# design 1

Fig. 1: design 1, the metal 1 layer
Supply wires on this layer in gray.
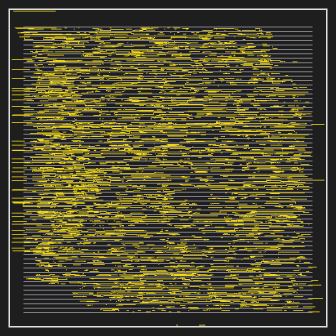

<file path="src/rtl/ifu_prefetch.sv">
`default_nettype none
// ============================================================================
// Module      : ifu_prefetch
// Description : Instruction fetch unit with a decoupled prefetch queue.
//               Issues sequential fetches over a request/response handshake
//               (at most one outstanding), buffers fetched {PC, instr} pairs
//               and feeds the F/D register. Supports decode stall and a
//               redirect that flushes all speculative work (no delay slot).
// Revision    : 1.0 - initial release
// ============================================================================
module ifu_prefetch #(
    parameter logic [31:0] RESET_PC = 32'h0000_3000,
    parameter int          ADDR_W   = 10,
    parameter int          QDEPTH   = 4
) (
    input  logic                     CLK,
    input  logic                     RESET,
    output logic                     imem_req,
    output logic [ADDR_W-1:0]        imem_addr,
    input  logic                     imem_ready,
    input  logic                     imem_rvalid,
    input  logic [31:0]              imem_rdata,
    input  logic                     stall_D,
    input  logic                     redirect,
    input  logic [31:0]              redirect_pc,
    output logic [31:0]              Instr_D,
    output logic [31:0]              PC_D,
    output logic                     valid_D,
    output logic [31:0]              PC_F,
    output logic [$clog2(QDEPTH):0]  q_count
);

    localparam int               c_PTR_W   = $clog2(QDEPTH);
    localparam int               c_CNT_W   = c_PTR_W + 1;
    localparam logic [c_CNT_W:0] c_QDEPTH  = (c_CNT_W + 1)'(QDEPTH);

    // Architectural state
    logic [31:0]        r_fetch_pc;
    logic [31:0]        r_q_pc    [QDEPTH];
    logic [31:0]        r_q_instr [QDEPTH];
    logic [c_PTR_W-1:0] r_head;
    logic [c_PTR_W-1:0] r_tail;
    logic [c_CNT_W-1:0] r_count;
    logic               r_inflight;
    logic [31:0]        r_inflight_pc;
    logic               r_drop;
    logic [31:0]        r_instr_d;
    logic [31:0]        r_pc_d;
    logic               r_valid_d;

    // Per-cycle control decisions
    logic               w_redirect_eff;
    logic [c_CNT_W:0]   w_occupancy;
    logic               w_req;
    logic               w_accept;
    logic               w_resp;
    logic               w_push;
    logic               w_pop;

    // Request guard, handshake and queue push/pop decisions for this cycle.
    // Occupancy counts the in-flight fetch so a response always has a slot;
    // a pop this cycle deliberately does not free a slot for the guard.
    always_comb begin
        w_redirect_eff = redirect && !stall_D;
        w_occupancy    = {1'b0, r_count} + {{c_CNT_W{1'b0}}, r_inflight};
        w_req          = !RESET && !w_redirect_eff
                         && (!r_inflight || imem_rvalid)
                         && (w_occupancy < c_QDEPTH);
        w_accept       = w_req && imem_ready;
        w_resp         = imem_rvalid && r_inflight;
        w_push         = w_resp && !r_drop && !w_redirect_eff;
        w_pop          = !stall_D && !redirect && (r_count != '0);
    end

    // Queue storage: entries need no reset, validity is tracked by r_count.
    always_ff @(posedge CLK) begin
        if (w_push) begin
            r_q_pc[r_tail]    <= r_inflight_pc;
            r_q_instr[r_tail] <= imem_rdata;
        end
    end

    // Fetch PC, outstanding-request tracking and queue pointers/occupancy.
    always_ff @(posedge CLK) begin
        if (RESET) begin
            r_fetch_pc    <= RESET_PC;
            r_inflight    <= 1'b0;
            r_inflight_pc <= 32'd0;
            r_drop        <= 1'b0;
            r_head        <= '0;
            r_tail        <= '0;
            r_count       <= '0;
        end else begin
            if (w_redirect_eff) begin
                r_fetch_pc <= redirect_pc & 32'hFFFF_FFFC;
            end else if (w_accept) begin
                r_fetch_pc <= r_fetch_pc + 32'd4;
            end

            if (w_accept) begin
                r_inflight    <= 1'b1;
                r_inflight_pc <= r_fetch_pc;
            end else if (w_resp) begin
                r_inflight <= 1'b0;
            end

            // A response still owed for pre-redirect work must be swallowed.
            if (w_resp) begin
                r_drop <= 1'b0;
            end else if (w_redirect_eff && r_inflight) begin
                r_drop <= 1'b1;
            end

            if (w_redirect_eff) begin
                r_head  <= '0;
                r_tail  <= '0;
                r_count <= '0;
            end else begin
                if (w_push) begin
                    r_tail <= r_tail + c_PTR_W'(1);
                end
                if (w_pop) begin
                    r_head <= r_head + c_PTR_W'(1);
                end
                if (w_push && !w_pop) begin
                    r_count <= r_count + c_CNT_W'(1);
                end else if (!w_push && w_pop) begin
                    r_count <= r_count - c_CNT_W'(1);
                end
            end
        end
    end

    // F/D register: load the queue head, or insert a bubble when empty or
    // redirecting; hold while decode is stalled.
    always_ff @(posedge CLK) begin
        if (RESET) begin
            r_instr_d <= 32'd0;
            r_pc_d    <= 32'd0;
            r_valid_d <= 1'b0;
        end else if (!stall_D) begin
            if (w_pop) begin
                r_instr_d <= r_q_instr[r_head];
                r_pc_d    <= r_q_pc[r_head];
                r_valid_d <= 1'b1;
            end else begin
                r_instr_d <= 32'd0;
                r_pc_d    <= 32'd0;
                r_valid_d <= 1'b0;
            end
        end
    end

    assign imem_req  = w_req;
    assign imem_addr = r_fetch_pc[ADDR_W+1:2];
    assign Instr_D   = r_instr_d;
    assign PC_D      = r_pc_d;
    assign valid_D   = r_valid_d;
    assign PC_F      = r_fetch_pc;
    assign q_count   = r_count;

endmodule
`default_nettype wire

</file>
<file path="config.mk">
export PLATFORM = sky130hd
export DESIGN_NAME = ifu_prefetch
export DESIGN_NICKNAME = d
export VERILOG_FILES = /design/src/rtl/ifu_prefetch.sv
export SDC_FILE = /design/constraint.sdc
export NUM_CORES = 1
export LEC_CHECK = 0
export CELL_PAD_IN_SITES_DETAIL_PLACEMENT = 1
export CELL_PAD_IN_SITES_GLOBAL_PLACEMENT = 1
export CORE_MARGIN = 8
export CORE_UTILIZATION = 46
export DETAILED_ROUTE_END_ITERATION = 10
export HOLD_SLACK_MARGIN = 0.08
export PLACE_DENSITY_LB_ADDON = 0.1
export SLEW_MARGIN = 5
export SYNTH_ARGS = -nofsm -noshare
export SYNTH_HDL_FRONTEND = slang
export SYNTH_SLANG_ARGS = --single-unit
export TNS_END_PERCENT = 10
</file>
<file path="constraint.sdc">
create_clock -name CLK -period 4.1 [get_ports CLK]
set_input_delay 0.41 -clock CLK [delete_from_list [all_inputs] [get_ports CLK]]
set_output_delay 0.41 -clock CLK [all_outputs]
set_load 0.01 [all_outputs]
</file>
# design 2

==> src/rtl/param_ram_arbiter_pkg.sv <==
// Shared types and constants for the parameter-RAM arbiter.
// Optional macro PARAM_ARB_RR_EN (used by param_ram_arbiter) selects round-robin tie-break.
package param_ram_arbiter_pkg;

  typedef enum logic [1:0] {
    StIdle,
    StGnt0,
    StGnt1
  } arb_state_e;

  // Requester IDs carried through the response pipeline
  localparam logic REQ_ADC = 1'b0;
  localparam logic REQ_SNS = 1'b1;

  localparam int unsigned DEF_ADDR_W    = 8;
  localparam int unsigned DEF_DATA_W    = 32;
  localparam int unsigned DEF_RD_LAT    = 1;
  localparam int unsigned DEF_MAX_BURST = 16;

endpackage

==> src/rtl/param_rsp_pipe.sv <==
// Delay line tracking in-flight RAM reads: valid and requester ID, RD_LAT stages deep.
module param_rsp_pipe
  import param_ram_arbiter_pkg::*;
#(
  parameter int unsigned RD_LAT = DEF_RD_LAT
) (
  input  logic clk,
  input  logic rst,
  input  logic in_valid,
  input  logic in_id,
  output logic out_valid,
  output logic out_id,
  output logic any_valid
);

  logic [RD_LAT-1:0] vld_q;
  logic [RD_LAT-1:0] id_q;

  // Shift one stage per cycle; reset discards every read in flight
  always_ff @(posedge clk or posedge rst) begin
    if (rst) begin
      vld_q <= '0;
      id_q  <= '0;
    end else begin
      vld_q[0] <= in_valid;
      id_q[0]  <= in_id;
      for (int i = 1; i < RD_LAT; i++) begin
        vld_q[i] <= vld_q[i-1];
        id_q[i]  <= id_q[i-1];
      end
    end
  end

  assign out_valid = vld_q[RD_LAT-1];
  assign out_id    = id_q[RD_LAT-1];
  assign any_valid = |vld_q;

endmodule

==> src/rtl/param_ram_arbiter.sv <==
// Two-requester read arbiter for the shared parameter RAM.
// Macro PARAM_ARB_RR_EN: when defined, IDLE ties go to the requester not granted last;
// otherwise requester 1 wins ties. Burst preemption at MAX_BURST applies in both builds.
module param_ram_arbiter
  import param_ram_arbiter_pkg::*;
#(
  parameter int unsigned ADDR_W    = DEF_ADDR_W,
  parameter int unsigned DATA_W    = DEF_DATA_W,
  parameter int unsigned RD_LAT    = DEF_RD_LAT,
  parameter int unsigned MAX_BURST = DEF_MAX_BURST
) (
  input  logic              clk,
  input  logic              rst,
  input  logic              req0_valid,
  input  logic [ADDR_W-1:0] req0_addr,
  output logic              req0_ready,
  input  logic              req1_valid,
  input  logic [ADDR_W-1:0] req1_addr,
  output logic              req1_ready,
  output logic              rsp0_valid,
  output logic [DATA_W-1:0] rsp0_data,
  output logic              rsp1_valid,
  output logic [DATA_W-1:0] rsp1_data,
  output logic              ram_en,
  output logic [ADDR_W-1:0] ram_addr,
  input  logic [DATA_W-1:0] ram_dout,
  output logic              busy
);

  localparam int unsigned CNT_W = $clog2(MAX_BURST + 1);

  arb_state_e        state_q;
  logic [CNT_W-1:0]  beat_cnt_q;
  logic [CNT_W-1:0]  beat_cnt_nxt;
  logic              beat;
  logic              beat_id;
  logic [ADDR_W-1:0] beat_addr;
  logic              other_valid;
  logic              preempt;
  logic              enter;
  logic              enter_id;
  logic              tie_winner;
  logic              pipe_valid;
  logic              pipe_id;
  logic              pipe_busy;
  logic [DATA_W-1:0] rsp0_data_q;
  logic [DATA_W-1:0] rsp1_data_q;

`ifdef PARAM_ARB_RR_EN
  logic last_q;
  assign tie_winner = ~last_q;
`else
  assign tie_winner = REQ_SNS;
`endif

  // Beat decode: the granted requester's valid is a RAM read this very cycle
  always_comb begin
    beat        = 1'b0;
    beat_id     = REQ_ADC;
    beat_addr   = '0;
    other_valid = 1'b0;
    unique case (state_q)
      StGnt0: begin
        beat        = req0_valid;
        beat_id     = REQ_ADC;
        beat_addr   = req0_valid ? req0_addr : '0;
        other_valid = req1_valid;
      end
      StGnt1: begin
        beat        = req1_valid;
        beat_id     = REQ_SNS;
        beat_addr   = req1_valid ? req1_addr : '0;
        other_valid = req0_valid;
      end
      default: ;
    endcase
  end

  assign beat_cnt_nxt = (beat_cnt_q == CNT_W'(MAX_BURST)) ? beat_cnt_q
                                                          : beat_cnt_q + CNT_W'(1);
  // Hand over once this beat brings the burst to its limit and the other side is waiting
  assign preempt = beat && other_valid && (beat_cnt_nxt == CNT_W'(MAX_BURST));

  // Grant entry decision: from IDLE on any request, or a preemptive switch
  always_comb begin
    enter    = 1'b0;
    enter_id = REQ_ADC;
    if (state_q == StIdle) begin
      enter    = req0_valid || req1_valid;
      enter_id = (req0_valid && req1_valid) ? tie_winner : req1_valid;
    end else if (preempt) begin
      enter    = 1'b1;
      enter_id = ~beat_id;
    end
  end

  // Arbitration FSM with beat counter (and last-granted tracking when round-robin)
  always_ff @(posedge clk or posedge rst) begin
    if (rst) begin
      state_q    <= StIdle;
      beat_cnt_q <= '0;
`ifdef PARAM_ARB_RR_EN
      last_q     <= 1'b1;
`endif
    end else if (enter) begin
      state_q    <= enter_id ? StGnt1 : StGnt0;
      beat_cnt_q <= '0;
`ifdef PARAM_ARB_RR_EN
      last_q     <= enter_id;
`endif
    end else if (state_q != StIdle && !beat) begin
      state_q    <= StIdle;
      beat_cnt_q <= '0;
    end else if (beat) begin
      beat_cnt_q <= beat_cnt_nxt;
    end
  end

  assign req0_ready = beat && (beat_id == REQ_ADC);
  assign req1_ready = beat && (beat_id == REQ_SNS);
  assign ram_en     = beat;
  assign ram_addr   = beat_addr;

  param_rsp_pipe #(
    .RD_LAT(RD_LAT)
  ) u_rsp_pipe (
    .clk      (clk),
    .rst      (rst),
    .in_valid (beat),
    .in_id    (beat_id),
    .out_valid(pipe_valid),
    .out_id   (pipe_id),
    .any_valid(pipe_busy)
  );

  assign rsp0_valid = pipe_valid && (pipe_id == REQ_ADC);
  assign rsp1_valid = pipe_valid && (pipe_id == REQ_SNS);

  // Hold the last delivered word per requester between strobes
  always_ff @(posedge clk or posedge rst) begin
    if (rst) begin
      rsp0_data_q <= '0;
      rsp1_data_q <= '0;
    end else begin
      if (rsp0_valid) rsp0_data_q <= ram_dout;
      if (rsp1_valid) rsp1_data_q <= ram_dout;
    end
  end

  // RAM data passes straight through on the strobe cycle
  assign rsp0_data = rsp0_valid ? ram_dout : rsp0_data_q;
  assign rsp1_data = rsp1_valid ? ram_dout : rsp1_data_q;

  assign busy = (state_q != StIdle) || pipe_busy;

endmodule

==> config.mk <==
export PLATFORM = sky130hd
export DESIGN_NAME = param_ram_arbiter
export DESIGN_NICKNAME = d
export VERILOG_FILES = /design/src/rtl/param_ram_arbiter_pkg.sv /design/src/rtl/param_rsp_pipe.sv /design/src/rtl/param_ram_arbiter.sv
export SDC_FILE = /design/constraint.sdc
export NUM_CORES = 1
export LEC_CHECK = 0
export ABC_AREA = 1
export CORE_UTILIZATION = 39
export CTS_BUF_LIST = sky130_fd_sc_hd__clkbuf_16
export DETAILED_ROUTE_END_ITERATION = 8
export GPL_TIMING_DRIVEN = 1
export PLACE_DENSITY = 0.77
export SLEW_MARGIN = 15
export SYNTH_ARGS = -nofsm -noshare
export SYNTH_HDL_FRONTEND = slang
export SYNTH_SLANG_ARGS = --single-unit
==> constraint.sdc <==
create_clock -name clk -period 2.4 [get_ports clk]
set_input_delay 0.48 -clock clk [delete_from_list [all_inputs] [get_ports clk]]
set_output_delay 0.48 -clock clk [all_outputs]
set_load 0.02 [all_outputs]
# design 3

<file path="config.mk">
export PLATFORM = sky130hd
export DESIGN_NAME = fetch_stage
export DESIGN_NICKNAME = d
export VERILOG_FILES = /design/src/rtl/fetch_stage.sv
export SDC_FILE = /design/constraint.sdc
export NUM_CORES = 1
export LEC_CHECK = 0
export CORE_MARGIN = 1.5
export CORE_UTILIZATION = 30
export DETAILED_ROUTE_END_ITERATION = 10
export PLACE_DENSITY_LB_ADDON = 0.05
export SLEW_MARGIN = 10
export SYNTH_ARGS = -nofsm -noshare
export SYNTH_HDL_FRONTEND = slang
export SYNTH_SLANG_ARGS = --single-unit
</file>
<file path="constraint.sdc">
create_clock -name clk -period 2.6 [get_ports clk]
set_input_delay 0.26 -clock clk [delete_from_list [all_inputs] [get_ports clk]]
set_output_delay 0.26 -clock clk [all_outputs]
set_load 0.05 [all_outputs]
</file>
<file path="src/rtl/fetch_stage.sv">
// Instruction-fetch front end: owns the fetch PC, issues one outstanding imem
// request at a time, and feeds decode through an IF/ID register with a one-entry skid.
module fetch_stage #(
    parameter logic [31:0] RESET_PC  = 32'h0000_0000,
    parameter logic [31:0] NOP_INSTR = 32'h0000_0013
) (
    input  logic        clk,
    input  logic        rst,
    input  logic        i_stall,
    input  logic        i_redirect,
    input  logic [31:0] i_redirect_pc,
    output logic        o_imem_req,
    output logic [31:0] o_imem_addr,
    input  logic [31:0] i_imem_rdata,
    input  logic        i_imem_valid,
    output logic        o_valid,
    output logic [31:0] o_instr,
    output logic [31:0] o_pc,
    output logic [31:0] o_pc_plus4
);

    // state   | meaning
    // IDLE    | just out of reset, nothing in flight
    // REQ     | request pulse on o_imem_req this cycle
    // WAIT    | one request outstanding, waiting for i_imem_valid
    // HOLD    | IF/ID and skid both full, decode stalled
    typedef enum logic [1:0] {
        ST_IDLE,
        ST_REQ,
        ST_WAIT,
        ST_HOLD
    } state_t;

    state_t      state_q, state_d;
    logic [31:0] fetch_pc_q, fetch_pc_d;
    logic        kill_q, kill_d;
    logic        req_q, req_d;
    logic        valid_q, valid_d;
    logic [31:0] instr_q, instr_d;
    logic [31:0] pc_q, pc_d;
    logic        skid_full_q, skid_full_d;
    logic [31:0] skid_instr_q, skid_instr_d;
    logic [31:0] skid_pc_q, skid_pc_d;

    logic        ifid_free;
    logic [31:0] fetch_pc_next;
    logic [31:0] redirect_target;

    assign ifid_free       = !valid_q || !i_stall;
    assign fetch_pc_next   = fetch_pc_q + 32'd4;
    assign redirect_target = {i_redirect_pc[31:2], 2'b00};

    always_comb begin
        state_d      = state_q;
        fetch_pc_d   = fetch_pc_q;
        kill_d       = kill_q;
        valid_d      = valid_q;
        instr_d      = instr_q;
        pc_d         = pc_q;
        skid_full_d  = skid_full_q;
        skid_instr_d = skid_instr_q;
        skid_pc_d    = skid_pc_q;

        // decode takes the current word; a load below overrides this
        if (valid_q && !i_stall) begin
            valid_d = 1'b0;
        end

        case (state_q)
            ST_IDLE: begin
                state_d = ST_REQ;
            end
            ST_REQ: begin
                state_d = ST_WAIT;
            end
            ST_WAIT: begin
                if (i_imem_valid) begin
                    if (kill_q) begin
                        kill_d  = 1'b0;
                        state_d = ST_REQ;
                    end else if (ifid_free) begin
                        valid_d    = 1'b1;
                        instr_d    = i_imem_rdata;
                        pc_d       = fetch_pc_q;
                        fetch_pc_d = fetch_pc_next;
                        state_d    = ST_REQ;
                    end else begin
                        skid_full_d  = 1'b1;
                        skid_instr_d = i_imem_rdata;
                        skid_pc_d    = fetch_pc_q;
                        fetch_pc_d   = fetch_pc_next;
                        state_d      = ST_HOLD;
                    end
                end
            end
            ST_HOLD: begin
                if (!i_stall) begin
                    valid_d     = 1'b1;
                    instr_d     = skid_instr_q;
                    pc_d        = skid_pc_q;
                    skid_full_d = 1'b0;
                    state_d     = ST_REQ;
                end
            end
            default: begin
                state_d = ST_IDLE;
            end
        endcase

        // A redirect flushes everything; an already-issued request must be
        // remembered as stale so its response gets dropped.
        if (i_redirect) begin
            valid_d     = 1'b0;
            skid_full_d = 1'b0;
            fetch_pc_d  = redirect_target;
            case (state_q)
                ST_WAIT: begin
                    if (i_imem_valid) begin
                        kill_d  = 1'b0;
                        state_d = ST_REQ;
                    end else begin
                        kill_d  = 1'b1;
                        state_d = ST_WAIT;
                    end
                end
                ST_REQ: begin
                    kill_d  = 1'b1;
                    state_d = ST_WAIT;
                end
                default: begin
                    kill_d  = 1'b0;
                    state_d = ST_REQ;
                end
            endcase
        end

        req_d = (state_d == ST_REQ);
    end

    always_ff @(posedge clk) begin
        if (rst) begin
            state_q      <= ST_IDLE;
            fetch_pc_q   <= RESET_PC;
            kill_q       <= 1'b0;
            req_q        <= 1'b0;
            valid_q      <= 1'b0;
            instr_q      <= NOP_INSTR;
            pc_q         <= 32'd0;
            skid_full_q  <= 1'b0;
            skid_instr_q <= NOP_INSTR;
            skid_pc_q    <= 32'd0;
        end else begin
            state_q      <= state_d;
            fetch_pc_q   <= fetch_pc_d;
            kill_q       <= kill_d;
            req_q        <= req_d;
            valid_q      <= valid_d;
            instr_q      <= instr_d;
            pc_q         <= pc_d;
            skid_full_q  <= skid_full_d;
            skid_instr_q <= skid_instr_d;
            skid_pc_q    <= skid_pc_d;
        end
    end

    assign o_imem_req  = req_q;
    assign o_imem_addr = fetch_pc_q;
    assign o_valid     = valid_q;
    assign o_instr     = valid_q ? instr_q : NOP_INSTR;
    assign o_pc        = pc_q;
    assign o_pc_plus4  = pc_q + 32'd4;

endmodule

</file>
# design 4

`src/rtl/log_entry_separator_pkg.sv`:
```
// Shared types for the log-entry separator: the on-stream entry header, the stored
// header-log entry, and the separator state encoding.
package log_entry_separator_pkg;

  localparam int NOC_DATA_W       = 512;
  localparam int LOG_HDR_DEPTH_W  = 8;
  localparam int LOG_DATA_DEPTH_W = 12;
  localparam int INT_W            = 32;
  localparam int LINE_BYTES       = 64;
  localparam int LINE_SHIFT       = $clog2(LINE_BYTES);
  localparam int NOC_PADBYTES_W   = $clog2(LINE_BYTES);
  localparam int DATA_LEN_W       = 16;
  // Enough bits for ceil(0xFFFF / 64) = 1024.
  localparam int LINES_W          = DATA_LEN_W - LINE_SHIFT + 1;

  typedef struct packed {
    logic [INT_W-1:0]      view;
    logic [INT_W-1:0]      op_num;
    logic [DATA_LEN_W-1:0] data_len;
  } log_entry_hdr_t;

  localparam int LOG_ENTRY_HDR_W = $bits(log_entry_hdr_t);

  typedef struct packed {
    log_entry_hdr_t            hdr;
    logic [LOG_DATA_DEPTH_W:0] data_ptr;
  } log_hdr_entry_t;

  localparam int LOG_HDR_ENTRY_W = $bits(log_hdr_entry_t);

  typedef enum logic [1:0] {
    SEP_IDLE = 2'd0,
    SEP_HDR  = 2'd1,
    SEP_DATA = 2'd2,
    SEP_DONE = 2'd3
  } sep_state_e;

endpackage

```
`src/rtl/log_entry_separator.sv`:
```
// Splits the realigned log-install stream into header-log and data-log writes,
// tracking both log tails and the first/last op numbers of the install.
module log_entry_separator
  import log_entry_separator_pkg::*;
(
  input  logic                        clk,
  input  logic                        rst_n,

  input  logic                        start_sep,
  input  logic [INT_W-1:0]            start_num_entries,

  input  logic                        src_sep_data_val,
  input  logic [NOC_DATA_W-1:0]       src_sep_data,
  input  logic                        src_sep_data_last,
  input  logic [NOC_PADBYTES_W-1:0]   src_sep_data_padbytes,
  output logic                        sep_src_data_rdy,

  output logic                        hdr_log_wr_val,
  output logic [LOG_HDR_DEPTH_W-1:0]  hdr_log_wr_addr,
  output logic [LOG_HDR_ENTRY_W-1:0]  hdr_log_wr_data,
  input  logic                        hdr_log_wr_rdy,

  output logic                        data_log_wr_val,
  output logic [LOG_DATA_DEPTH_W-1:0] data_log_wr_addr,
  output logic [NOC_DATA_W-1:0]       data_log_wr_data,
  input  logic                        data_log_wr_rdy,

  output logic                        sep_done,
  output logic                        sep_err,
  output logic [INT_W-1:0]            first_log_op,
  output logic [INT_W-1:0]            last_log_op,
  output logic [LOG_HDR_DEPTH_W:0]    hdr_log_tail,
  output logic [LOG_DATA_DEPTH_W:0]   data_log_tail
);

  sep_state_e           state, state_nxt;
  logic [INT_W-1:0]     entries_left;
  logic [LINES_W-1:0]   lines_left;
  logic                 first_seen;
  logic                 err_q, err_nxt;

  log_entry_hdr_t       line_hdr;
  log_hdr_entry_t       hdr_entry;
  logic [DATA_LEN_W:0]  len_sum;
  logic [LINES_W-1:0]   lines_new;
  logic [INT_W-1:0]     entries_dec;
  logic                 hdr_hs, data_hs;
  logic                 hdr_final, data_final;

  // Padding is only meaningful to the upstream realigner; lines are consumed whole.
  logic unused_padbytes;
  assign unused_padbytes = ^src_sep_data_padbytes;

  assign line_hdr    = log_entry_hdr_t'(src_sep_data[NOC_DATA_W-1 -: LOG_ENTRY_HDR_W]);
  assign len_sum     = {1'b0, line_hdr.data_len} + (DATA_LEN_W+1)'(LINE_BYTES-1);
  assign lines_new   = len_sum[DATA_LEN_W:LINE_SHIFT];
  assign entries_dec = entries_left - INT_W'(1);

  assign hdr_hs     = (state == SEP_HDR)  && src_sep_data_val && hdr_log_wr_rdy;
  assign data_hs    = (state == SEP_DATA) && src_sep_data_val && data_log_wr_rdy;
  assign hdr_final  = (lines_new == '0) && (entries_dec == '0);
  assign data_final = (lines_left == LINES_W'(1)) && (entries_left == '0);

  assign hdr_entry.hdr      = line_hdr;
  assign hdr_entry.data_ptr = data_log_tail;

  assign hdr_log_wr_addr  = hdr_log_tail[LOG_HDR_DEPTH_W-1:0];
  assign data_log_wr_addr = data_log_tail[LOG_DATA_DEPTH_W-1:0];
  assign sep_done         = (state == SEP_DONE);
  assign sep_err          = err_q;

  always_comb begin
    state_nxt        = state;
    err_nxt          = 1'b0;
    sep_src_data_rdy = 1'b0;
    hdr_log_wr_val   = 1'b0;
    hdr_log_wr_data  = '0;
    data_log_wr_val  = 1'b0;
    data_log_wr_data = '0;
    case (state)
      SEP_IDLE: begin
        if (start_sep) state_nxt = (start_num_entries == '0) ? SEP_DONE : SEP_HDR;
      end
      SEP_HDR: begin
        hdr_log_wr_val   = src_sep_data_val;
        sep_src_data_rdy = hdr_log_wr_rdy;
        hdr_log_wr_data  = hdr_entry;
        if (hdr_hs) begin
          if (src_sep_data_last && !hdr_final) begin
            state_nxt = SEP_IDLE;
            err_nxt   = 1'b1;
          end else if (lines_new != '0) begin
            state_nxt = SEP_DATA;
          end else if (entries_dec == '0) begin
            state_nxt = SEP_DONE;
            err_nxt   = !src_sep_data_last;
          end
        end
      end
      SEP_DATA: begin
        data_log_wr_val  = src_sep_data_val;
        sep_src_data_rdy = data_log_wr_rdy;
        data_log_wr_data = src_sep_data;
        if (data_hs) begin
          if (src_sep_data_last && !data_final) begin
            state_nxt = SEP_IDLE;
            err_nxt   = 1'b1;
          end else if (lines_left == LINES_W'(1)) begin
            if (entries_left == '0) begin
              state_nxt = SEP_DONE;
              err_nxt   = !src_sep_data_last;
            end else begin
              state_nxt = SEP_HDR;
            end
          end
        end
      end
      SEP_DONE: state_nxt = SEP_IDLE;
      default:  state_nxt = SEP_IDLE;
    endcase
  end

  always_ff @(posedge clk or negedge rst_n) begin
    if (!rst_n) begin
      state         <= SEP_IDLE;
      err_q         <= 1'b0;
      entries_left  <= '0;
      lines_left    <= '0;
      first_seen    <= 1'b0;
      first_log_op  <= '0;
      last_log_op   <= '0;
      hdr_log_tail  <= '0;
      data_log_tail <= '0;
    end else begin
      state <= state_nxt;
      err_q <= err_nxt;
      if (state == SEP_IDLE && start_sep) begin
        entries_left  <= start_num_entries;
        lines_left    <= '0;
        first_seen    <= 1'b0;
        first_log_op  <= '0;
        last_log_op   <= '0;
        hdr_log_tail  <= '0;
        data_log_tail <= '0;
      end
      if (hdr_hs) begin
        hdr_log_tail <= hdr_log_tail + 1'b1;
        lines_left   <= lines_new;
        entries_left <= entries_dec;
        last_log_op  <= line_hdr.op_num;
        if (!first_seen) begin
          first_log_op <= line_hdr.op_num;
          first_seen   <= 1'b1;
        end
      end
      if (data_hs) begin
        data_log_tail <= data_log_tail + 1'b1;
        lines_left    <= lines_left - 1'b1;
      end
    end
  end

endmodule

```
`config.mk`:
```
export PLATFORM = sky130hd
export DESIGN_NAME = log_entry_separator
export DESIGN_NICKNAME = d
export VERILOG_FILES = /design/src/rtl/log_entry_separator_pkg.sv /design/src/rtl/log_entry_separator.sv
export SDC_FILE = /design/constraint.sdc
export NUM_CORES = 1
export LEC_CHECK = 0
export CAP_MARGIN = 0
export CORE_AREA = 3 3 501 503
export DETAILED_ROUTE_END_ITERATION = 6
export DIE_AREA = 0 0 504 506
export PLACE_DENSITY = 0.3
export SYNTH_ARGS = -nofsm -noshare
export SYNTH_HDL_FRONTEND = slang
export SYNTH_SLANG_ARGS = --single-unit
```
`constraint.sdc`:
```
create_clock -name clk -period 9.86 [get_ports clk]
set_clock_uncertainty 0.2 [all_clocks]
set_input_delay 2.958 -clock clk [delete_from_list [all_inputs] [get_ports clk]]
set_output_delay 2.958 -clock clk [all_outputs]
set_load 0.1 [all_outputs]
```
Fig. 2: design 2, close-up of the layout
Scale bar: 10 um. Window x 31 to 61, y 31 to 61 um. Cells in gray, sequential cells in the stronger gray; small squares are vias.
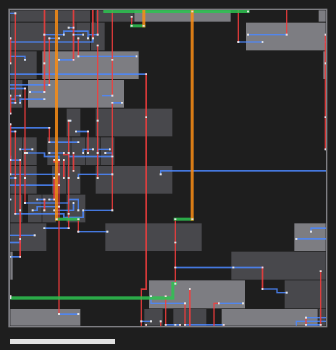
Key: met4 = orange; met1 = blue; met2 = red; met3 = green
Most frequent: nand2_1 (7), dfrtp_1 (6), inv_1 (4). Netlist names of flops here include beat_cnt_q (2), rsp0_data_q (2), rsp1_data_q (2). 33 logic cells have their middle in the window. Sequential cells in the window: 6.

==> out/metrics.cfg, design 2 <==
[power]
comb-power_w=0.00383
comb_power_share=0.527

[setup_path]
cp.depth=5
r2r-start=state_q[0]$_DFFE_PP0P_
max_stage_delay_ps=390
worstPathMaxFanout=38
slowest_stage=dfrtp_1

[hold_path]
hold_start=rsp1_data_q[28]$_DFF_PP0_
min_path_type=reg -> reg

[flow_run]
warnings=29

[detailed_routing]
antenna_left=0

[clock_network]
postCtsSetupBuffers=0
cts.path.max_buffers=2
insertion_delay_ps=320
h-tree-depth=3

[layout]
largest_registers=rsp0_data_q: 32 flops, rsp1_data_q: 32 flops, beat_cnt_q: 5 flops
nets=569
logic_area_um2=1070
syn_to_final_growth_pct=58.3

[placement]
dpl-instance-area_um2=4710
dp_worst_setup_slack_ps=-198
gp_congestion=0.826

[final_timing]
rsz0062_at_grt=false
fin_skew_ps=5.17
hold_violations=0

[yosys]
synth.net_count=425
edf_count=0
netlist_instances=368
async_reset_ff_frac=1.00

[die]
core_um2=7770

[grt]
grt_max_degree=74

[run_status]
status=finished clean

design 2: synthesized netlist by cell type, types with 2 or more instances:
master	instances
nand2_2	3
nand4_1	2
dfrtp_1	73
nor2_1	7
inv_1	49
nor2_4	2
nor2_2	2
nand2_4	2
a21oi_2	2
nand2_1	111
ha_1	5
nand3_1	11
a21oi_1	11
inv_2	5
clkbuf_1	12
o21ai_0	65
design 2: kinds of logic after synthesis:
| family | share of synthesized area |
|---|---|
| and+or+nand+nor | 0.192 |
| AOI/OAI and AO/OA | 0.126 |
| DFF | 0.578 |
| buffers and inverters | 0.0846 |
| adders and majority gates | 0.0198 |
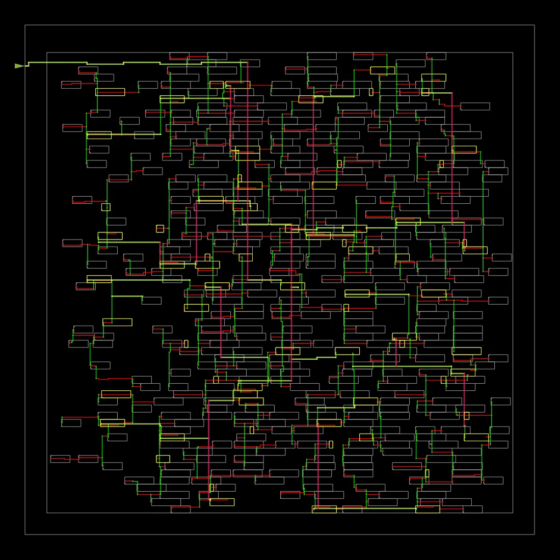
Fig. 3. Clock wiring as the flow saved it (design 1).
number of buffers created by CTS: 40
Clock Sinks: 382

Fig. 4: design 1, wiring by layer
Only two layers are drawn.
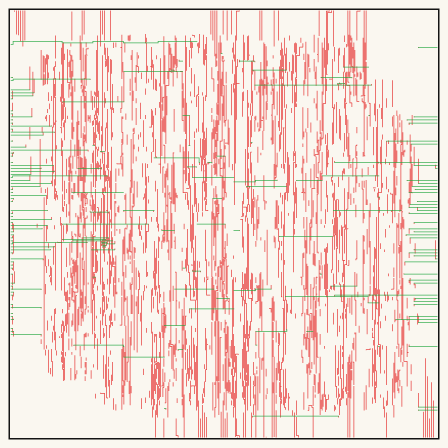
Key: met2 = red [wire length 16200 um]; met3 = green [wire length 1950 um]

About Fig. 1:
The layer carries 15500 um of wire. The longest straight run is 48.3 um. 1111 nets have wire on it. The layer holds 45% of the routed length. The wires run mostly horizontal.

==> out/metrics.cfg, design 1 <==
[detailed_routing]
drc=0
routedWlPerCell_um=22.2
vias=8541
dr.pass1.iters=4

[grt]
grt_pass1_vias=9257
track_usage=0.184
grt_max_degree=69
use_met3=0.0403
grtUsageMet2=0.300
met1_usage=0.249
busiest_layer=met2

[setup_path]
required_ps=3690
arrival_ps=2310
end_kind=output pin
ff2ff_path_depth=6
crit_type=in -> out
regToRegSetupSlack_ps=1520
r2r-start=PC_F[3]$_SDFFE_PP0P_
worstPathMaxFanout=43

[yosys]
ys_top_cells_by_area=edfxtp_1 52%, dfxtp_1 19%, mux4_2 9.7%, a22oi_1 3.3%, nor2_1 2.4%
synth.most_common_cell=edfxtp_1
async_reset_ff_frac=0
xor_share=0.0110
ys_area_um2=14400
ys_cells=953
syn_area_um2=14400
synth_adder_area_share=0.00662
ys.flop_type=edfxtp_1
synthSimpleGateAreaFrac=0.0765
compound_area_frac=0.0730
yosys_warnings=0
top_area_frac=0.519

[power]
comb-power_w=0.000394
clock_power_share=0.444
ir_drop_v=0.000250
comb_power_share=0.048
p_clk_w=0.00367
maxPowerGroup=sequential cells
p_sw_frac=0.207
p_int_w=0.00656
p_sw_w=0.00171

[layout]
nets=1192
antenna_cells=0
fin_util=0.580
fin_cells=1541
lay_top_count=edfxtp_1
largest_reg_flops=128
drive_gt1_frac=0.140

[final_timing]
worst_pin_slew_ps=987
setup_ws_ps=1380
min_period_ps=2720
slew_viol_final=0
post-route-period-util=0.663

[clock_network]
path_clk_slew_ps=60
cts_tree=yes
postCtsSetupBuffers=0
cts-root-buf=clkbuf_16
insertion_delay_ps=510
h-tree-depth=2

[hold_path]
holdPathStages=2
min_path_type=in -> reg
hold_end=PC_D[15]$_SDFFE_PP0N_

[die]
dieHeight_um=193
core_um2=30700
num_rows=64
fp-utilization=0.468

[run_status]
status=finished clean

[placement]
hpwl_um=20700
place.port_buffers=174

==> design 1: metal layers <==
layer | wire [um] | part of all wire
met5 | 0 | 0
met4 | 601 | 0.018
met3 | 1950 | 0.057
met2 | 16200 | 0.47
met1 | 15500 | 0.45
==> design 1: critical path, stage by stage <==
cell and delay, ps:
clkdlybuf4s50_1 460, nand2b_1 170, buf_4 390, nand2_1 130
nor3_1 170, clkdlybuf4s50_1 570
==> design 1: area by class of cell <==
cell class	instances	area, um^2
clock buffers	54	1160
inverters	11	41.3
well taps	396	495
fillers	2857	12900
repair buffers	192	1910
multi-input cells	488	3870
clock inverters	18	193
flip-flops and latches	382	10100
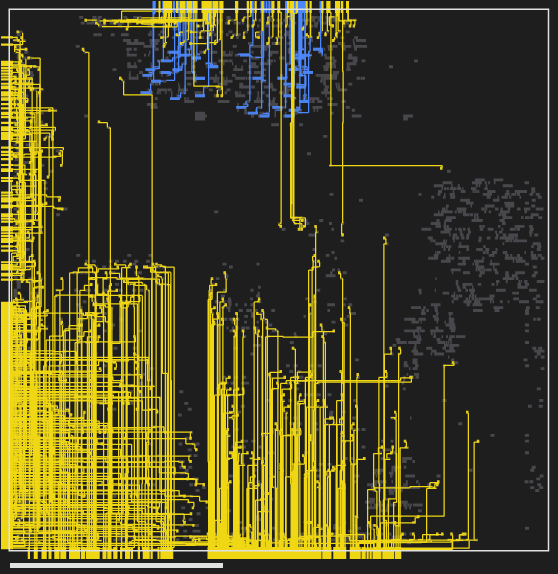
Fig. 5. Port wiring (design 4).
Scale bar: 200 um.
Key: data_log_wr_data = yellow [direction output, edge 240 west, 215 south, 57 north, end cells 512, wire 62.2 mm]; last_log_op = blue [direction output, edge north, end cells 32, wire 2400 um]

Fig. 6: design 4, the metal 1 layer
Supply wires on this layer in gray.
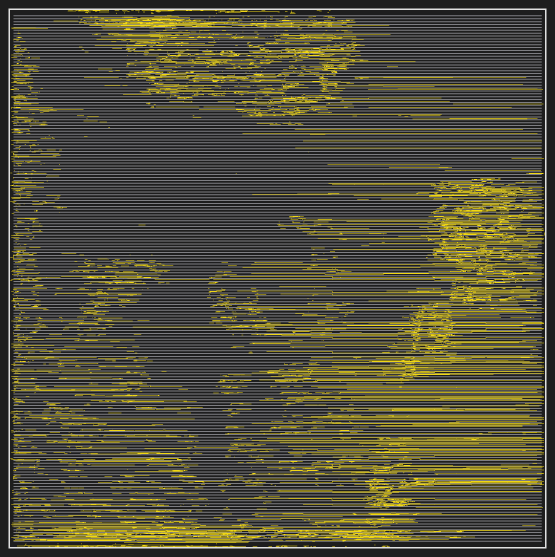
The wires run mostly horizontal. The layer carries 68.3 mm of wire. The longest straight run is 278 um. 2969 nets have wire on it.

==> out/metrics.cfg, design 4 <==
[run_status]
status=finished clean

[die]
die_w_um=504
dieHeight_um=506
fp-utilization=0.0468
chipArea_um2=255000

[yosys]
synth_adder_area_share=0.0130
ys_area_um2=11500
synthTopLogicFamily=simple AND/OR/NAND/NOR gates
synthDistinctLibCells=69
xor_share=0.0137
top_area_frac=0.330
top_area_cell=and2_1

[grt]
grt_pass1_vias=17412
grt-ovfl-total=0
antenna_found_initial=253
grt_pass1_wl_um=255000

[clock_network]
numCtsBuffers=17
cts-root-buf=clkbuf_16
post_cts_resized=0
cts.path.max_buffers=2
cts_hold_buf=0

[layout]
syn_to_final_growth_pct=145
buffers=1281
mostFrequentLayoutCells=1058 x clkdlybuf4s50_1, 608 x and2_1, 216 x buf_4
ff_latch_area_um2=3330
dominant_cells=non-clock buffers
nClkBuffers=17
logic_area_um2=7570
comb_share=0.268
fill_cells=28733
fin_area_um2=28200
seq_share=0.118
nets=3294

[setup_path]
required_ps=6700
worstPathMaxFanout=4
arrival_ps=5290
startpoint_type=input port
path_common_cell=clkdlybuf4s50_1

[flow_run]
cap_viol_max_count=0

[detailed_routing]
drt-initial-drc-count=1201
drt_wl_total_um=213000
vias=17630
routedWlPerCell_um=34.9
wl_met3_um=24400

[placement]
dp_cells=6018
place.port_buffers=1266
gp_congestion=1.18

[final_timing]
slew-limit-headroom=0.185
hold_violations=0
setup_ws_ps=1410
slew_viol_final=0
worst_pin_slew_ps=1220

[power]
p_sw_w=0.00659
p_clk_w=0.000764
powerDensity_nw_per_um2=331
powerSeq_w=0.00101
comb-power_w=0.00756

design 4: worst paths after layout:
path	start	end	slack [ps]	cells past startpoint
min in group asynchronous	rst_n	entries_left[7]$_DFFE_PN0P_	2320	1
worst min-delay path	last_log_op[5]$_DFFE_PN0P_	last_log_op[5]$_DFFE_PN0P_	300	2
worst max-delay path	data_log_wr_rdy	sep_src_data_rdy	1410	4
worst min register to register	last_log_op[5]$_DFFE_PN0P_	last_log_op[5]$_DFFE_PN0P_	300	2
max in group asynchronous	rst_n	first_log_op[16]$_DFF_PN0_	5660	2
worst max register to register	state[0]$_DFFE_PN0P_	state[1]$_DFFE_PN0P_	5990	9
Fig. 7: design 3, met4 routing
Supply wires on this layer in gray.
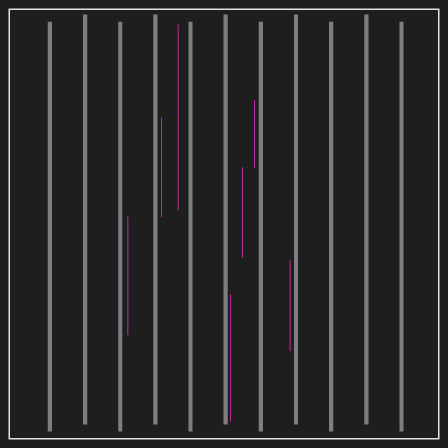
The wires run mostly vertical. The layer holds 1.3% of the routed length.

Fig. 8: design 3, wiring by layer
Only two layers are drawn.
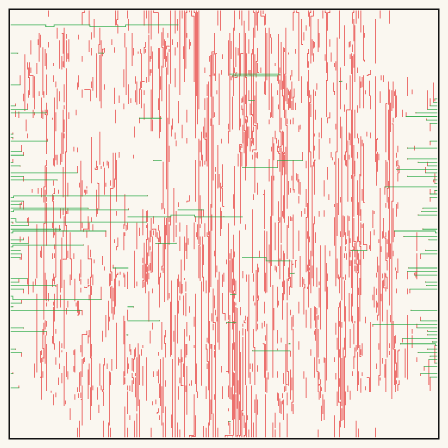
Key: met2 = red [wire length 11200 um]; met3 = green [wire length 1180 um]

==> out/metrics.cfg, design 3 <==
[layout]
clkCellAreaFrac=0.0565
fill_cells=2497
dominant_cells=multi-input combinational cells

[yosys]
top_area_frac=0.403
netlist_instances=909
edf_count=0
ys_seq_frac=0.403
ys_cells=909
top_area_cell=dfxtp_1

[power]
p_clk_w=0.00281
p_int_w=0.00484
comb-power_w=0.00134

[clock_network]
numClockSinks=159
postCtsSetupBuffers=0
path_clk_slew_ps=70

[final_timing]
rsz0062_at_grt=true

[grt]
grtUsageMet2=0.292

[placement]
gp_congestion=0.752
place.port_buffers=190
hpwl_um=16300

[setup_path]
startpoint=o_pc[3]$_SDFFE_PP0P_

[hold_path]
hold_end=skid_instr_q[12]$_SDFFE_PP0P_
holdPathStages=2

[run_status]
status=finished clean

[detailed_routing]
drt_wl_total_um=23500
top_layer=met4

==> design 3: flip-flops by register name (all words and copies together) (netlist names) <==
name          flops
instr_q          32
skid_instr_q     32
o_imem_addr      30
o_pc             30
skid_pc_q        30
state_q           2
kill_q            1
o_imem_req        1
o_valid           1
==> design 3: worst max-delay path, stage by stage (launching register included) <==
cell	delay [ps]
dfxtp_1	420
ha_2	240
nand3_2	130
nor2_2	200
and3_1	260
nand4_1	160
xnor2_2	200
buf_12	160

# design 5

File: config.mk
export PLATFORM = sky130hd
export DESIGN_NAME = tap_controller
export DESIGN_NICKNAME = d
export VERILOG_FILES = /design/src/rtl/jtag_pkg.sv /design/src/rtl/tap_fsm.sv /design/src/rtl/tap_controller.sv
export SDC_FILE = /design/constraint.sdc
export NUM_CORES = 1
export LEC_CHECK = 0
export ABC_AREA = 1
export ABC_CLOCK_PERIOD_IN_PS = 1000
export CAP_MARGIN = 20
export CORE_MARGIN = 2
export CORE_UTILIZATION = 35
export DETAILED_ROUTE_END_ITERATION = 6
export PLACE_DENSITY = 0.65
export SYNTH_ARGS = -nofsm -noshare
export SYNTH_HDL_FRONTEND = slang
export SYNTH_SLANG_ARGS = --single-unit
File: constraint.sdc
create_clock -name TCK -period 1 [get_ports TCK]
set_input_delay 0.2 -clock TCK [delete_from_list [all_inputs] [get_ports TCK]]
set_output_delay 0.2 -clock TCK [all_outputs]
set_load 0.05 [all_outputs]
File: src/rtl/jtag_pkg.sv
// Shared JTAG TAP definitions: state width, IEEE 1149.1 state encoding and
// the decoded-control payload passed from the FSM to the output registers.
package jtag_pkg;

    localparam int unsigned STATE_W = 4;

    localparam logic [STATE_W-1:0] TLR   = 4'hF;
    localparam logic [STATE_W-1:0] RTI   = 4'hC;
    localparam logic [STATE_W-1:0] SELDR = 4'h7;
    localparam logic [STATE_W-1:0] CAPDR = 4'h6;
    localparam logic [STATE_W-1:0] SHDR  = 4'h2;
    localparam logic [STATE_W-1:0] EX1DR = 4'h1;
    localparam logic [STATE_W-1:0] PAUDR = 4'h3;
    localparam logic [STATE_W-1:0] EX2DR = 4'h0;
    localparam logic [STATE_W-1:0] UPDDR = 4'h5;
    localparam logic [STATE_W-1:0] SELIR = 4'h4;
    localparam logic [STATE_W-1:0] CAPIR = 4'hE;
    localparam logic [STATE_W-1:0] SHIR  = 4'hA;
    localparam logic [STATE_W-1:0] EX1IR = 4'h9;
    localparam logic [STATE_W-1:0] PAUIR = 4'hB;
    localparam logic [STATE_W-1:0] EX2IR = 4'h8;
    localparam logic [STATE_W-1:0] UPDIR = 4'hD;

    // Controls decoded from the current state; all-zero is the reset value.
    typedef struct packed {
        logic sh_ir_en;
        logic sh_dr_en;
        logic shift_ir;
        logic shift_dr;
        logic upd_ir;
        logic upd_dr;
        logic sel;
        logic ena;
        logic rst_n;
    } tap_dec_t;

endpackage

File: src/rtl/tap_fsm.sv
// TAP state machine: posedge-TCK state register, 1149.1 next-state logic and
// a combinational decode of the current state into control flags.
module tap_fsm
    import jtag_pkg::*;
(
    input  logic               tck_i,
    input  logic               trst_i,
    input  logic               tms_i,
    output logic [STATE_W-1:0] state_o,
    output tap_dec_t           dec_c_o
);

    logic [STATE_W-1:0] state_q;
    logic [STATE_W-1:0] state_d;

    // State register; TRST forces Test-Logic-Reset immediately.
    always_ff @(posedge tck_i or posedge trst_i) begin
        if (trst_i) begin
            state_q <= TLR;
        end else begin
            state_q <= state_d;
        end
    end

    // Standard 1149.1 transitions steered by TMS.
    always_comb begin
        state_d = state_q;
        case (state_q)
            TLR:   state_d = tms_i ? TLR   : RTI;
            RTI:   state_d = tms_i ? SELDR : RTI;
            SELDR: state_d = tms_i ? SELIR : CAPDR;
            CAPDR: state_d = tms_i ? EX1DR : SHDR;
            SHDR:  state_d = tms_i ? EX1DR : SHDR;
            EX1DR: state_d = tms_i ? UPDDR : PAUDR;
            PAUDR: state_d = tms_i ? EX2DR : PAUDR;
            EX2DR: state_d = tms_i ? UPDDR : SHDR;
            UPDDR: state_d = tms_i ? SELDR : RTI;
            SELIR: state_d = tms_i ? TLR   : CAPIR;
            CAPIR: state_d = tms_i ? EX1IR : SHIR;
            SHIR:  state_d = tms_i ? EX1IR : SHIR;
            EX1IR: state_d = tms_i ? UPDIR : PAUIR;
            PAUIR: state_d = tms_i ? EX2IR : PAUIR;
            EX2IR: state_d = tms_i ? UPDIR : SHIR;
            UPDIR: state_d = tms_i ? SELDR : RTI;
            default: state_d = TLR;
        endcase
    end

    // Decode the current state into the shift/update/select controls.
    always_comb begin
        dec_c_o          = '0;
        dec_c_o.sh_ir_en = (state_q == CAPIR) || (state_q == SHIR);
        dec_c_o.sh_dr_en = (state_q == CAPDR) || (state_q == SHDR);
        dec_c_o.shift_ir = (state_q == SHIR);
        dec_c_o.shift_dr = (state_q == SHDR);
        dec_c_o.upd_ir   = (state_q == UPDIR);
        dec_c_o.upd_dr   = (state_q == UPDDR);
        dec_c_o.sel      = state_q inside {SELIR, CAPIR, SHIR, EX1IR, PAUIR, EX2IR, UPDIR};
        dec_c_o.ena      = (state_q == SHIR) || (state_q == SHDR);
        dec_c_o.rst_n    = (state_q != TLR);
    end

    assign state_o = state_q;

endmodule

File: src/rtl/tap_controller.sv
// IEEE 1149.1 TAP controller top: FSM plus negedge-registered IR/DR controls
// and glitch-free gated shift clocks for the boundary cells.
module tap_controller
    import jtag_pkg::*;
(
    input  logic               TCK,
    input  logic               TRST,
    input  logic               TMS,
    output logic               ShiftIR,
    output logic               ClockIR,
    output logic               UpdateIR,
    output logic               ShiftDR,
    output logic               ClockDR,
    output logic               UpdateDR,
    output logic               Select,
    output logic               Enable,
    output logic               ResetN,
    output logic [STATE_W-1:0] State
);

    tap_dec_t ctl_d;
    tap_dec_t ctl_q;

    tap_fsm u_fsm (
        .tck_i   (TCK),
        .trst_i  (TRST),
        .tms_i   (TMS),
        .state_o (State),
        .dec_c_o (ctl_d)
    );

    // Controls change only while TCK is low, so the clock gates below never glitch.
    always_ff @(negedge TCK or posedge TRST) begin
        if (TRST) begin
            ctl_q <= '0;
        end else begin
            ctl_q <= ctl_d;
        end
    end

    assign ShiftIR  = ctl_q.shift_ir;
    assign ShiftDR  = ctl_q.shift_dr;
    assign UpdateIR = ctl_q.upd_ir;
    assign UpdateDR = ctl_q.upd_dr;
    assign Select   = ctl_q.sel;
    assign Enable   = ctl_q.ena;
    assign ResetN   = ctl_q.rst_n;

    // Gated shift clocks: rising edge aligned with posedge TCK while enabled.
    assign ClockIR = TCK & ctl_q.sh_ir_en;
    assign ClockDR = TCK & ctl_q.sh_dr_en;

endmodule

# design 6

## src/rtl/uart_io_bridge_pkg.sv

```systemverilog
// Shared constants for the core byte-IO UART bridge: error bit indices, UART FSM encodings, byte width.
// Latency: n/a (declarations only).
// Backpressure: n/a.
package cpu_io_pkg;

  localparam int BYTE_W = 8;

  // io_err bit positions
  localparam int IO_ERR_OVF    = 0;
  localparam int IO_ERR_FRAME  = 1;
  localparam int IO_ERR_PARITY = 2;
  localparam int IO_ERR_PROTO  = 3;

  // UART FSM states, shared by the RX and TX machines
  localparam logic [2:0] ST_IDLE   = 3'd0;
  localparam logic [2:0] ST_START  = 3'd1;
  localparam logic [2:0] ST_DATA   = 3'd2;
  localparam logic [2:0] ST_PARITY = 3'd3;
  localparam logic [2:0] ST_STOP   = 3'd4;

endpackage

```

## src/rtl/uart_io_bridge_if.sv

```systemverilog
// Core-side byte streams of the UART bridge: io_in (bridge -> core) and io_out (core -> bridge).
// Latency: n/a (wires only).
// Backpressure: valid/ready on both streams; a byte moves on the edge where vld & rdy.
interface uart_io_bridge_if;
  import cpu_io_pkg::*;

  logic [BYTE_W-1:0] io_in_data;
  logic              io_in_vld;
  logic              io_in_rdy;
  logic [BYTE_W-1:0] io_out_data;
  logic              io_out_vld;
  logic              io_out_rdy;

  // core side
  modport master (
    input  io_in_data, io_in_vld,
    output io_in_rdy,
    output io_out_data, io_out_vld,
    input  io_out_rdy
  );

  // bridge side
  modport slave (
    output io_in_data, io_in_vld,
    input  io_in_rdy,
    input  io_out_data, io_out_vld,
    output io_out_rdy
  );

endinterface

```

## src/rtl/uart_io_bridge_fifo.sv

```systemverilog
// Byte FIFO with first-word-fall-through head; empty head reads as zero.
// Latency: push at edge N is visible (non-empty) after edge N; pop takes effect on the same edge.
// Backpressure: pushes while full are dropped (full judged before a same-cycle pop); pops while empty are ignored.
module io_byte_fifo #(
  parameter int W  = 8,
  parameter int AW = 4
) (
  input  logic         clk,
  input  logic         rstn,
  input  logic         push,
  input  logic [W-1:0] push_dat,
  input  logic         pop,
  output logic [W-1:0] pop_dat,
  output logic         full,
  output logic         empty
);

  logic [W-1:0] mem [0:(1<<AW)-1];
  logic [AW:0]  wr_ptr;
  logic [AW:0]  rd_ptr;
  logic         do_push;
  logic         do_pop;

  // extra pointer bit distinguishes full from empty when the index bits match
  assign empty   = (wr_ptr == rd_ptr);
  assign full    = (wr_ptr[AW] != rd_ptr[AW]) && (wr_ptr[AW-1:0] == rd_ptr[AW-1:0]);
  assign do_push = push & ~full;
  assign do_pop  = pop & ~empty;
  assign pop_dat = empty ? '0 : mem[rd_ptr[AW-1:0]];

  // pointer advance, wrapping naturally mod 2^(AW+1)
  always_ff @(posedge clk) begin
    if (!rstn) begin
      wr_ptr <= '0;
      rd_ptr <= '0;
    end else begin
      if (do_push) wr_ptr <= wr_ptr + 1'b1;
      if (do_pop)  rd_ptr <= rd_ptr + 1'b1;
    end
  end

  // storage write; contents need no reset because the empty head is masked
  always_ff @(posedge clk) begin
    if (do_push) mem[wr_ptr[AW-1:0]] <= push_dat;
  end

endmodule

```

## src/rtl/uart_io_bridge.sv

```systemverilog
// UART RX/TX bridge presenting the core's byte IO ports as valid/ready streams; UART_PARITY_EN adds even parity.
// Latency: RX byte visible on io_in the cycle after the stop sample; TX start bit on txd the cycle after the FIFO pop.
// Backpressure: io_out_rdy drops when the TX FIFO is full; RX bytes arriving to a full FIFO are dropped with io_err[0].
module uart_io_bridge
  import cpu_io_pkg::*;
#(
  parameter int CLK_PER_BIT = 868,
  parameter int FIFO_AW     = 4
) (
  input  logic              clk,
  input  logic              rstn,
  input  logic              rxd,
  output logic              txd,
  output logic [4:0]        io_err,
  uart_io_bridge_if.slave   io
);

  localparam int            CW        = $clog2(CLK_PER_BIT);
  localparam logic [CW-1:0] BIT_LAST  = CW'(CLK_PER_BIT - 1);
  localparam logic [CW-1:0] HALF_LAST = CW'(CLK_PER_BIT / 2 - 1);

  // FIFO plumbing
  logic              rx_push, rx_full, rx_empty;
  logic [BYTE_W-1:0] rx_head;
  logic              tx_load, tx_full, tx_empty;
  logic [BYTE_W-1:0] tx_head;

  // RX datapath
  logic              rx_s1, rx_s2, rx_prev;
  logic [2:0]        rx_state;
  logic [CW-1:0]     rx_cnt;
  logic [2:0]        rx_idx;
  logic [BYTE_W-1:0] rx_sh;
  logic              rx_sample, rx_fall, rx_par_ok;

  // TX datapath
  logic [2:0]        tx_state;
  logic [CW-1:0]     tx_cnt;
  logic [2:0]        tx_idx;
  logic [BYTE_W-1:0] tx_sh;
  logic              tx_q;
  logic              tx_sample;

  logic [3:0]        err_q;

  io_byte_fifo #(.W(BYTE_W), .AW(FIFO_AW)) u_rx_fifo (
    .clk(clk), .rstn(rstn),
    .push(rx_push), .push_dat(rx_sh),
    .pop(io.io_in_rdy), .pop_dat(rx_head),
    .full(rx_full), .empty(rx_empty)
  );

  io_byte_fifo #(.W(BYTE_W), .AW(FIFO_AW)) u_tx_fifo (
    .clk(clk), .rstn(rstn),
    .push(io.io_out_vld), .push_dat(io.io_out_data),
    .pop(tx_load), .pop_dat(tx_head),
    .full(tx_full), .empty(tx_empty)
  );

  assign io.io_in_data = rx_head;
  assign io.io_in_vld  = ~rx_empty;
  assign io.io_out_rdy = ~tx_full;
  assign io_err        = {1'b0, err_q};
  assign txd           = tx_q;

  assign rx_sample = (rx_cnt == '0);
  assign rx_fall   = rx_prev & ~rx_s2;
  assign tx_sample = (tx_cnt == '0);
`ifdef UART_PARITY_EN
  logic rx_par_bit;
  logic tx_par;
  assign rx_par_ok = (rx_par_bit == ^rx_sh);
`else
  assign rx_par_ok = 1'b1;
`endif
  assign rx_push = (rx_state == ST_STOP) && rx_sample && rx_s2 && rx_par_ok && !rx_full;
  // a new byte is taken straight from STOP so back-to-back frames have no idle gap
  assign tx_load = !tx_empty && ((tx_state == ST_IDLE) || ((tx_state == ST_STOP) && tx_sample));

  // two-flop synchroniser plus one delayed copy for falling-edge detection
  always_ff @(posedge clk) begin
    if (!rstn) begin
      rx_s1   <= 1'b1;
      rx_s2   <= 1'b1;
      rx_prev <= 1'b1;
    end else begin
      rx_s1   <= rxd;
      rx_s2   <= rx_s1;
      rx_prev <= rx_s2;
    end
  end

  // RX frame FSM: half-bit to centre of start, then one sample per bit period
  always_ff @(posedge clk) begin
    if (!rstn) begin
      rx_state <= ST_IDLE;
      rx_cnt   <= '0;
      rx_idx   <= '0;
      rx_sh    <= '0;
`ifdef UART_PARITY_EN
      rx_par_bit <= 1'b0;
`endif
    end else begin
      case (rx_state)
        ST_IDLE: begin
          if (rx_fall) begin
            rx_cnt   <= HALF_LAST;
            rx_state <= ST_START;
          end
        end
        ST_START: begin
          if (!rx_sample) rx_cnt <= rx_cnt - 1'b1;
          else if (rx_s2) rx_state <= ST_IDLE;
          else begin
            rx_cnt   <= BIT_LAST;
            rx_idx   <= '0;
            rx_state <= ST_DATA;
          end
        end
        ST_DATA: begin
          if (!rx_sample) rx_cnt <= rx_cnt - 1'b1;
          else begin
            rx_sh  <= {rx_s2, rx_sh[BYTE_W-1:1]};
            rx_cnt <= BIT_LAST;
            if (rx_idx == 3'd7) begin
`ifdef UART_PARITY_EN
              rx_state <= ST_PARITY;
`else
              rx_state <= ST_STOP;
`endif
            end else begin
              rx_idx <= rx_idx + 3'd1;
            end
          end
        end
`ifdef UART_PARITY_EN
        ST_PARITY: begin
          if (!rx_sample) rx_cnt <= rx_cnt - 1'b1;
          else begin
            rx_par_bit <= rx_s2;
            rx_cnt     <= BIT_LAST;
            rx_state   <= ST_STOP;
          end
        end
`endif
        ST_STOP: begin
          if (!rx_sample) rx_cnt <= rx_cnt - 1'b1;
          else rx_state <= ST_IDLE;
        end
        default: rx_state <= ST_IDLE;
      endcase
    end
  end

  // TX frame FSM: txd is registered so every bit lasts exactly one bit period
  always_ff @(posedge clk) begin
    if (!rstn) begin
      tx_state <= ST_IDLE;
      tx_cnt   <= '0;
      tx_idx   <= '0;
      tx_sh    <= '0;
      tx_q     <= 1'b1;
`ifdef UART_PARITY_EN
      tx_par   <= 1'b0;
`endif
    end else begin
      if (tx_load) begin
        tx_sh    <= tx_head;
        tx_q     <= 1'b0;
        tx_cnt   <= BIT_LAST;
        tx_state <= ST_START;
`ifdef UART_PARITY_EN
        tx_par   <= ^tx_head;
`endif
      end else begin
        case (tx_state)
          ST_START: begin
            if (!tx_sample) tx_cnt <= tx_cnt - 1'b1;
            else begin
              tx_q     <= tx_sh[0];
              tx_sh    <= tx_sh >> 1;
              tx_idx   <= '0;
              tx_cnt   <= BIT_LAST;
              tx_state <= ST_DATA;
            end
          end
          ST_DATA: begin
            if (!tx_sample) tx_cnt <= tx_cnt - 1'b1;
            else begin
              tx_cnt <= BIT_LAST;
              if (tx_idx == 3'd7) begin
`ifdef UART_PARITY_EN
                tx_q     <= tx_par;
                tx_state <= ST_PARITY;
`else
                tx_q     <= 1'b1;
                tx_state <= ST_STOP;
`endif
              end else begin
                tx_q   <= tx_sh[0];
                tx_sh  <= tx_sh >> 1;
                tx_idx <= tx_idx + 3'd1;
              end
            end
          end
`ifdef UART_PARITY_EN
          ST_PARITY: begin
            if (!tx_sample) tx_cnt <= tx_cnt - 1'b1;
            else begin
              tx_q     <= 1'b1;
              tx_cnt   <= BIT_LAST;
              tx_state <= ST_STOP;
            end
          end
`endif
          ST_STOP: begin
            if (!tx_sample) tx_cnt <= tx_cnt - 1'b1;
            else begin
              tx_q     <= 1'b1;
              tx_state <= ST_IDLE;
            end
          end
          default: begin
            tx_q     <= 1'b1;
            tx_state <= ST_IDLE;
          end
        endcase
      end
    end
  end

  // sticky error flags, cleared only by reset
  always_ff @(posedge clk) begin
    if (!rstn) begin
      err_q <= '0;
    end else begin
      if ((rx_state == ST_STOP) && rx_sample) begin
        if (!rx_s2)         err_q[IO_ERR_FRAME]  <= 1'b1;
`ifdef UART_PARITY_EN
        else if (!rx_par_ok) err_q[IO_ERR_PARITY] <= 1'b1;
`endif
        else if (rx_full)   err_q[IO_ERR_OVF]    <= 1'b1;
      end
      if (io.io_out_vld && tx_full) err_q[IO_ERR_PROTO] <= 1'b1;
    end
  end

endmodule

```

## src/flat_wrapper.sv

```systemverilog
// flat-port wrapper written by rule: the top's interface ports become plain ports
module uart_io_bridge_flat import cpu_io_pkg::*;
#(
  parameter int CLK_PER_BIT = 868,
  parameter int FIFO_AW     = 4
)
  (clk, rstn, rxd, txd, io_err, io_io_in_data, io_io_in_vld, io_io_in_rdy, io_io_out_data, io_io_out_vld, io_io_out_rdy);
  uart_io_bridge_if io_i ();
  input  logic clk;
  input  logic rstn;
  input  logic rxd;
  output logic txd;
  output logic [4:0] io_err;
  output wire logic [$bits(io_i.io_in_data)-1:0] io_io_in_data;
  output wire logic [$bits(io_i.io_in_vld)-1:0] io_io_in_vld;
  input wire logic [$bits(io_i.io_in_rdy)-1:0] io_io_in_rdy;
  input wire logic [$bits(io_i.io_out_data)-1:0] io_io_out_data;
  input wire logic [$bits(io_i.io_out_vld)-1:0] io_io_out_vld;
  output wire logic [$bits(io_i.io_out_rdy)-1:0] io_io_out_rdy;
  assign io_io_in_data = io_i.io_in_data;
  assign io_io_in_vld = io_i.io_in_vld;
  assign io_i.io_in_rdy = io_io_in_rdy;
  assign io_i.io_out_data = io_io_out_data;
  assign io_i.io_out_vld = io_io_out_vld;
  assign io_io_out_rdy = io_i.io_out_rdy;
  uart_io_bridge #(.CLK_PER_BIT(CLK_PER_BIT), .FIFO_AW(FIFO_AW)) u_core (.clk(clk), .rstn(rstn), .rxd(rxd), .txd(txd), .io_err(io_err), .io(io_i));
endmodule
```

## config.mk

```make
export PLATFORM = sky130hd
export DESIGN_NAME = uart_io_bridge_flat
export DESIGN_NICKNAME = d
export VERILOG_FILES = /design/src/rtl/uart_io_bridge_pkg.sv /design/src/rtl/uart_io_bridge_if.sv /design/src/rtl/uart_io_bridge_fifo.sv /design/src/rtl/uart_io_bridge.sv /design/src/flat_wrapper.sv
export SDC_FILE = /design/constraint.sdc
export NUM_CORES = 1
export LEC_CHECK = 0
export CORE_MARGIN = 3
export CORE_UTILIZATION = 58
export CTS_BUF_LIST = sky130_fd_sc_hd__clkbuf_16
export DETAILED_ROUTE_END_ITERATION = 8
export GPL_TIMING_DRIVEN = 0
export PLACE_DENSITY = 0.72
export SYNTH_ARGS = -nofsm -noshare
export SYNTH_HDL_FRONTEND = slang
export SYNTH_SLANG_ARGS = --single-unit
```

## constraint.sdc

```tcl
create_clock -name clk -period 4.4 [get_ports clk]
set_clock_uncertainty 0.2 [all_clocks]
set_input_delay 0.66 -clock clk [delete_from_list [all_inputs] [get_ports clk]]
set_output_delay 0.66 -clock clk [all_outputs]
set_load 0.01 [all_outputs]
```

# design 7

--- config.mk ---
export PLATFORM = sky130hd
export DESIGN_NAME = instr_encoder_loader
export DESIGN_NICKNAME = d
export VERILOG_FILES = /design/src/rtl/instr_encoder_loader.sv
export SDC_FILE = /design/constraint.sdc
export NUM_CORES = 1
export LEC_CHECK = 0
export ABC_AREA = 1
export CAP_MARGIN = 40
export CORE_MARGIN = 8
export CORE_UTILIZATION = 46
export DETAILED_ROUTE_END_ITERATION = 10
export GPL_TIMING_DRIVEN = 1
export PLACE_DENSITY = 0.89
export SLEW_MARGIN = 0
export SYNTH_ARGS = -nofsm -noshare
export SYNTH_HDL_FRONTEND = slang
export SYNTH_SLANG_ARGS = --single-unit
--- constraint.sdc ---
create_clock -name Clk -period 1.9 [get_ports Clk]
set_clock_uncertainty 0.05 [all_clocks]
set_input_delay 0.285 -clock Clk [delete_from_list [all_inputs] [get_ports Clk]]
set_output_delay 0.285 -clock Clk [all_outputs]
set_load 0.05 [all_outputs]
--- src/rtl/instr_encoder_loader.sv ---
// ============================================================================
//  Module      : instr_encoder_loader
//  Description : Program-load encoder for the 9-bit ISA. It accepts symbolic
//                instructions over a valid/ready handshake and encodes each one
//                into 9-bit machine code. The words are written one after
//                another into instruction memory, starting at address 0, until
//                a HALT is written or memory is full.
//                Optional feature macro: ENCODER_CHECKSUM_EN (running XOR
//                checksum of every written word).
//  Revision    : 1.0 - initial release
// ============================================================================
`default_nettype none

module instr_encoder_loader #(
  parameter int A     = 8,
  parameter int DEPTH = 256
) (
  input  logic         Clk,
  input  logic         Reset,
  input  logic         Start,
  input  logic         InValid,
  output logic         InReady,
  input  logic [4:0]   InOp,
  input  logic [2:0]   InRd,
  input  logic [2:0]   InRs,
  input  logic [4:0]   InImm,
  input  logic         InFlag,
  output logic         ImWrEn,
  output logic [A-1:0] ImWrAddr,
  output logic [8:0]   ImWrData,
  output logic [A:0]   Count,
  output logic         Done,
  output logic         Full,
  output logic         Error,
  output logic [8:0]   Checksum
);

  typedef enum logic [2:0] {
    S_IDLE   = 3'd0,
    S_ACCEPT = 3'd1,
    S_WRITE  = 3'd2,
    S_DONE   = 3'd3,
    S_ERR    = 3'd4
  } state_t;

  localparam logic [A:0] DEPTH_C  = (A+1)'(DEPTH);
  localparam logic [8:0] HALT_WORD = 9'h1FF;

  state_t       state_q, state_d;
  logic [A:0]   count_q, count_d;
  logic [8:0]   data_q, data_d;
  logic         in_ready_q, in_ready_d;
  logic         wr_en_q, wr_en_d;
  logic         done_q, done_d;
  logic         full_q, full_d;
  logic         error_q, error_d;

  logic [8:0]   enc_word;
  logic         enc_legal;
  logic [A:0]   count_inc;
  logic         rs_pc_ok;

  // Encode the presented fields into a machine word and flag illegal combinations
  always_comb begin
    enc_word  = 9'h000;
    enc_legal = 1'b1;
    // pc-register selects for JE/JNE/SPC must be 1..3
    rs_pc_ok  = (InRs != 3'd0) && (InRs <= 3'd3);
    case (InOp)
      5'd0:  enc_word = {3'b000, InRd, InRs};
      5'd1:  enc_word = {3'b001, InRd, InRs};
      5'd2:  enc_word = {4'b0110, InRd, 2'b00};
      5'd3:  enc_word = {4'b0111, InRd, 2'b00};
      5'd4:  enc_word = {5'b01000, InRd, 1'b0};
      5'd5:  enc_word = {5'b01001, InRd, 1'b0};
      5'd6: begin
        enc_word  = {4'b1000, 1'b0, InRs[1:0], 2'b00};
        enc_legal = rs_pc_ok;
      end
      5'd7: begin
        enc_word  = {4'b1000, 1'b1, InRs[1:0], 2'b00};
        enc_legal = rs_pc_ok;
      end
      5'd8: begin
        enc_word  = {4'b1001, InRs[1:0], InFlag, 2'b00};
        enc_legal = rs_pc_ok;
      end
      5'd9:  enc_word = {4'b1010, InRd, InFlag, 1'b0};
      5'd10: enc_word = 9'b101100000;
      5'd11: enc_word = {4'b1100, InRd, 2'b00};
      5'd12: begin
        enc_word  = {4'b1101, InRd, InRs[1:0]};
        enc_legal = (InRs <= 3'd3);
      end
      5'd13: enc_word = {4'b1110, InRd, 2'b00};
      5'd14: enc_word = {4'b1110, InRd, 2'b10};
      5'd15: begin
        // Imm 31 would produce the HALT word, so it is refused
        enc_word  = {4'b1111, InImm};
        enc_legal = (InImm != 5'd31);
      end
      5'd16: enc_word = HALT_WORD;
      default: begin
        enc_word  = 9'h000;
        enc_legal = 1'b0;
      end
    endcase
  end

  // Next-state logic: Start overrides everything and drops any in-flight word
  always_comb begin
    state_d   = state_q;
    count_d   = count_q;
    data_d    = data_q;
    done_d    = done_q;
    full_d    = full_q;
    error_d   = error_q;
    count_inc = count_q + 1'b1;
    if (Start) begin
      state_d = S_ACCEPT;
      count_d = '0;
      done_d  = 1'b0;
      full_d  = 1'b0;
      error_d = 1'b0;
    end else begin
      case (state_q)
        S_ACCEPT: begin
          if (InValid) begin
            if (enc_legal) begin
              data_d  = enc_word;
              state_d = S_WRITE;
            end else begin
              error_d = 1'b1;
              state_d = S_ERR;
            end
          end
        end
        S_WRITE: begin
          count_d = count_inc;
          if ((data_q == HALT_WORD) || (count_inc == DEPTH_C)) begin
            state_d = S_DONE;
            done_d  = 1'b1;
            full_d  = (count_inc == DEPTH_C);
          end else begin
            state_d = S_ACCEPT;
          end
        end
        default: state_d = state_q;
      endcase
    end
    in_ready_d = (state_d == S_ACCEPT);
    wr_en_d    = (state_d == S_WRITE);
  end

  // State and registered outputs
  always_ff @(posedge Clk or negedge Reset) begin
    if (!Reset) begin
      state_q    <= S_IDLE;
      count_q    <= '0;
      data_q     <= 9'h000;
      in_ready_q <= 1'b0;
      wr_en_q    <= 1'b0;
      done_q     <= 1'b0;
      full_q     <= 1'b0;
      error_q    <= 1'b0;
    end else begin
      state_q    <= state_d;
      count_q    <= count_d;
      data_q     <= data_d;
      in_ready_q <= in_ready_d;
      wr_en_q    <= wr_en_d;
      done_q     <= done_d;
      full_q     <= full_d;
      error_q    <= error_d;
    end
  end

`ifdef ENCODER_CHECKSUM_EN
  logic [8:0] cks_q, cks_d;

  // Running XOR of every word, folded in as its write completes
  always_comb begin
    cks_d = cks_q;
    if (Start) begin
      cks_d = 9'h000;
    end else if (state_q == S_WRITE) begin
      cks_d = cks_q ^ data_q;
    end
  end

  // Checksum register
  always_ff @(posedge Clk or negedge Reset) begin
    if (!Reset) begin
      cks_q <= 9'h000;
    end else begin
      cks_q <= cks_d;
    end
  end

  assign Checksum = cks_q;
`else
  assign Checksum = 9'h000;
`endif

  assign InReady  = in_ready_q;
  assign ImWrEn   = wr_en_q;
  assign ImWrAddr = count_q[A-1:0];
  assign ImWrData = data_q;
  assign Count    = count_q;
  assign Done     = done_q;
  assign Full     = full_q;
  assign Error    = error_q;

endmodule

`default_nettype wire

Fig. 9: design 5, clock wiring as the flow saved it
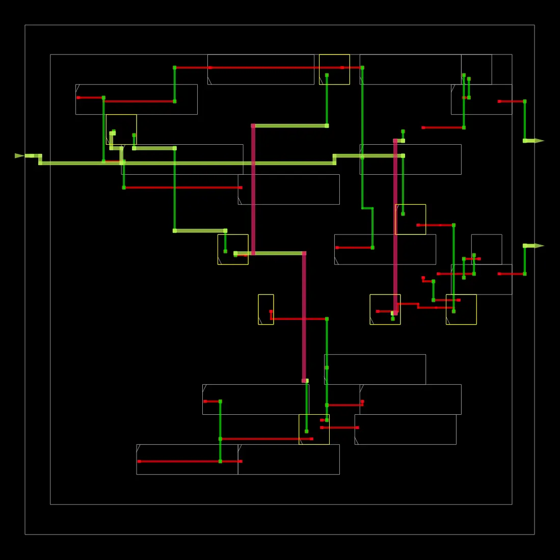
Insertion Delay late pin: 410 ps
clock buffer count: 10

==> out/metrics.cfg, design 5 <==
[run_status]
status=finished with violations
failed_checks=negative setup slack

[power]
maxPowerGroup=combinational cells
comb-power_w=0.00359

[yosys]
yosys_warnings=0
async_reset_ff_frac=1.00
top_area_frac=0.361
ys.flop_type=dfrtn_1
synthDistinctLibCells=15

[detailed_routing]
drt-initial-drc-count=10
drc=0
wl_met3_um=112
vias=747

[layout]
lay_top_count=buf_4

[setup_path]
startpoint_type=flop
cp.buffers_inverters=2

[placement]
dp_cells=139
hpwl_um=1190

[hold_path]
min_path_type=in -> async

[final_timing]
setup_ws_ps=-788
finalSetupViolCount=28

[grt]
grt_pass1_wl_um=2870
grt-ovfl-total=0
track_usage=0.207

[die]
fp-utilization=0.365

[flow_run]
warnings=35

design 5: what timing repair did:
| item | CTS | global route |
|---|---|---|
| endpoints found under the setup margin | 28 | 28 |
| pin swaps | 8 | 4 |
| setup buffers | 6 | 6 |
| cloned | 0 | 0 |
| gates resized | 39 | 15 |
design 5: area by class of cell:
class                           instances  area share
Timing Repair Buffer                   46       0.394
Clock inverter                          2      0.0107
Tap cell                               25      0.0223
Inverter                               10      0.0321
Clock buffer                           10      0.0614
Multi-Input combinational cell         49       0.240
Sequential cell                        13       0.240
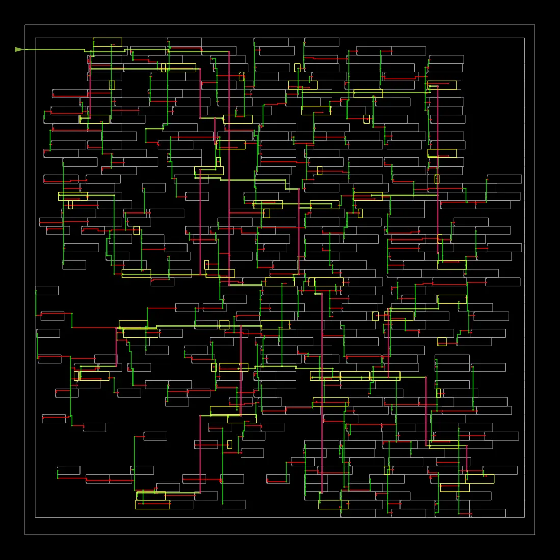
Fig. 10. Clock wiring as the flow saved it (design 6).
seq_cells: 339
Clock Sinks: 339
Insertion Delay late pin: 510 ps

Fig. 11: design 6, wiring by layer
Only two layers are drawn.
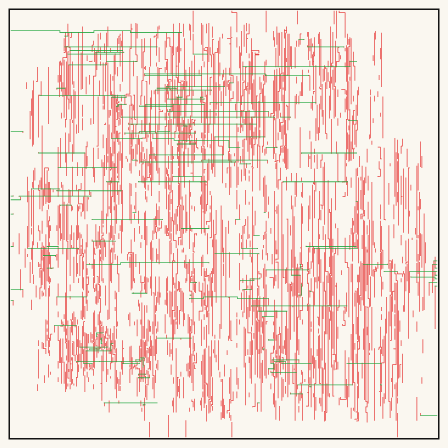
Key: met2 = red [wire length 13900 um]; met3 = green [wire length 1660 um]

==> out/metrics.cfg, design 6 <==
[run_status]
status=finished clean

[detailed_routing]
drc=0
antenna_left=0
drt-initial-drc-count=712
routedWlPerCell_um=21.8
viasPerCell=6.06
drt_wl_total_um=29100
top_layer=met4

[layout]
comb_share=0.278
fill_cells=1705
nets=1021
syn_to_final_growth_pct=12.6
drive_gt1_frac=0.151
seq_share=0.590
buffers=79
ff_latch_area_um2=9350
antenna_cells=0

[setup_path]
end_kind=output pin
slowest_stage=mux4_2
cp.buffers_inverters=3
arrival_ps=3230
r2r-start=u_core.rx_cnt[0]$_SDFFE_PN0P_

[grt]
grt_max_degree=19
use_met3=0.0344
track_usage=0.226
busiest_layer=met2
grtUsageMet2=0.365
grt_pass1_vias=8154

[clock_network]
cts.path.max_buffers=3
cts_hold_buf=0
h-tree-depth=2

[yosys]
ys_seq_frac=0.664
synthDistinctLibCells=71
top_area_frac=0.546
synth_area_per_cell_um2=15.2
async_reset_ff_frac=0
ys_cells=925

[final_timing]
whs_ps=209
setup_ws_ps=310
slew-limit-headroom=0.378

[power]
ir_drop_v=0.000297
clock_power_share=0.340
power_w=0.00829
comb_power_share=0.212
seqPwrFrac=0.448

[hold_path]
min_path_type=reg -> reg
hold_start=u_core.rx_s1$_SDFF_PN1_

[die]
num_io_pins=29
nWellTaps=319
fp-utilization=0.595

[placement]
dp_cells=1271
hpwl_um=19200
dpl-instance-area_um2=14800

[flow_run]
cap_viol_max_count=0

[design 6: power groups by stage]
stage               clock [W]  combinational, W  sequential [W]
finish                0.00282           0.00176         0.00371
global route          0.00300           0.00193         0.00373
CTS                   0.00286           0.00176         0.00371
detailed placement          0           0.00174         0.00378
global placement            0           0.00172         0.00377
floorplan                   0           0.00132         0.00375
[design 6: kinds of logic after synthesis]
group / synth area share
other cells: 0.000266
simple gates: 0.0858
flops: 0.664
fa+ha+maj: 0.0151
buf+inv: 0.0236
mux: 0.118
compound gates: 0.0740
xor+xnor: 0.0193
Fig. 12: design 7, the metal 1 layer
Supply wires on this layer in gray.
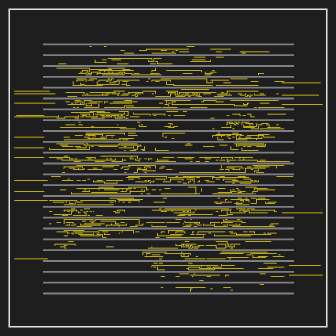
341 nets have wire on it. The wires run mostly horizontal. The longest straight run is 16.6 um.

Fig. 13: design 7, clock wiring as the flow saved it
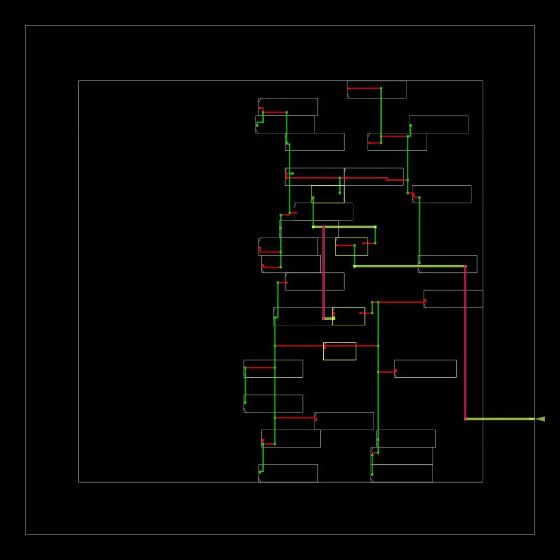
number of buffers created by CTS: 3
Clock Sinks: 26

==> out/metrics.cfg, design 7 <==
[setup_path]
crit_type=reg -> out
required_ps=1560
arrival_ps=1480
worstPathMaxFanout=3
regToRegSetupSlack_ps=110
max_stage_delay_ps=830
reg2reg_to=InReady$_DFF_PN0_
cp.depth=1
r2r-start=Count[3]$_DFFE_PN0P_

[final_timing]
min_period_ps=1820
whs_ps=320
slew-limit-headroom=0.656
setup_ws_ps=84.2
slew_viol_final=0
worst_pin_slew_ps=514

[die]
chipArea_um2=6290
dieHeight_um=79.3
core_um2=3940
num_io_pins=61
fp-utilization=0.468

[yosys]
netlist_instances=285
yosys_warnings=0
compound_area_frac=0.111
ys_cells=285
ys_top_cells_by_area=dfrtp_1 35%, nand2_1 20%, inv_1 7.1%, buf_4 6.9%, nor2_1 6.5%
ys.flop_type=dfrtp_1
common_cells=99 x nand2_1, 35 x inv_1, 32 x nor2_1
synth.most_common_cell=nand2_1
synthSimpleGateAreaFrac=0.378
ys_seq_frac=0.353
top_area_frac=0.353

[power]
maxPowerGroup=combinational cells
powerDensity_nw_per_um2=842
p_leak_nw=1.42
ir_drop_v=0.000384
p_sw_w=0.00101
p_sw_frac=0.456
seqPwrFrac=0.347
powerSeq_w=0.000769

[layout]
fin_util=0.668
nets=384
fin_area_um2=2630
antenna_cells=0
lay_top_count=nand2_1

[run_status]
status=finished clean

[grt]
grt_pass1_vias=2110
track_usage=0.176
grt_pass1_wl_um=9150
antenna_found_initial=0
grtUsageMet2=0.329

[clock_network]
cts-root-buf=clkbuf_8
cts_tree=yes
post_cts_resized=1
h-tree-depth=1

[detailed_routing]
vias=2044
antenna_left=0
top_layer=met4
drt-initial-drc-count=93

[flow_run]
warnings=26

-- design 7: cell type report --
| type | instances | area [um^2] | area share |
|---|---|---|---|
| Inverter | 37 | 141 | 0.0537 |
| Tap cell | 50 | 62.6 | 0.0238 |
| Timing Repair Buffer | 82 | 703 | 0.267 |
| Multi-Input combinational cell | 212 | 1020 | 0.386 |
| Sequential cell | 26 | 654 | 0.248 |
| Clock buffer | 4 | 55.1 | 0.0209 |
-- design 7: logic make-up after synthesis --
group                      Yosys count
adders and majority gates            1
DFF                                 26
and+or+nand+nor                    167
other                                1
buffers and inverters               55
AOI/OAI and AO/OA                   35

# design 8

<file path="config.mk">
export PLATFORM = sky130hd
export DESIGN_NAME = imem_arbiter
export DESIGN_NICKNAME = d
export VERILOG_FILES = /design/src/rtl/imem_arbiter_pkg.sv /design/src/rtl/imem_arbiter_starve_counter.sv /design/src/rtl/imem_arbiter.sv
export SDC_FILE = /design/constraint.sdc
export NUM_CORES = 1
export LEC_CHECK = 0
export CORE_AREA = 5 5 94 96
export DETAILED_ROUTE_END_ITERATION = 16
export DIE_AREA = 0 0 99 101
export GPL_ROUTABILITY_DRIVEN = 0
export HOLD_SLACK_MARGIN = 0.02
export PLACE_DENSITY = 0.79
export REMOVE_ABC_BUFFERS = 1
export SLEW_MARGIN = 20
export SYNTH_ARGS = -nofsm -noshare
export SYNTH_HDL_FRONTEND = slang
export SYNTH_HIERARCHICAL = 1
export SYNTH_SLANG_ARGS = --single-unit
</file>
<file path="constraint.sdc">
create_clock -name clk -period 2.8 [get_ports clk]
set_clock_uncertainty 0.1 [all_clocks]
set_input_delay 0.56 -clock clk [delete_from_list [all_inputs] [get_ports clk]]
set_output_delay 0.56 -clock clk [all_outputs]
set_load 0.1 [all_outputs]
</file>
<file path="src/rtl/imem_arbiter_pkg.sv">
// ----------------------------------------------------------------------------
// imem_arbiter_pkg
// Shared types and defaults for the instruction-memory arbiter slice.
//   arbState_e : arbiter phase (BOOT while the loader fills memory, RUN after)
//   owner_e    : who owns the read response returning next cycle
//   DEFAULT_STARVE_LIMIT : default denial count before the loader is forced in
// ----------------------------------------------------------------------------
package imem_arbiter_pkg;

   localparam int unsigned DEFAULT_STARVE_LIMIT = 4;

   typedef enum logic [0:0] {
      BOOT = 1'b0,
      RUN  = 1'b1
   } arbState_e;

   typedef enum logic [1:0] {
      NONE   = 2'd0,
      FETCH  = 2'd1,
      LOADER = 2'd2
   } owner_e;

endpackage

</file>
<file path="src/rtl/imem_arbiter_starve_counter.sv">
// ----------------------------------------------------------------------------
// starve_counter
// Counts consecutive cycles a loader request has been denied, saturating at
// LIMIT.
//   clk, reset : clock and synchronous active-high reset
//   inc_i      : request pending and denied this cycle
//   clr_i      : request granted or withdrawn this cycle (wins over inc_i)
//   sat_o      : count has reached LIMIT
// ----------------------------------------------------------------------------
module starve_counter #(
   parameter int unsigned LIMIT = 4
) (
   input  logic clk,
   input  logic reset,
   input  logic inc_i,
   input  logic clr_i,
   output logic sat_o
);

   logic [3:0] cnt_q;
   logic [3:0] cnt_d;

   // Clear has priority; otherwise count up until the limit and hold there.
   always_comb begin
      cnt_d = cnt_q;
      if (clr_i) begin
         cnt_d = 4'd0;
      end else if (inc_i && (cnt_q != 4'(LIMIT))) begin
         cnt_d = cnt_q + 4'd1;
      end
   end

   always_ff @(posedge clk) begin
      if (reset) begin
         cnt_q <= 4'd0;
      end else begin
         cnt_q <= cnt_d;
      end
   end

   assign sat_o = (cnt_q == 4'(LIMIT));

endmodule

</file>
<file path="src/rtl/imem_arbiter.sv">
// ----------------------------------------------------------------------------
// imem_arbiter
// Two-port arbiter in front of a single-port instruction memory. During BOOT
// only the loader may access memory; after boot_done the fetch unit has
// priority, with a starvation counter forcing a loader grant periodically.
// Reads return one cycle after the grant, steered by a registered owner tag.
//   clk, reset               : clock, synchronous active-high reset
//   f_req/f_addr             : fetch read request and byte address
//   f_gnt/f_rvalid/f_rdata   : fetch grant, read valid, read data
//   l_req/l_we/l_addr/l_wdata: loader request, write enable, address, data
//   l_gnt/l_rvalid/l_rdata   : loader grant, read valid, read data
//   l_err                    : pulse after an out-of-range loader grant
//   boot_done                : ends the boot phase
//   fetch_stall              : fetch requested but not granted
//   mem_*                    : external single-port memory interface
// ----------------------------------------------------------------------------
module imem_arbiter
   import imem_arbiter_pkg::*;
#(
   parameter int unsigned STARVE_LIMIT = DEFAULT_STARVE_LIMIT,
   parameter int unsigned AW           = 9
) (
   input  logic          clk,
   input  logic          reset,
   input  logic          f_req,
   input  logic [31:0]   f_addr,
   output logic          f_gnt,
   output logic          f_rvalid,
   output logic [31:0]   f_rdata,
   input  logic          l_req,
   input  logic          l_we,
   input  logic [31:0]   l_addr,
   input  logic [31:0]   l_wdata,
   output logic          l_gnt,
   output logic          l_rvalid,
   output logic [31:0]   l_rdata,
   output logic          l_err,
   input  logic          boot_done,
   output logic          fetch_stall,
   output logic          mem_en,
   output logic          mem_we,
   output logic [AW-1:0] mem_addr,
   output logic [31:0]   mem_wdata,
   input  logic [31:0]   mem_rdata
);

   arbState_e state_q, state_d;
   owner_e    owner_q, owner_d;
   logic      err_q, err_d;
   logic      starveSat;
   logic      lInRange;
   logic      fAddrUnused;

   // Fetch addresses are word aligned by construction; only the word bits matter.
   assign fAddrUnused = ^{f_addr[31:AW+2], f_addr[1:0]};

   // Loader accesses beyond the memory or not word aligned are rejected.
   assign lInRange = (l_addr[31:AW+2] == '0) && (l_addr[1:0] == 2'b00);

   // Grant selection. Grants are blocked while reset is high so that nothing
   // reaches memory during the reset cycle even if the phase register has not
   // yet returned to BOOT.
   always_comb begin
      f_gnt = 1'b0;
      l_gnt = 1'b0;
      if (!reset) begin
         if (state_q == BOOT) begin
            l_gnt = l_req;
         end else if (starveSat) begin
            l_gnt = l_req;
         end else begin
            f_gnt = f_req;
            l_gnt = l_req & ~f_req;
         end
      end
   end

   // Phase, response owner and error pulse for the next cycle.
   always_comb begin
      state_d = state_q;
      if ((state_q == BOOT) && boot_done) begin
         state_d = RUN;
      end
      owner_d = NONE;
      if (f_gnt) begin
         owner_d = FETCH;
      end else if (l_gnt && !l_we && lInRange) begin
         owner_d = LOADER;
      end
      err_d = l_gnt & ~lInRange;
   end

   always_ff @(posedge clk) begin
      if (reset) begin
         state_q <= BOOT;
         owner_q <= NONE;
         err_q   <= 1'b0;
      end else begin
         state_q <= state_d;
         owner_q <= owner_d;
         err_q   <= err_d;
      end
   end

   starve_counter #(
      .LIMIT (STARVE_LIMIT)
   ) u_starve (
      .clk   (clk),
      .reset (reset),
      .inc_i (l_req & ~l_gnt),
      .clr_i (~l_req | l_gnt),
      .sat_o (starveSat)
   );

   assign fetch_stall = f_req & ~f_gnt;

   assign mem_en    = f_gnt | (l_gnt & lInRange);
   assign mem_we    = l_we & l_gnt & lInRange;
   assign mem_addr  = f_gnt ? f_addr[AW+1:2] : l_addr[AW+1:2];
   assign mem_wdata = l_wdata;

   // Responses are masked during reset so a read granted just before reset
   // never produces a valid.
   assign f_rvalid = (owner_q == FETCH) & ~reset;
   assign l_rvalid = (owner_q == LOADER) & ~reset;
   assign l_err    = err_q & ~reset;
   assign f_rdata  = f_rvalid ? mem_rdata : 32'd0;
   assign l_rdata  = l_rvalid ? mem_rdata : 32'd0;

endmodule

</file>
# design 9

[config.mk]
export PLATFORM = sky130hd
export DESIGN_NAME = controle_fechadura
export DESIGN_NICKNAME = d
export VERILOG_FILES = /design/src/rtl/controle_fechadura.sv
export SDC_FILE = /design/constraint.sdc
export NUM_CORES = 1
export LEC_CHECK = 0
export CAP_MARGIN = 15
export CORE_UTILIZATION = 45
export CTS_CLUSTER_SIZE = 24
export DETAILED_ROUTE_END_ITERATION = 10
export GPL_TIMING_DRIVEN = 0
export SETUP_SLACK_MARGIN = 0.05
export SYNTH_ARGS = -nofsm -noshare
export SYNTH_HDL_FRONTEND = slang
export SYNTH_SLANG_ARGS = --single-unit
[constraint.sdc]
create_clock -name clk -period 5.7 [get_ports clk]
set_input_delay 1.14 -clock clk [delete_from_list [all_inputs] [get_ports clk]]
set_output_delay 1.14 -clock clk [all_outputs]
set_load 0.05 [all_outputs]
[src/rtl/controle_fechadura.sv]
// Serial-entry password lock sequencer: shifts in password bits, verifies them,
// and times the open / error / lockout indications; reprogramming only while open.
module controle_fechadura #(
  parameter int                    SENHA_BITS     = 6,
  parameter logic [SENHA_BITS-1:0] SENHA_PADRAO   = 6'b101100,
  parameter int                    MAX_TENTATIVAS = 3,
  parameter int                    T_ABERTO       = 8,
  parameter int                    T_ERRO         = 4,
  parameter int                    T_BLOQUEIO     = 16
) (
  input  logic       clk,
  input  logic       reset_n,
  input  logic       bit_valido,
  input  logic       bit_in,
  input  logic       cancelar,
  input  logic       trocar_senha,
  output logic       led_verde,
  output logic       led_vermelho,
  output logic       bloqueado,
  output logic [1:0] tentativas
);

  localparam int                CNT_W          = (SENHA_BITS > 2) ? $clog2(SENHA_BITS) : 1;
  localparam logic [CNT_W-1:0]  ULTIMO         = CNT_W'(SENHA_BITS - 1);
  localparam logic [15:0]       CARGA_ABERTO   = 16'(T_ABERTO - 1);
  localparam logic [15:0]       CARGA_ERRO     = 16'(T_ERRO - 1);
  localparam logic [15:0]       CARGA_BLOQUEIO = 16'(T_BLOQUEIO - 1);
  localparam logic [1:0]        TENT_MAX       = 2'(MAX_TENTATIVAS);

  typedef enum logic [2:0] {
    DIGITANDO,
    VERIFICA,
    ABERTO,
    ERRO,
    BLOQUEADO,
    PROGRAMANDO
  } estado_t;

  estado_t               estado, estado_nxt;
  logic [CNT_W-1:0]      cnt, cnt_nxt;
  logic [SENHA_BITS-1:0] entrada, entrada_nxt;
  logic [SENHA_BITS-1:0] senha, senha_nxt;
  logic [1:0]            tent, tent_nxt;
  logic [15:0]           timer, timer_nxt;
  logic [SENHA_BITS-1:0] entrada_desl;
  logic [2:0]            tent_mais_um;

  always_ff @(posedge clk or negedge reset_n) begin
    if (!reset_n) begin
      estado  <= DIGITANDO;
      cnt     <= '0;
      entrada <= '0;
      senha   <= SENHA_PADRAO;
      tent    <= '0;
      timer   <= '0;
    end else begin
      estado  <= estado_nxt;
      cnt     <= cnt_nxt;
      entrada <= entrada_nxt;
      senha   <= senha_nxt;
      tent    <= tent_nxt;
      timer   <= timer_nxt;
    end
  end

  always_comb begin
    estado_nxt   = estado;
    cnt_nxt      = cnt;
    entrada_nxt  = entrada;
    senha_nxt    = senha;
    tent_nxt     = tent;
    timer_nxt    = timer;
    entrada_desl = {entrada[SENHA_BITS-2:0], bit_in};
    tent_mais_um = {1'b0, tent} + 3'd1;

    case (estado)
      // Entry and programming share the shifter; only the completion action differs
      DIGITANDO, PROGRAMANDO: begin
        if (cancelar) begin
          cnt_nxt     = '0;
          entrada_nxt = '0;
          estado_nxt  = DIGITANDO;
        end else if (bit_valido) begin
          entrada_nxt = entrada_desl;
          if (cnt == ULTIMO) begin
            cnt_nxt = '0;
            if (estado == PROGRAMANDO) begin
              senha_nxt  = entrada_desl;
              estado_nxt = DIGITANDO;
            end else begin
              estado_nxt = VERIFICA;
            end
          end else begin
            cnt_nxt = cnt + 1'b1;
          end
        end
      end
      VERIFICA: begin
        if (entrada == senha) begin
          tent_nxt   = '0;
          timer_nxt  = CARGA_ABERTO;
          estado_nxt = ABERTO;
        end else if (tent_mais_um == {1'b0, TENT_MAX}) begin
          tent_nxt   = TENT_MAX;
          timer_nxt  = CARGA_BLOQUEIO;
          estado_nxt = BLOQUEADO;
        end else begin
          tent_nxt   = tent_mais_um[1:0];
          timer_nxt  = CARGA_ERRO;
          estado_nxt = ERRO;
        end
      end
      ABERTO: begin
        if (trocar_senha) begin
          cnt_nxt     = '0;
          entrada_nxt = '0;
          estado_nxt  = PROGRAMANDO;
        end else if (timer == 16'd0) begin
          estado_nxt = DIGITANDO;
        end else begin
          timer_nxt = timer - 16'd1;
        end
      end
      ERRO: begin
        if (timer == 16'd0) estado_nxt = DIGITANDO;
        else                timer_nxt  = timer - 16'd1;
      end
      BLOQUEADO: begin
        if (timer == 16'd0) begin
          tent_nxt   = '0;
          estado_nxt = DIGITANDO;
        end else begin
          timer_nxt = timer - 16'd1;
        end
      end
      default: estado_nxt = DIGITANDO;
    endcase
  end

  // Moore outputs straight from the state register so reset clears them at once
  always_comb begin
    led_verde    = 1'b0;
    led_vermelho = 1'b0;
    bloqueado    = 1'b0;
    case (estado)
      ABERTO:      led_verde = 1'b1;
      ERRO:        led_vermelho = 1'b1;
      BLOQUEADO: begin
        led_vermelho = 1'b1;
        bloqueado    = 1'b1;
      end
      PROGRAMANDO: begin
        led_verde    = 1'b1;
        led_vermelho = 1'b1;
      end
      default: ;
    endcase
  end

  assign tentativas = tent;

endmodule

# design 10

### src/rtl/demux_pkg.sv
// Shared types for the registered 1:2 stream demultiplexer.
// Holds the holding-stage FSM state type and the default counter width.
package demux_pkg;

   typedef enum logic {
      EMPTY = 1'b0,
      FULL  = 1'b1
   } demux_state_e;

   localparam int unsigned DEMUX_CNT_W_DEF = 16;

endpackage

### src/rtl/xfer_counter.sv
// Free-running transfer counter: adds one per cycle with inc high and
// wraps modulo 2^CNT_W.
module xfer_counter
   import demux_pkg::*;
#(
   parameter int unsigned CNT_W = DEMUX_CNT_W_DEF
) (
   input  logic             clk,
   input  logic             rst_n,
   input  logic             inc,
   output logic [CNT_W-1:0] count
);

   logic [CNT_W-1:0] count_q;
   logic [CNT_W-1:0] count_d;

   // Next count: increment on a transfer, natural wrap at the top.
   always_comb begin
      count_d = count_q;
      if (inc) begin
         count_d = count_q + CNT_W'(1);
      end
   end

   // Count register, cleared asynchronously.
   always_ff @(posedge clk or negedge rst_n) begin
      if (!rst_n) begin
         count_q <= '0;
      end else begin
         count_q <= count_d;
      end
   end

   assign count = count_q;

endmodule

### src/rtl/demux1x2_reg.sv
// Registered 1-to-2 stream demultiplexer with one holding stage.
// A beat and its select bit are captured together; one cycle later the
// beat is offered on exactly one output. Only the selected consumer's
// ready can stall the input; the other ready is ignored.
// Optional per-output transfer counters are built when DEMUX_CNT_EN is
// defined; otherwise cnt0/cnt1 are tied to zero.
module demux1x2_reg
   import demux_pkg::*;
#(
   parameter int unsigned WIDTH = 8,
   parameter int unsigned CNT_W = DEMUX_CNT_W_DEF
) (
   input  logic             clk,
   input  logic             rst_n,
   input  logic [WIDTH-1:0] in_data,
   input  logic             in_sel,
   input  logic             in_valid,
   output logic             in_ready,
   output logic [WIDTH-1:0] out0_data,
   output logic             out0_valid,
   input  logic             out0_ready,
   output logic [WIDTH-1:0] out1_data,
   output logic             out1_valid,
   input  logic             out1_ready,
   output logic [CNT_W-1:0] cnt0,
   output logic [CNT_W-1:0] cnt1
);

   demux_state_e     state_q, state_d;
   logic [WIDTH-1:0] data_q, data_d;
   logic             sel_q, sel_d;

   logic             sel_ready;
   logic             in_xfer;
   logic             out_xfer;

   // The held beat's consumer decides whether the stage can drain; this
   // is the only combinational path from inputs to outputs (in_ready).
   assign sel_ready = sel_q ? out1_ready : out0_ready;
   assign in_ready  = (state_q == EMPTY) | sel_ready;
   assign in_xfer   = in_valid & in_ready;
   assign out_xfer  = (state_q == FULL) & sel_ready;

   // Next-state: load on any input transfer (covers the EMPTY load and the
   // FULL drain-and-reload case), empty on a lone output transfer.
   always_comb begin
      state_d = state_q;
      data_d  = data_q;
      sel_d   = sel_q;
      if (in_xfer) begin
         state_d = FULL;
         data_d  = in_data;
         sel_d   = in_sel;
      end else if (out_xfer) begin
         state_d = EMPTY;
      end
   end

   // Holding-stage registers; reset discards any held beat.
   always_ff @(posedge clk or negedge rst_n) begin
      if (!rst_n) begin
         state_q <= EMPTY;
         data_q  <= '0;
         sel_q   <= 1'b0;
      end else begin
         state_q <= state_d;
         data_q  <= data_d;
         sel_q   <= sel_d;
      end
   end

   assign out0_valid = (state_q == FULL) & ~sel_q;
   assign out1_valid = (state_q == FULL) &  sel_q;
   assign out0_data  = data_q;
   assign out1_data  = data_q;

`ifdef DEMUX_CNT_EN
   logic out0_xfer;
   logic out1_xfer;

   assign out0_xfer = out0_valid & out0_ready;
   assign out1_xfer = out1_valid & out1_ready;

   xfer_counter #(.CNT_W(CNT_W)) u_cnt0 (
      .clk   (clk),
      .rst_n (rst_n),
      .inc   (out0_xfer),
      .count (cnt0)
   );

   xfer_counter #(.CNT_W(CNT_W)) u_cnt1 (
      .clk   (clk),
      .rst_n (rst_n),
      .inc   (out1_xfer),
      .count (cnt1)
   );
`else
   assign cnt0 = '0;
   assign cnt1 = '0;
`endif

endmodule

### config.mk
export PLATFORM = sky130hd
export DESIGN_NAME = demux1x2_reg
export DESIGN_NICKNAME = d
export VERILOG_FILES = /design/src/rtl/demux_pkg.sv /design/src/rtl/xfer_counter.sv /design/src/rtl/demux1x2_reg.sv
export SDC_FILE = /design/constraint.sdc
export NUM_CORES = 1
export LEC_CHECK = 0
export ABC_AREA = 1
export ABC_CLOCK_PERIOD_IN_PS = 1100
export CORE_ASPECT_RATIO = 1.1
export CORE_MARGIN = 2
export CORE_UTILIZATION = 31
export DETAILED_ROUTE_END_ITERATION = 8
export GPL_ROUTABILITY_DRIVEN = 0
export HOLD_SLACK_MARGIN = 0.1
export MAX_ROUTING_LAYER = met4
export PLACE_DENSITY = 0.9
export SYNTH_ARGS = -nofsm -noshare
export SYNTH_HDL_FRONTEND = slang
export SYNTH_SLANG_ARGS = --single-unit
### constraint.sdc
create_clock -name clk -period 1.1 [get_ports clk]
set_input_delay 0.22 -clock clk [delete_from_list [all_inputs] [get_ports clk]]
set_output_delay 0.22 -clock clk [all_outputs]
set_load 0.02 [all_outputs]
# design 11

==> config.mk <==
export PLATFORM = sky130hd
export DESIGN_NAME = cpu_issue_unit
export DESIGN_NICKNAME = d
export VERILOG_FILES = /design/src/rtl/cpu_issue_unit_pkg.sv /design/src/rtl/cpu_issue_unit_regfile.sv /design/src/rtl/cpu_issue_unit.sv
export SDC_FILE = /design/constraint.sdc
export NUM_CORES = 1
export LEC_CHECK = 0
export ABC_AREA = 1
export CAP_MARGIN = 20
export CORE_MARGIN = 5
export CORE_UTILIZATION = 30
export DETAILED_ROUTE_END_ITERATION = 8
export GPL_TIMING_DRIVEN = 0
export PLACE_DENSITY = 0.63
export SLEW_MARGIN = 20
export SYNTH_ARGS = -nofsm -noshare
export SYNTH_HDL_FRONTEND = slang
export SYNTH_SLANG_ARGS = --single-unit
==> constraint.sdc <==
create_clock -name i_clk -period 5.8 [get_ports i_clk]
set_input_delay 0.58 -clock i_clk [delete_from_list [all_inputs] [get_ports i_clk]]
set_output_delay 0.58 -clock i_clk [all_outputs]
set_load 0.01 [all_outputs]
==> src/rtl/cpu_issue_unit_pkg.sv <==
// Shared definitions for the issue unit: opcode map (also used by the ALU),
// instruction field positions, sequencer state encoding and small helpers.
package cpu_issue_unit_pkg;

    // Opcode map, IR[15:12]
    localparam logic [3:0] OpAdd    = 4'h0;
    localparam logic [3:0] OpSub    = 4'h1;
    localparam logic [3:0] OpAnd    = 4'h2;
    localparam logic [3:0] OpOr     = 4'h3;
    localparam logic [3:0] OpShift  = 4'h4;
    localparam logic [3:0] OpMove   = 4'h5;
    localparam logic [3:0] OpLoadc  = 4'h6;
    localparam logic [3:0] OpJump   = 4'h7;
    localparam logic [3:0] OpLoad   = 4'h8;
    localparam logic [3:0] OpStore  = 4'h9;
    localparam logic [3:0] OpUndef1 = 4'hA;
    localparam logic [3:0] OpUndef2 = 4'hB;
    localparam logic [3:0] OpUndef3 = 4'hC;
    localparam logic [3:0] OpUndef4 = 4'hD;
    localparam logic [3:0] OpUndef5 = 4'hE;
    localparam logic [3:0] OpUndef6 = 4'hF;

    // Instruction field bit positions
    localparam int unsigned OpcMsb   = 15;
    localparam int unsigned OpcLsb   = 12;
    localparam int unsigned ExtraMsb = 11;
    localparam int unsigned ExtraLsb = 10;
    localparam int unsigned RaMsb    = 9;
    localparam int unsigned RaLsb    = 8;
    localparam int unsigned RbMsb    = 7;
    localparam int unsigned RbLsb    = 6;
    localparam int unsigned ConstMsb = 7;
    localparam int unsigned ConstLsb = 0;

    // Sequencer states
    typedef enum logic [2:0] {
        StIdle,
        StFetch,
        StExec,
        StMem,
        StHalt
    } state_e;

    // Sign-extend an 8-bit branch offset to 16 bits
    function automatic logic [15:0] sext8(input logic [7:0] v);
        return {{8{v[7]}}, v};
    endfunction

endpackage

==> src/rtl/cpu_issue_unit_regfile.sv <==
// 4x16 register file: two combinational read ports, one synchronous write port,
// asynchronous active-low clear of every entry.
module cpu_issue_unit_regfile #(
    parameter int unsigned NumRegs = 4
) (
    input  logic        clk_i,
    input  logic        rst_ni,
    input  logic [1:0]  raddr_a_i,
    output logic [15:0] rdata_a_o,
    input  logic [1:0]  raddr_b_i,
    output logic [15:0] rdata_b_o,
    input  logic        we_i,
    input  logic [1:0]  waddr_i,
    input  logic [15:0] wdata_i
);

    logic [15:0] regs_q [NumRegs];

    // Register storage with asynchronous clear
    always_ff @(posedge clk_i or negedge rst_ni) begin
        if (!rst_ni) begin
            for (int i = 0; i < NumRegs; i++) begin
                regs_q[i] <= 16'h0000;
            end
        end else if (we_i) begin
            regs_q[waddr_i] <= wdata_i;
        end
    end

    // Combinational read ports
    always_comb begin
        rdata_a_o = regs_q[raddr_a_i];
        rdata_b_o = regs_q[raddr_b_i];
    end

endmodule

==> src/rtl/cpu_issue_unit.sv <==
// Fetch/decode/register-file/writeback sequencer feeding the ALU.
// Optional feature macro: CPU_ISSUE_RETIRE_CNT_EN adds the o_retired counter.
module cpu_issue_unit
    import cpu_issue_unit_pkg::*;
#(
    parameter logic [15:0] RESET_PC = 16'h0000,
    parameter int unsigned NUM_REGS = 4
) (
    input  logic        i_clk,
    input  logic        i_rst_n,
    output logic        o_imem_req,
    output logic [15:0] o_imem_addr,
    input  logic        i_imem_ack,
    input  logic [15:0] i_imem_data,
    output logic        o_dmem_req,
    output logic        o_dmem_we,
    output logic [15:0] o_dmem_addr,
    output logic [15:0] o_dmem_wdata,
    input  logic        i_dmem_ack,
    input  logic [15:0] i_dmem_rdata,
    output logic [3:0]  o_alu_opcode,
    output logic [1:0]  o_alu_extra,
    output logic [15:0] o_alu_data1,
    output logic [15:0] o_alu_data2,
    output logic [7:0]  o_alu_const,
    input  logic [15:0] i_alu_data,
    output logic [15:0] o_pc,
    output logic        o_halted
`ifdef CPU_ISSUE_RETIRE_CNT_EN
    ,
    output logic [31:0] o_retired
`endif
);

    state_e      state_q, state_d;
    logic [15:0] pc_q, pc_d;
    logic [15:0] ir_q, ir_d;

    logic [3:0]  opc;
    logic [1:0]  extra;
    logic [1:0]  ra;
    logic [1:0]  rb;
    logic [7:0]  cnst;
    logic [15:0] ra_data;
    logic [15:0] rb_data;
    logic        rf_we;
    logic [15:0] rf_wdata;
    logic [15:0] pc_inc;
    logic [15:0] pc_rel;

    assign opc    = ir_q[OpcMsb:OpcLsb];
    assign extra  = ir_q[ExtraMsb:ExtraLsb];
    assign ra     = ir_q[RaMsb:RaLsb];
    assign rb     = ir_q[RbMsb:RbLsb];
    assign cnst   = ir_q[ConstMsb:ConstLsb];
    assign pc_inc = pc_q + 16'd1;
    assign pc_rel = pc_q + sext8(cnst);
    assign o_pc   = pc_q;

    cpu_issue_unit_regfile #(
        .NumRegs (NUM_REGS)
    ) u_regfile (
        .clk_i     (i_clk),
        .rst_ni    (i_rst_n),
        .raddr_a_i (ra),
        .rdata_a_o (ra_data),
        .raddr_b_i (rb),
        .rdata_b_o (rb_data),
        .we_i      (rf_we),
        .waddr_i   (ra),
        .wdata_i   (rf_wdata)
    );

    // Sequencer state, PC and instruction register
    always_ff @(posedge i_clk or negedge i_rst_n) begin
        if (!i_rst_n) begin
            state_q <= StIdle;
            pc_q    <= RESET_PC;
            ir_q    <= 16'h0000;
        end else begin
            state_q <= state_d;
            pc_q    <= pc_d;
            ir_q    <= ir_d;
        end
    end

    // Next-state, writeback and all bus/ALU outputs; everything idles at 0
    always_comb begin
        state_d      = state_q;
        pc_d         = pc_q;
        ir_d         = ir_q;
        rf_we        = 1'b0;
        rf_wdata     = 16'h0000;
        o_imem_req   = 1'b0;
        o_imem_addr  = 16'h0000;
        o_dmem_req   = 1'b0;
        o_dmem_we    = 1'b0;
        o_dmem_addr  = 16'h0000;
        o_dmem_wdata = 16'h0000;
        o_alu_opcode = 4'h0;
        o_alu_extra  = 2'b00;
        o_alu_data1  = 16'h0000;
        o_alu_data2  = 16'h0000;
        o_alu_const  = 8'h00;
        o_halted     = 1'b0;

        case (state_q)
            StIdle: begin
                state_d = StFetch;
            end
            StFetch: begin
                o_imem_req  = 1'b1;
                o_imem_addr = pc_q;
                if (i_imem_ack) begin
                    ir_d    = i_imem_data;
                    state_d = StExec;
                end
            end
            StExec: begin
                o_alu_opcode = opc;
                o_alu_extra  = extra;
                o_alu_const  = cnst;
                case (opc)
                    OpAdd, OpSub, OpAnd, OpOr, OpShift: begin
                        o_alu_data1 = ra_data;
                        o_alu_data2 = rb_data;
                        rf_we       = 1'b1;
                        rf_wdata    = i_alu_data;
                        pc_d        = pc_inc;
                        state_d     = StFetch;
                    end
                    OpMove: begin
                        o_alu_data1 = rb_data;
                        rf_we       = 1'b1;
                        rf_wdata    = i_alu_data;
                        pc_d        = pc_inc;
                        state_d     = StFetch;
                    end
                    OpLoadc: begin
                        rf_we    = 1'b1;
                        // extra[0] selects the high byte, keeping the low byte
                        rf_wdata = extra[0] ? {cnst, ra_data[7:0]} : {8'h00, cnst};
                        pc_d     = pc_inc;
                        state_d  = StFetch;
                    end
                    OpJump: begin
                        state_d = StFetch;
                        case (extra)
                            2'd0:    pc_d = rb_data;
                            2'd1:    pc_d = pc_rel;
                            2'd2:    pc_d = (ra_data == 16'h0000) ? pc_rel : pc_inc;
                            default: state_d = StHalt;
                        endcase
                    end
                    OpLoad, OpStore: begin
                        state_d = StMem;
                    end
                    default: begin
                        state_d = StHalt;
                    end
                endcase
            end
            StMem: begin
                // Operands come straight from the regfile; nothing writes it until ack
                o_dmem_req   = 1'b1;
                o_dmem_we    = (opc == OpStore);
                o_dmem_addr  = rb_data;
                o_dmem_wdata = ra_data;
                if (i_dmem_ack) begin
                    if (opc == OpLoad) begin
                        rf_we    = 1'b1;
                        rf_wdata = i_dmem_rdata;
                    end
                    pc_d    = pc_inc;
                    state_d = StFetch;
                end
            end
            StHalt: begin
                o_halted = 1'b1;
            end
            default: begin
                state_d = StIdle;
            end
        endcase
    end

`ifdef CPU_ISSUE_RETIRE_CNT_EN
    logic [31:0] retired_q;
    logic        retire;

    // Exec->Fetch is exactly a completed non-memory instruction
    assign retire = ((state_q == StExec) && (state_d == StFetch)) ||
                    ((state_q == StMem) && i_dmem_ack);

    // Retired-instruction counter, wraps at 2^32
    always_ff @(posedge i_clk or negedge i_rst_n) begin
        if (!i_rst_n) begin
            retired_q <= 32'd0;
        end else if (retire) begin
            retired_q <= retired_q + 32'd1;
        end
    end

    assign o_retired = retired_q;
`endif

endmodule

Fig. 14: design 11, close-up of the layout
Scale bar: 10 um. Window x 71 to 101, y 71 to 101 um. Cells in gray, sequential cells in the stronger gray; small squares are vias.
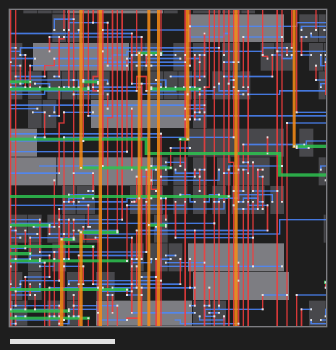
Key: met2 = red; met1 = blue; met4 = orange; met3 = green
Sequential cells in the window: 7. Most frequent: nand2_1 (41), o21ai_0 (8). 76 logic cells have their middle in the window. Netlist names of flops here include u_regfile.regs_q (7).

Fig. 15: design 11, the metal 1 layer
Supply wires on this layer in gray.
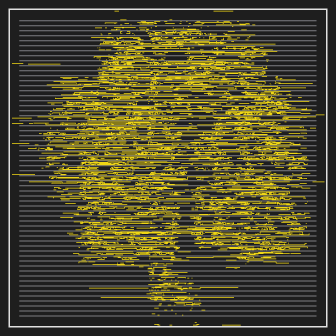
1435 nets have wire on it. The layer holds 40% of the routed length. The longest straight run is 56.4 um.

==> out/metrics.cfg, design 11 <==
[run_status]
status=finished clean

[setup_path]
required_ps=5220
reg2reg_to=o_pc[10]$_DFFE_PN0P_
critPathTopFamily=buffers and inverters

[layout]
lay_top_count=nand2_1
bufAreaShareNonClock=0.189
seq_share=0.242
fin_cells=1824
mostFrequentLayoutCells=465 x nand2_1, 167 x inv_1, 164 x clkdlybuf4s50_1

[placement]
dpl-instance-area_um2=9950

[clock_network]
cts_hold_buf=0

[die]
die_w_um=172

[detailed_routing]
drt-initial-drc-count=900
vias=9335

[yosys]
top_area_cell=dfrtp_1
ys_cells=1307

[power]
seqPwrFrac=0.206
maxPowerGroup=combinational cells

[final_timing]
worst_pin_slew_ps=963
min_period_ps=4090
slew_viol_final=0

-- design 11: layer usage --
metal,wire length (um),vias to the layer above,global-route usage
li1,-,4466,-
met1,13600,4358,0.291
met2,16000,432,0.369
met3,2540,79,0.0253
met4,1710,0,0.111
met5,0,-,0
-- design 11: cell families after synthesis --
kind of cell,after synthesis,synth area share
AND-OR/OR-AND,250,0.168
XOR/XNOR,16,0.0179
buffers and inverters,231,0.116
adder cells (fa/ha/maj),21,0.0344
flip-flops,99,0.316
AND/OR/NAND/NOR,690,0.349
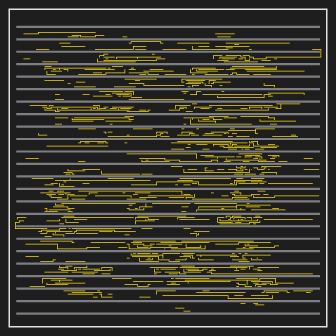
Fig. 16. The metal 1 layer (design 9).
Supply wires on this layer in gray.
The layer holds 51% of the routed length. The layer carries 2140 um of wire. 217 nets have wire on it. The wires run mostly horizontal. The longest straight run is 22.5 um.

==> out/metrics.cfg, design 9 <==
[run_status]
status=finished clean

[final_timing]
finalSetupViolCount=0
fin_tns_setup_ps=0
post-route-period-util=0.602
worst_pin_slew_ps=786
fmax_ghz=0.292
fin_skew_ps=8.67
setup_ws_ps=2270
min_period_ps=3430

[layout]
ff_latch_area_um2=905
logic_area_um2=1030
mostFrequentLayoutCells=33 x dfrtp_1, 21 x nand2_1, 19 x a21oi_1
fin_cells=283
fin_util=0.552
lay_top_count=dfrtp_1
antenna_cells=0
drive_gt1_frac=0.150
largest_registers=timer: 16 flops, entrada: 6 flops, senha: 6 flops
fin_area_um2=2290

[clock_network]
post_cts_resized=0
numClockSinks=36
insertion_delay_ps=280

[yosys]
async_reset_ff_frac=1.00
netlist_instances=215
edf_count=0
synthDistinctLibCells=51
ys.flop_type=dfrtp_1
ys_cells=215
synth.net_count=223
top_area_frac=0.409
ys_seq_frac=0.449

[die]
chipArea_um2=4750

[setup_path]
crit_type=reg -> out
cp.depth=3
critPathTopFamily=buffers and inverters
r2r-start=timer[2]$_DFFE_PN0P_
startpoint=estado[1]$_DFFE_PN0P_

[flow_run]
cap_viol_max_count=0

[detailed_routing]
drt-initial-drc-count=105
viasPerCell=5.81
wl_met3_um=117
wl_met1_um=2140
routedWlPerCell_um=14.8

[placement]
gp_congestion=0.805
hpwl_um=3010
place.port_buffers=10

[grt]
grt_max_degree=37
grtUsageMet2=0.299

[power]
p_sw_w=0.000421
powerSeq_w=0.000348
ir_drop_v=0.000188

[hold_path]
min_path_type=reg -> reg
holdPathStages=2
hold_end=entrada[5]$_DFFE_PN0P_

[design 9: kinds of logic after synthesis]
group,count (synthesis),share of synthesized area
compound gates,64,0.203
xor+xnor,7,0.0304
fa+ha+maj,2,0.0124
buf+inv,18,0.0422
flops,36,0.449
mux,7,0.0391
simple gates,81,0.224
[design 9: final cells by class]
| cell class | count | share of cell area |
|---|---|---|
| multi-input combinational | 161 | 0.449 |
| timing repair buffer | 10 | 0.0416 |
| tap | 50 | 0.0274 |
| buffer | 9 | 0.0224 |
| clock buffer | 5 | 0.0301 |
| inverter | 9 | 0.0148 |
| clock inverter | 3 | 0.0186 |
| sequential | 36 | 0.396 |
Fig. 17: design 10, port wiring
Scale bar: 20 um.
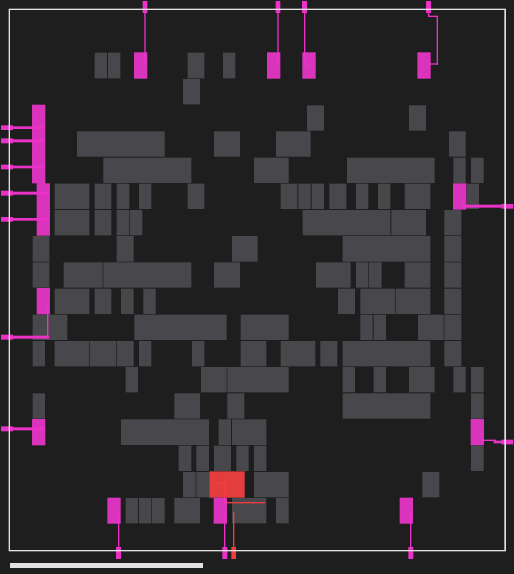
Key: cnt1 = magenta [direction output, edge 7 west, 4 north, 3 south, 2 east, end cells 16, wire 68.8 um]; out0_ready = red [direction input, edge south, end cells 2, wire 10.8 um]

Fig. 18: design 10, clock wiring as the flow saved it
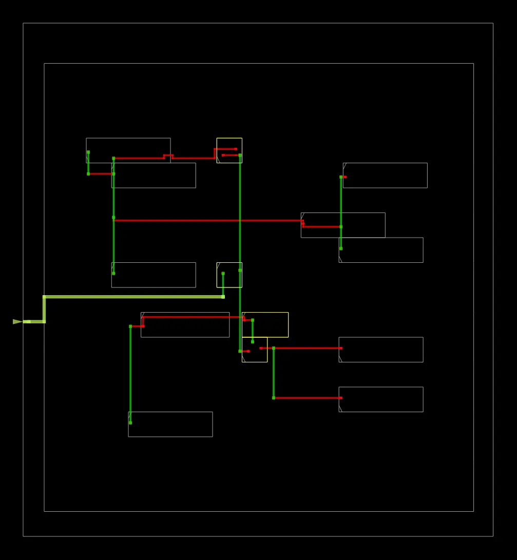
Insertion Delay late pin: 270 ps
clock buffer count: 4

==> out/metrics.cfg, design 10 <==
[die]
chipArea_um2=2880
nWellTaps=30
dieHeight_um=56.1

[yosys]
synthDistinctLibCells=11
yosys_warnings=0
top_area_frac=0.393
ys_area_um2=764
ys_seq_frac=0.327
ys.flop_type=dfrtp_1
syn_area_um2=764
edf_count=0
async_reset_ff_frac=1.00
ys_cells=94
synthTopLogicFamily=buffers and inverters

[setup_path]
critPathTopFamily=flip-flops
cp.buffers_inverters=1
slowest_stage=dfrtp_2
r2r-start=sel_q$_DFFE_PN0P_
cp.depth=3
max_stage_delay_ps=440
ff2ff_path_depth=5
arrival_ps=1030

[layout]
clkCellAreaFrac=0.0390
lay_top_count=conb_1
dominant_cells=multi-input combinational cells
nNonClkInverters=5
drive_gt1_frac=0.286
ff_latch_area_um2=251
logic_area_um2=297
syn_to_final_growth_pct=21.6
largest_reg_flops=8
fill_cells=277
ff_count=10
fin_area_um2=930
logic_gate_count=68

[hold_path]
min_path_type=in -> async

[detailed_routing]
antenna_left=0
drt_wl_total_um=1360
vias=556
drc=0

[clock_network]
path_clk_slew_ps=80
postCtsSetupBuffers=0
post_cts_resized=80

[placement]
hpwl_um=1080
place.port_buffers=32

[final_timing]
slew_viol_final=0
setup_ws_ps=-151
finalSetupViolCount=3
min_period_ps=1250
rsz0062_at_grt=true
post-route-period-util=1.14
fmax_ghz=0.799
hold_violations=0

[power]
power_w=0.00206
p_leak_nw=0.549
powerDensity_nw_per_um2=2220

[run_status]
failed_checks=negative setup slack
status=finished with violations

[grt]
antenna_found_initial=0
grt-ovfl-total=0
grt_pass1_wl_um=2110

-- design 10: power by group --
| group | internal, W | switching [W] | total [W] |
|---|---|---|---|
| clock | 0.000201 | 0.000137 | 0.000338 |
| sequential | 0.000497 | 0.000103 | 0.000599 |
| combinational | 0.000419 | 0.000705 | 0.00112 |
| total | 0.00112 | 0.000945 | 0.00206 |
-- design 10: routing by layer --
metal / GRT usage / up-vias / share of wire
met2: 0.169 / 40 / 0.49
met1: 0.112 / 235 / 0.39
met3: 0.0296 / 0 / 0.12
met5: - / - / 0
met4: 0.0564 / 0 / 0
li1: - / 281 / -
Fig. 19: design 8, the metal 1 layer
Supply wires on this layer in gray.
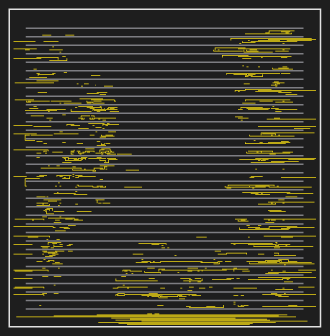
The layer carries 2620 um of wire. The layer holds 31% of the routed length. 310 nets have wire on it. The wires run mostly horizontal.

Fig. 20: design 8, clock wiring as the flow saved it
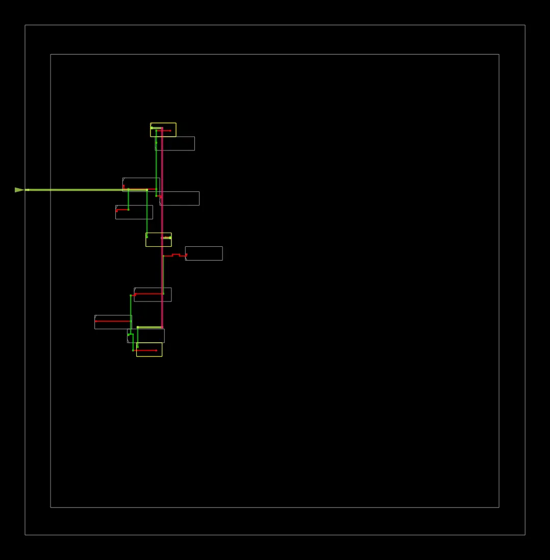
number of buffers created by CTS: 3
clock buffer count: 3
Clock Sinks: 8

==> out/metrics.cfg, design 8 <==
[power]
comb-power_w=0.000390
powerSeq_w=0.000120
p_clk_w=0.000142
p_sw_w=0.000252
clock_power_share=0.218
powerDensity_nw_per_um2=178

[clock_network]
cts-root-buf=clkbuf_8
h-tree-depth=1

[final_timing]
post-route-period-util=0.977
worst_pin_slew_ps=395
min_period_ps=2740
setup_ws_ps=63.8
fin_tns_setup_ps=0
finalSetupViolCount=0
hold_violations=0

[yosys]
top_area_frac=0.319
syn_area_um2=1270
ys.flop_type=dfxtp_1
async_reset_ff_frac=0
ys_cells=169
ys_top_cells_by_area=and2_1 32%, buf_4 19%, dfxtp_1 13%, mux2_2 7.9%, nor4_1 2.5%
netlist_instances=169
compound_area_frac=0.0442
common_cells=65 x and2_1, 32 x buf_4, 9 x mux2_2
yosys-mux-area-fraction=0.0795
synth.most_common_cell=and2_1
yosys_warnings=6
ys_seq_frac=0.126
top_area_cell=and2_1

[grt]
track_usage=0.163

[die]
chipArea_um2=10000
dieHeight_um=101
core_um2=7970
num_io_pins=247

[setup_path]
cp.buffers_inverters=4
startpoint_type=flop
cp.depth=9
max_stage_delay_ps=370
worstPathMaxFanout=12
startpoint=u_starve/cnt_q[0]$_SDFFE_PP0P_
regToRegSetupSlack_ps=680

[detailed_routing]
routedWlPerCell_um=20.9
viasPerCell=4.25
drt_wl_total_um=8420
drt-initial-drc-count=8
wl_met3_um=1770
wl_met1_um=2620
vias=1713
wl_met2_um=3910
top_layer=met5

[layout]
syn_to_final_growth_pct=188
comb_share=0.224
clkCellAreaFrac=0.0113
ff_count=8
bufAreaShareNonClock=0.678
antenna_cells=0
ff_latch_area_um2=163
logic_gate_count=116
mostFrequentLayoutCells=84 x buf_12, 77 x clkdlybuf4s50_1, 65 x and2_1

[hold_path]
holdPathStages=2

[placement]
dp_worst_setup_slack_ps=46.1

[run_status]
status=finished clean

[design 8: stage by stage]
step | hold WS [ps] | cell area, um^2 | utilization | power [W]
floorplan | 384 | 993 | - | 0.000294
global route | 445 | 3670 | 0.460 | 0.000680
finish | 418 | 3670 | 0.460 | 0.000652
global placement | 402 | 3600 | 0.452 | 0.000505
CTS | 415 | 3650 | 0.458 | 0.000659
detailed placement | 407 | 3600 | 0.452 | 0.000512
[design 8: flip-flops by register name, indices dropped and copies added, names as in the netlist]
register,cells
err_q,1
owner_q,2
state_q,1
u_starve/cnt_q,4

==> notes/layouts.md <==
Pictures saved along the way, in no particular order.

Wiring by layer.
Only two layers are drawn.
(a)
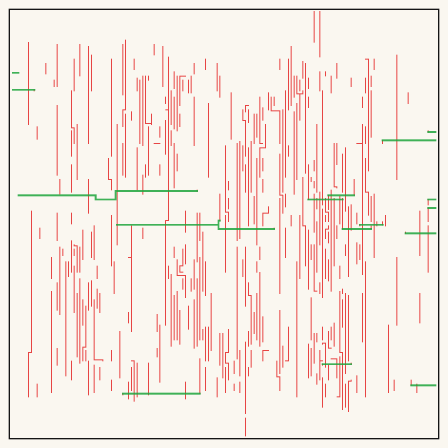
(b)
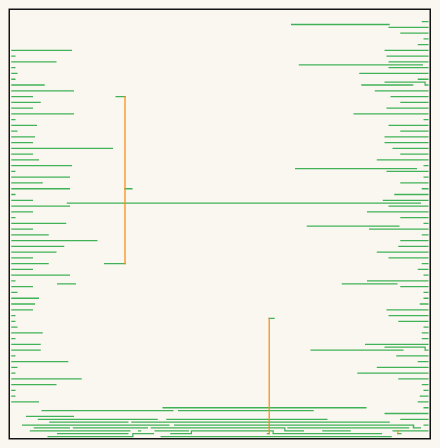
(c)
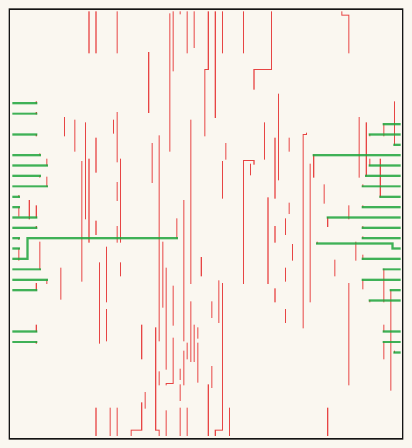
(d)
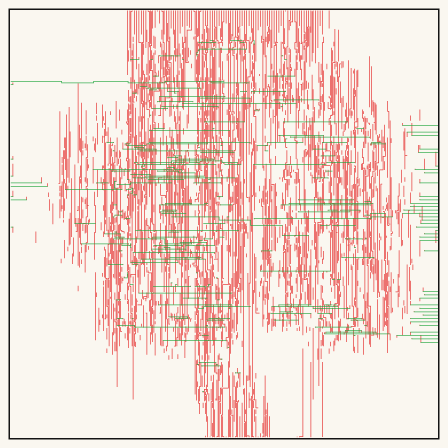
- least wire: (c)
(d) comes from design 11.
(a) comes from design 9.
(c) comes from design 10.
(b) comes from design 8.

Key to (d):
Key: met2 = red [wire length 16000 um]; met3 = green [wire length 2540 um]



==> screenshots <==
Wiring by layer.
Only two layers are drawn.
Plate I
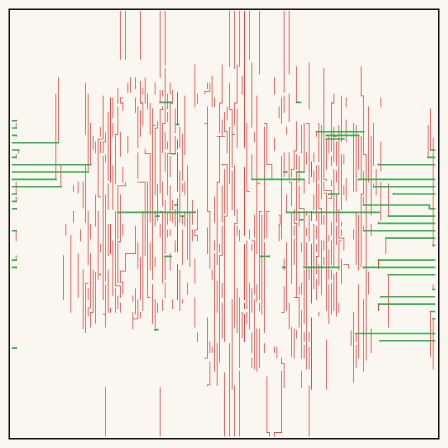
Plate II
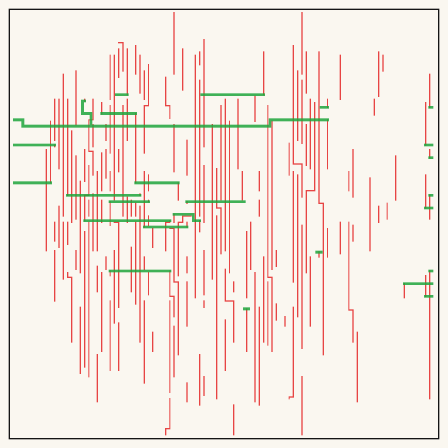
Plate III
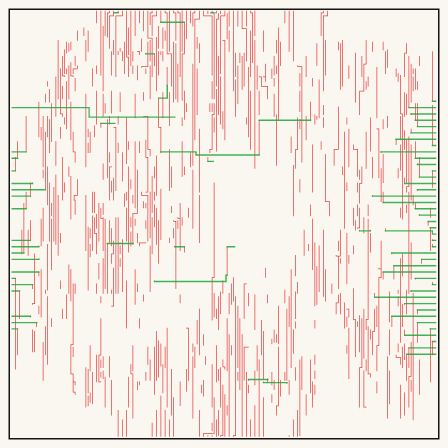
Plate IV
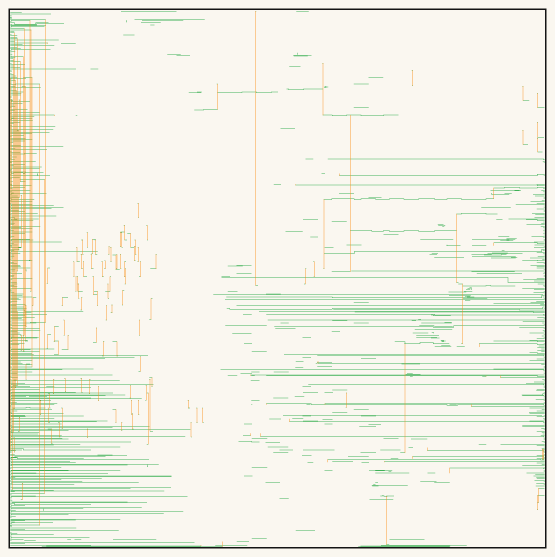
design 4: Plate IV
design 2: Plate III
design 5: Plate II
design 7: Plate I
The one with the least wire is Plate II.
The one with the most wire is Plate IV.

Key to Plate II:
Key: met2 = red [wire length 1080 um]; met3 = green [wire length 112 um]


==> notes/layouts.md <==
Pictures saved along the way, in no particular order.

The metal 1 layer.
Supply wires on this layer in gray.
image #1
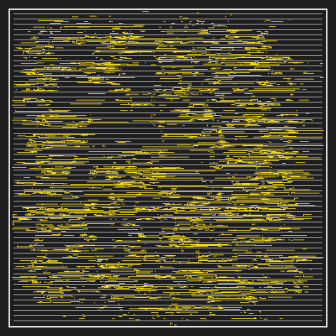
image #2
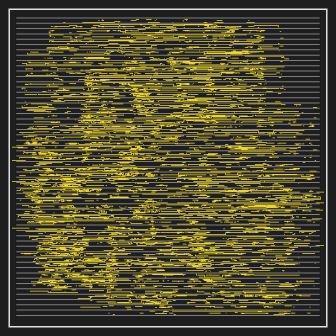
image #3
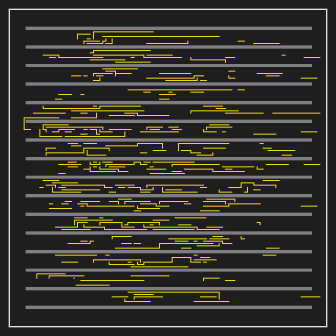
image #4
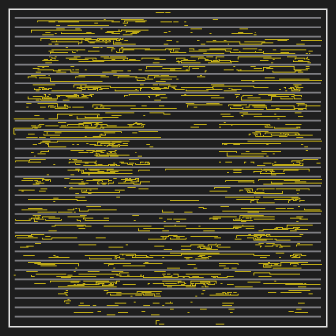
image #5
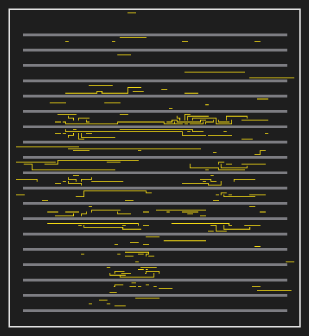
image #2: design 6
image #4: design 2
image #3: design 5
image #1: design 3
image #5: design 10

Key to image #3:
The longest straight run is 17.0 um. 123 nets have wire on it. The layer holds 40% of the routed length.

No activity file was given, so power comes from the tool's default toggle rates.
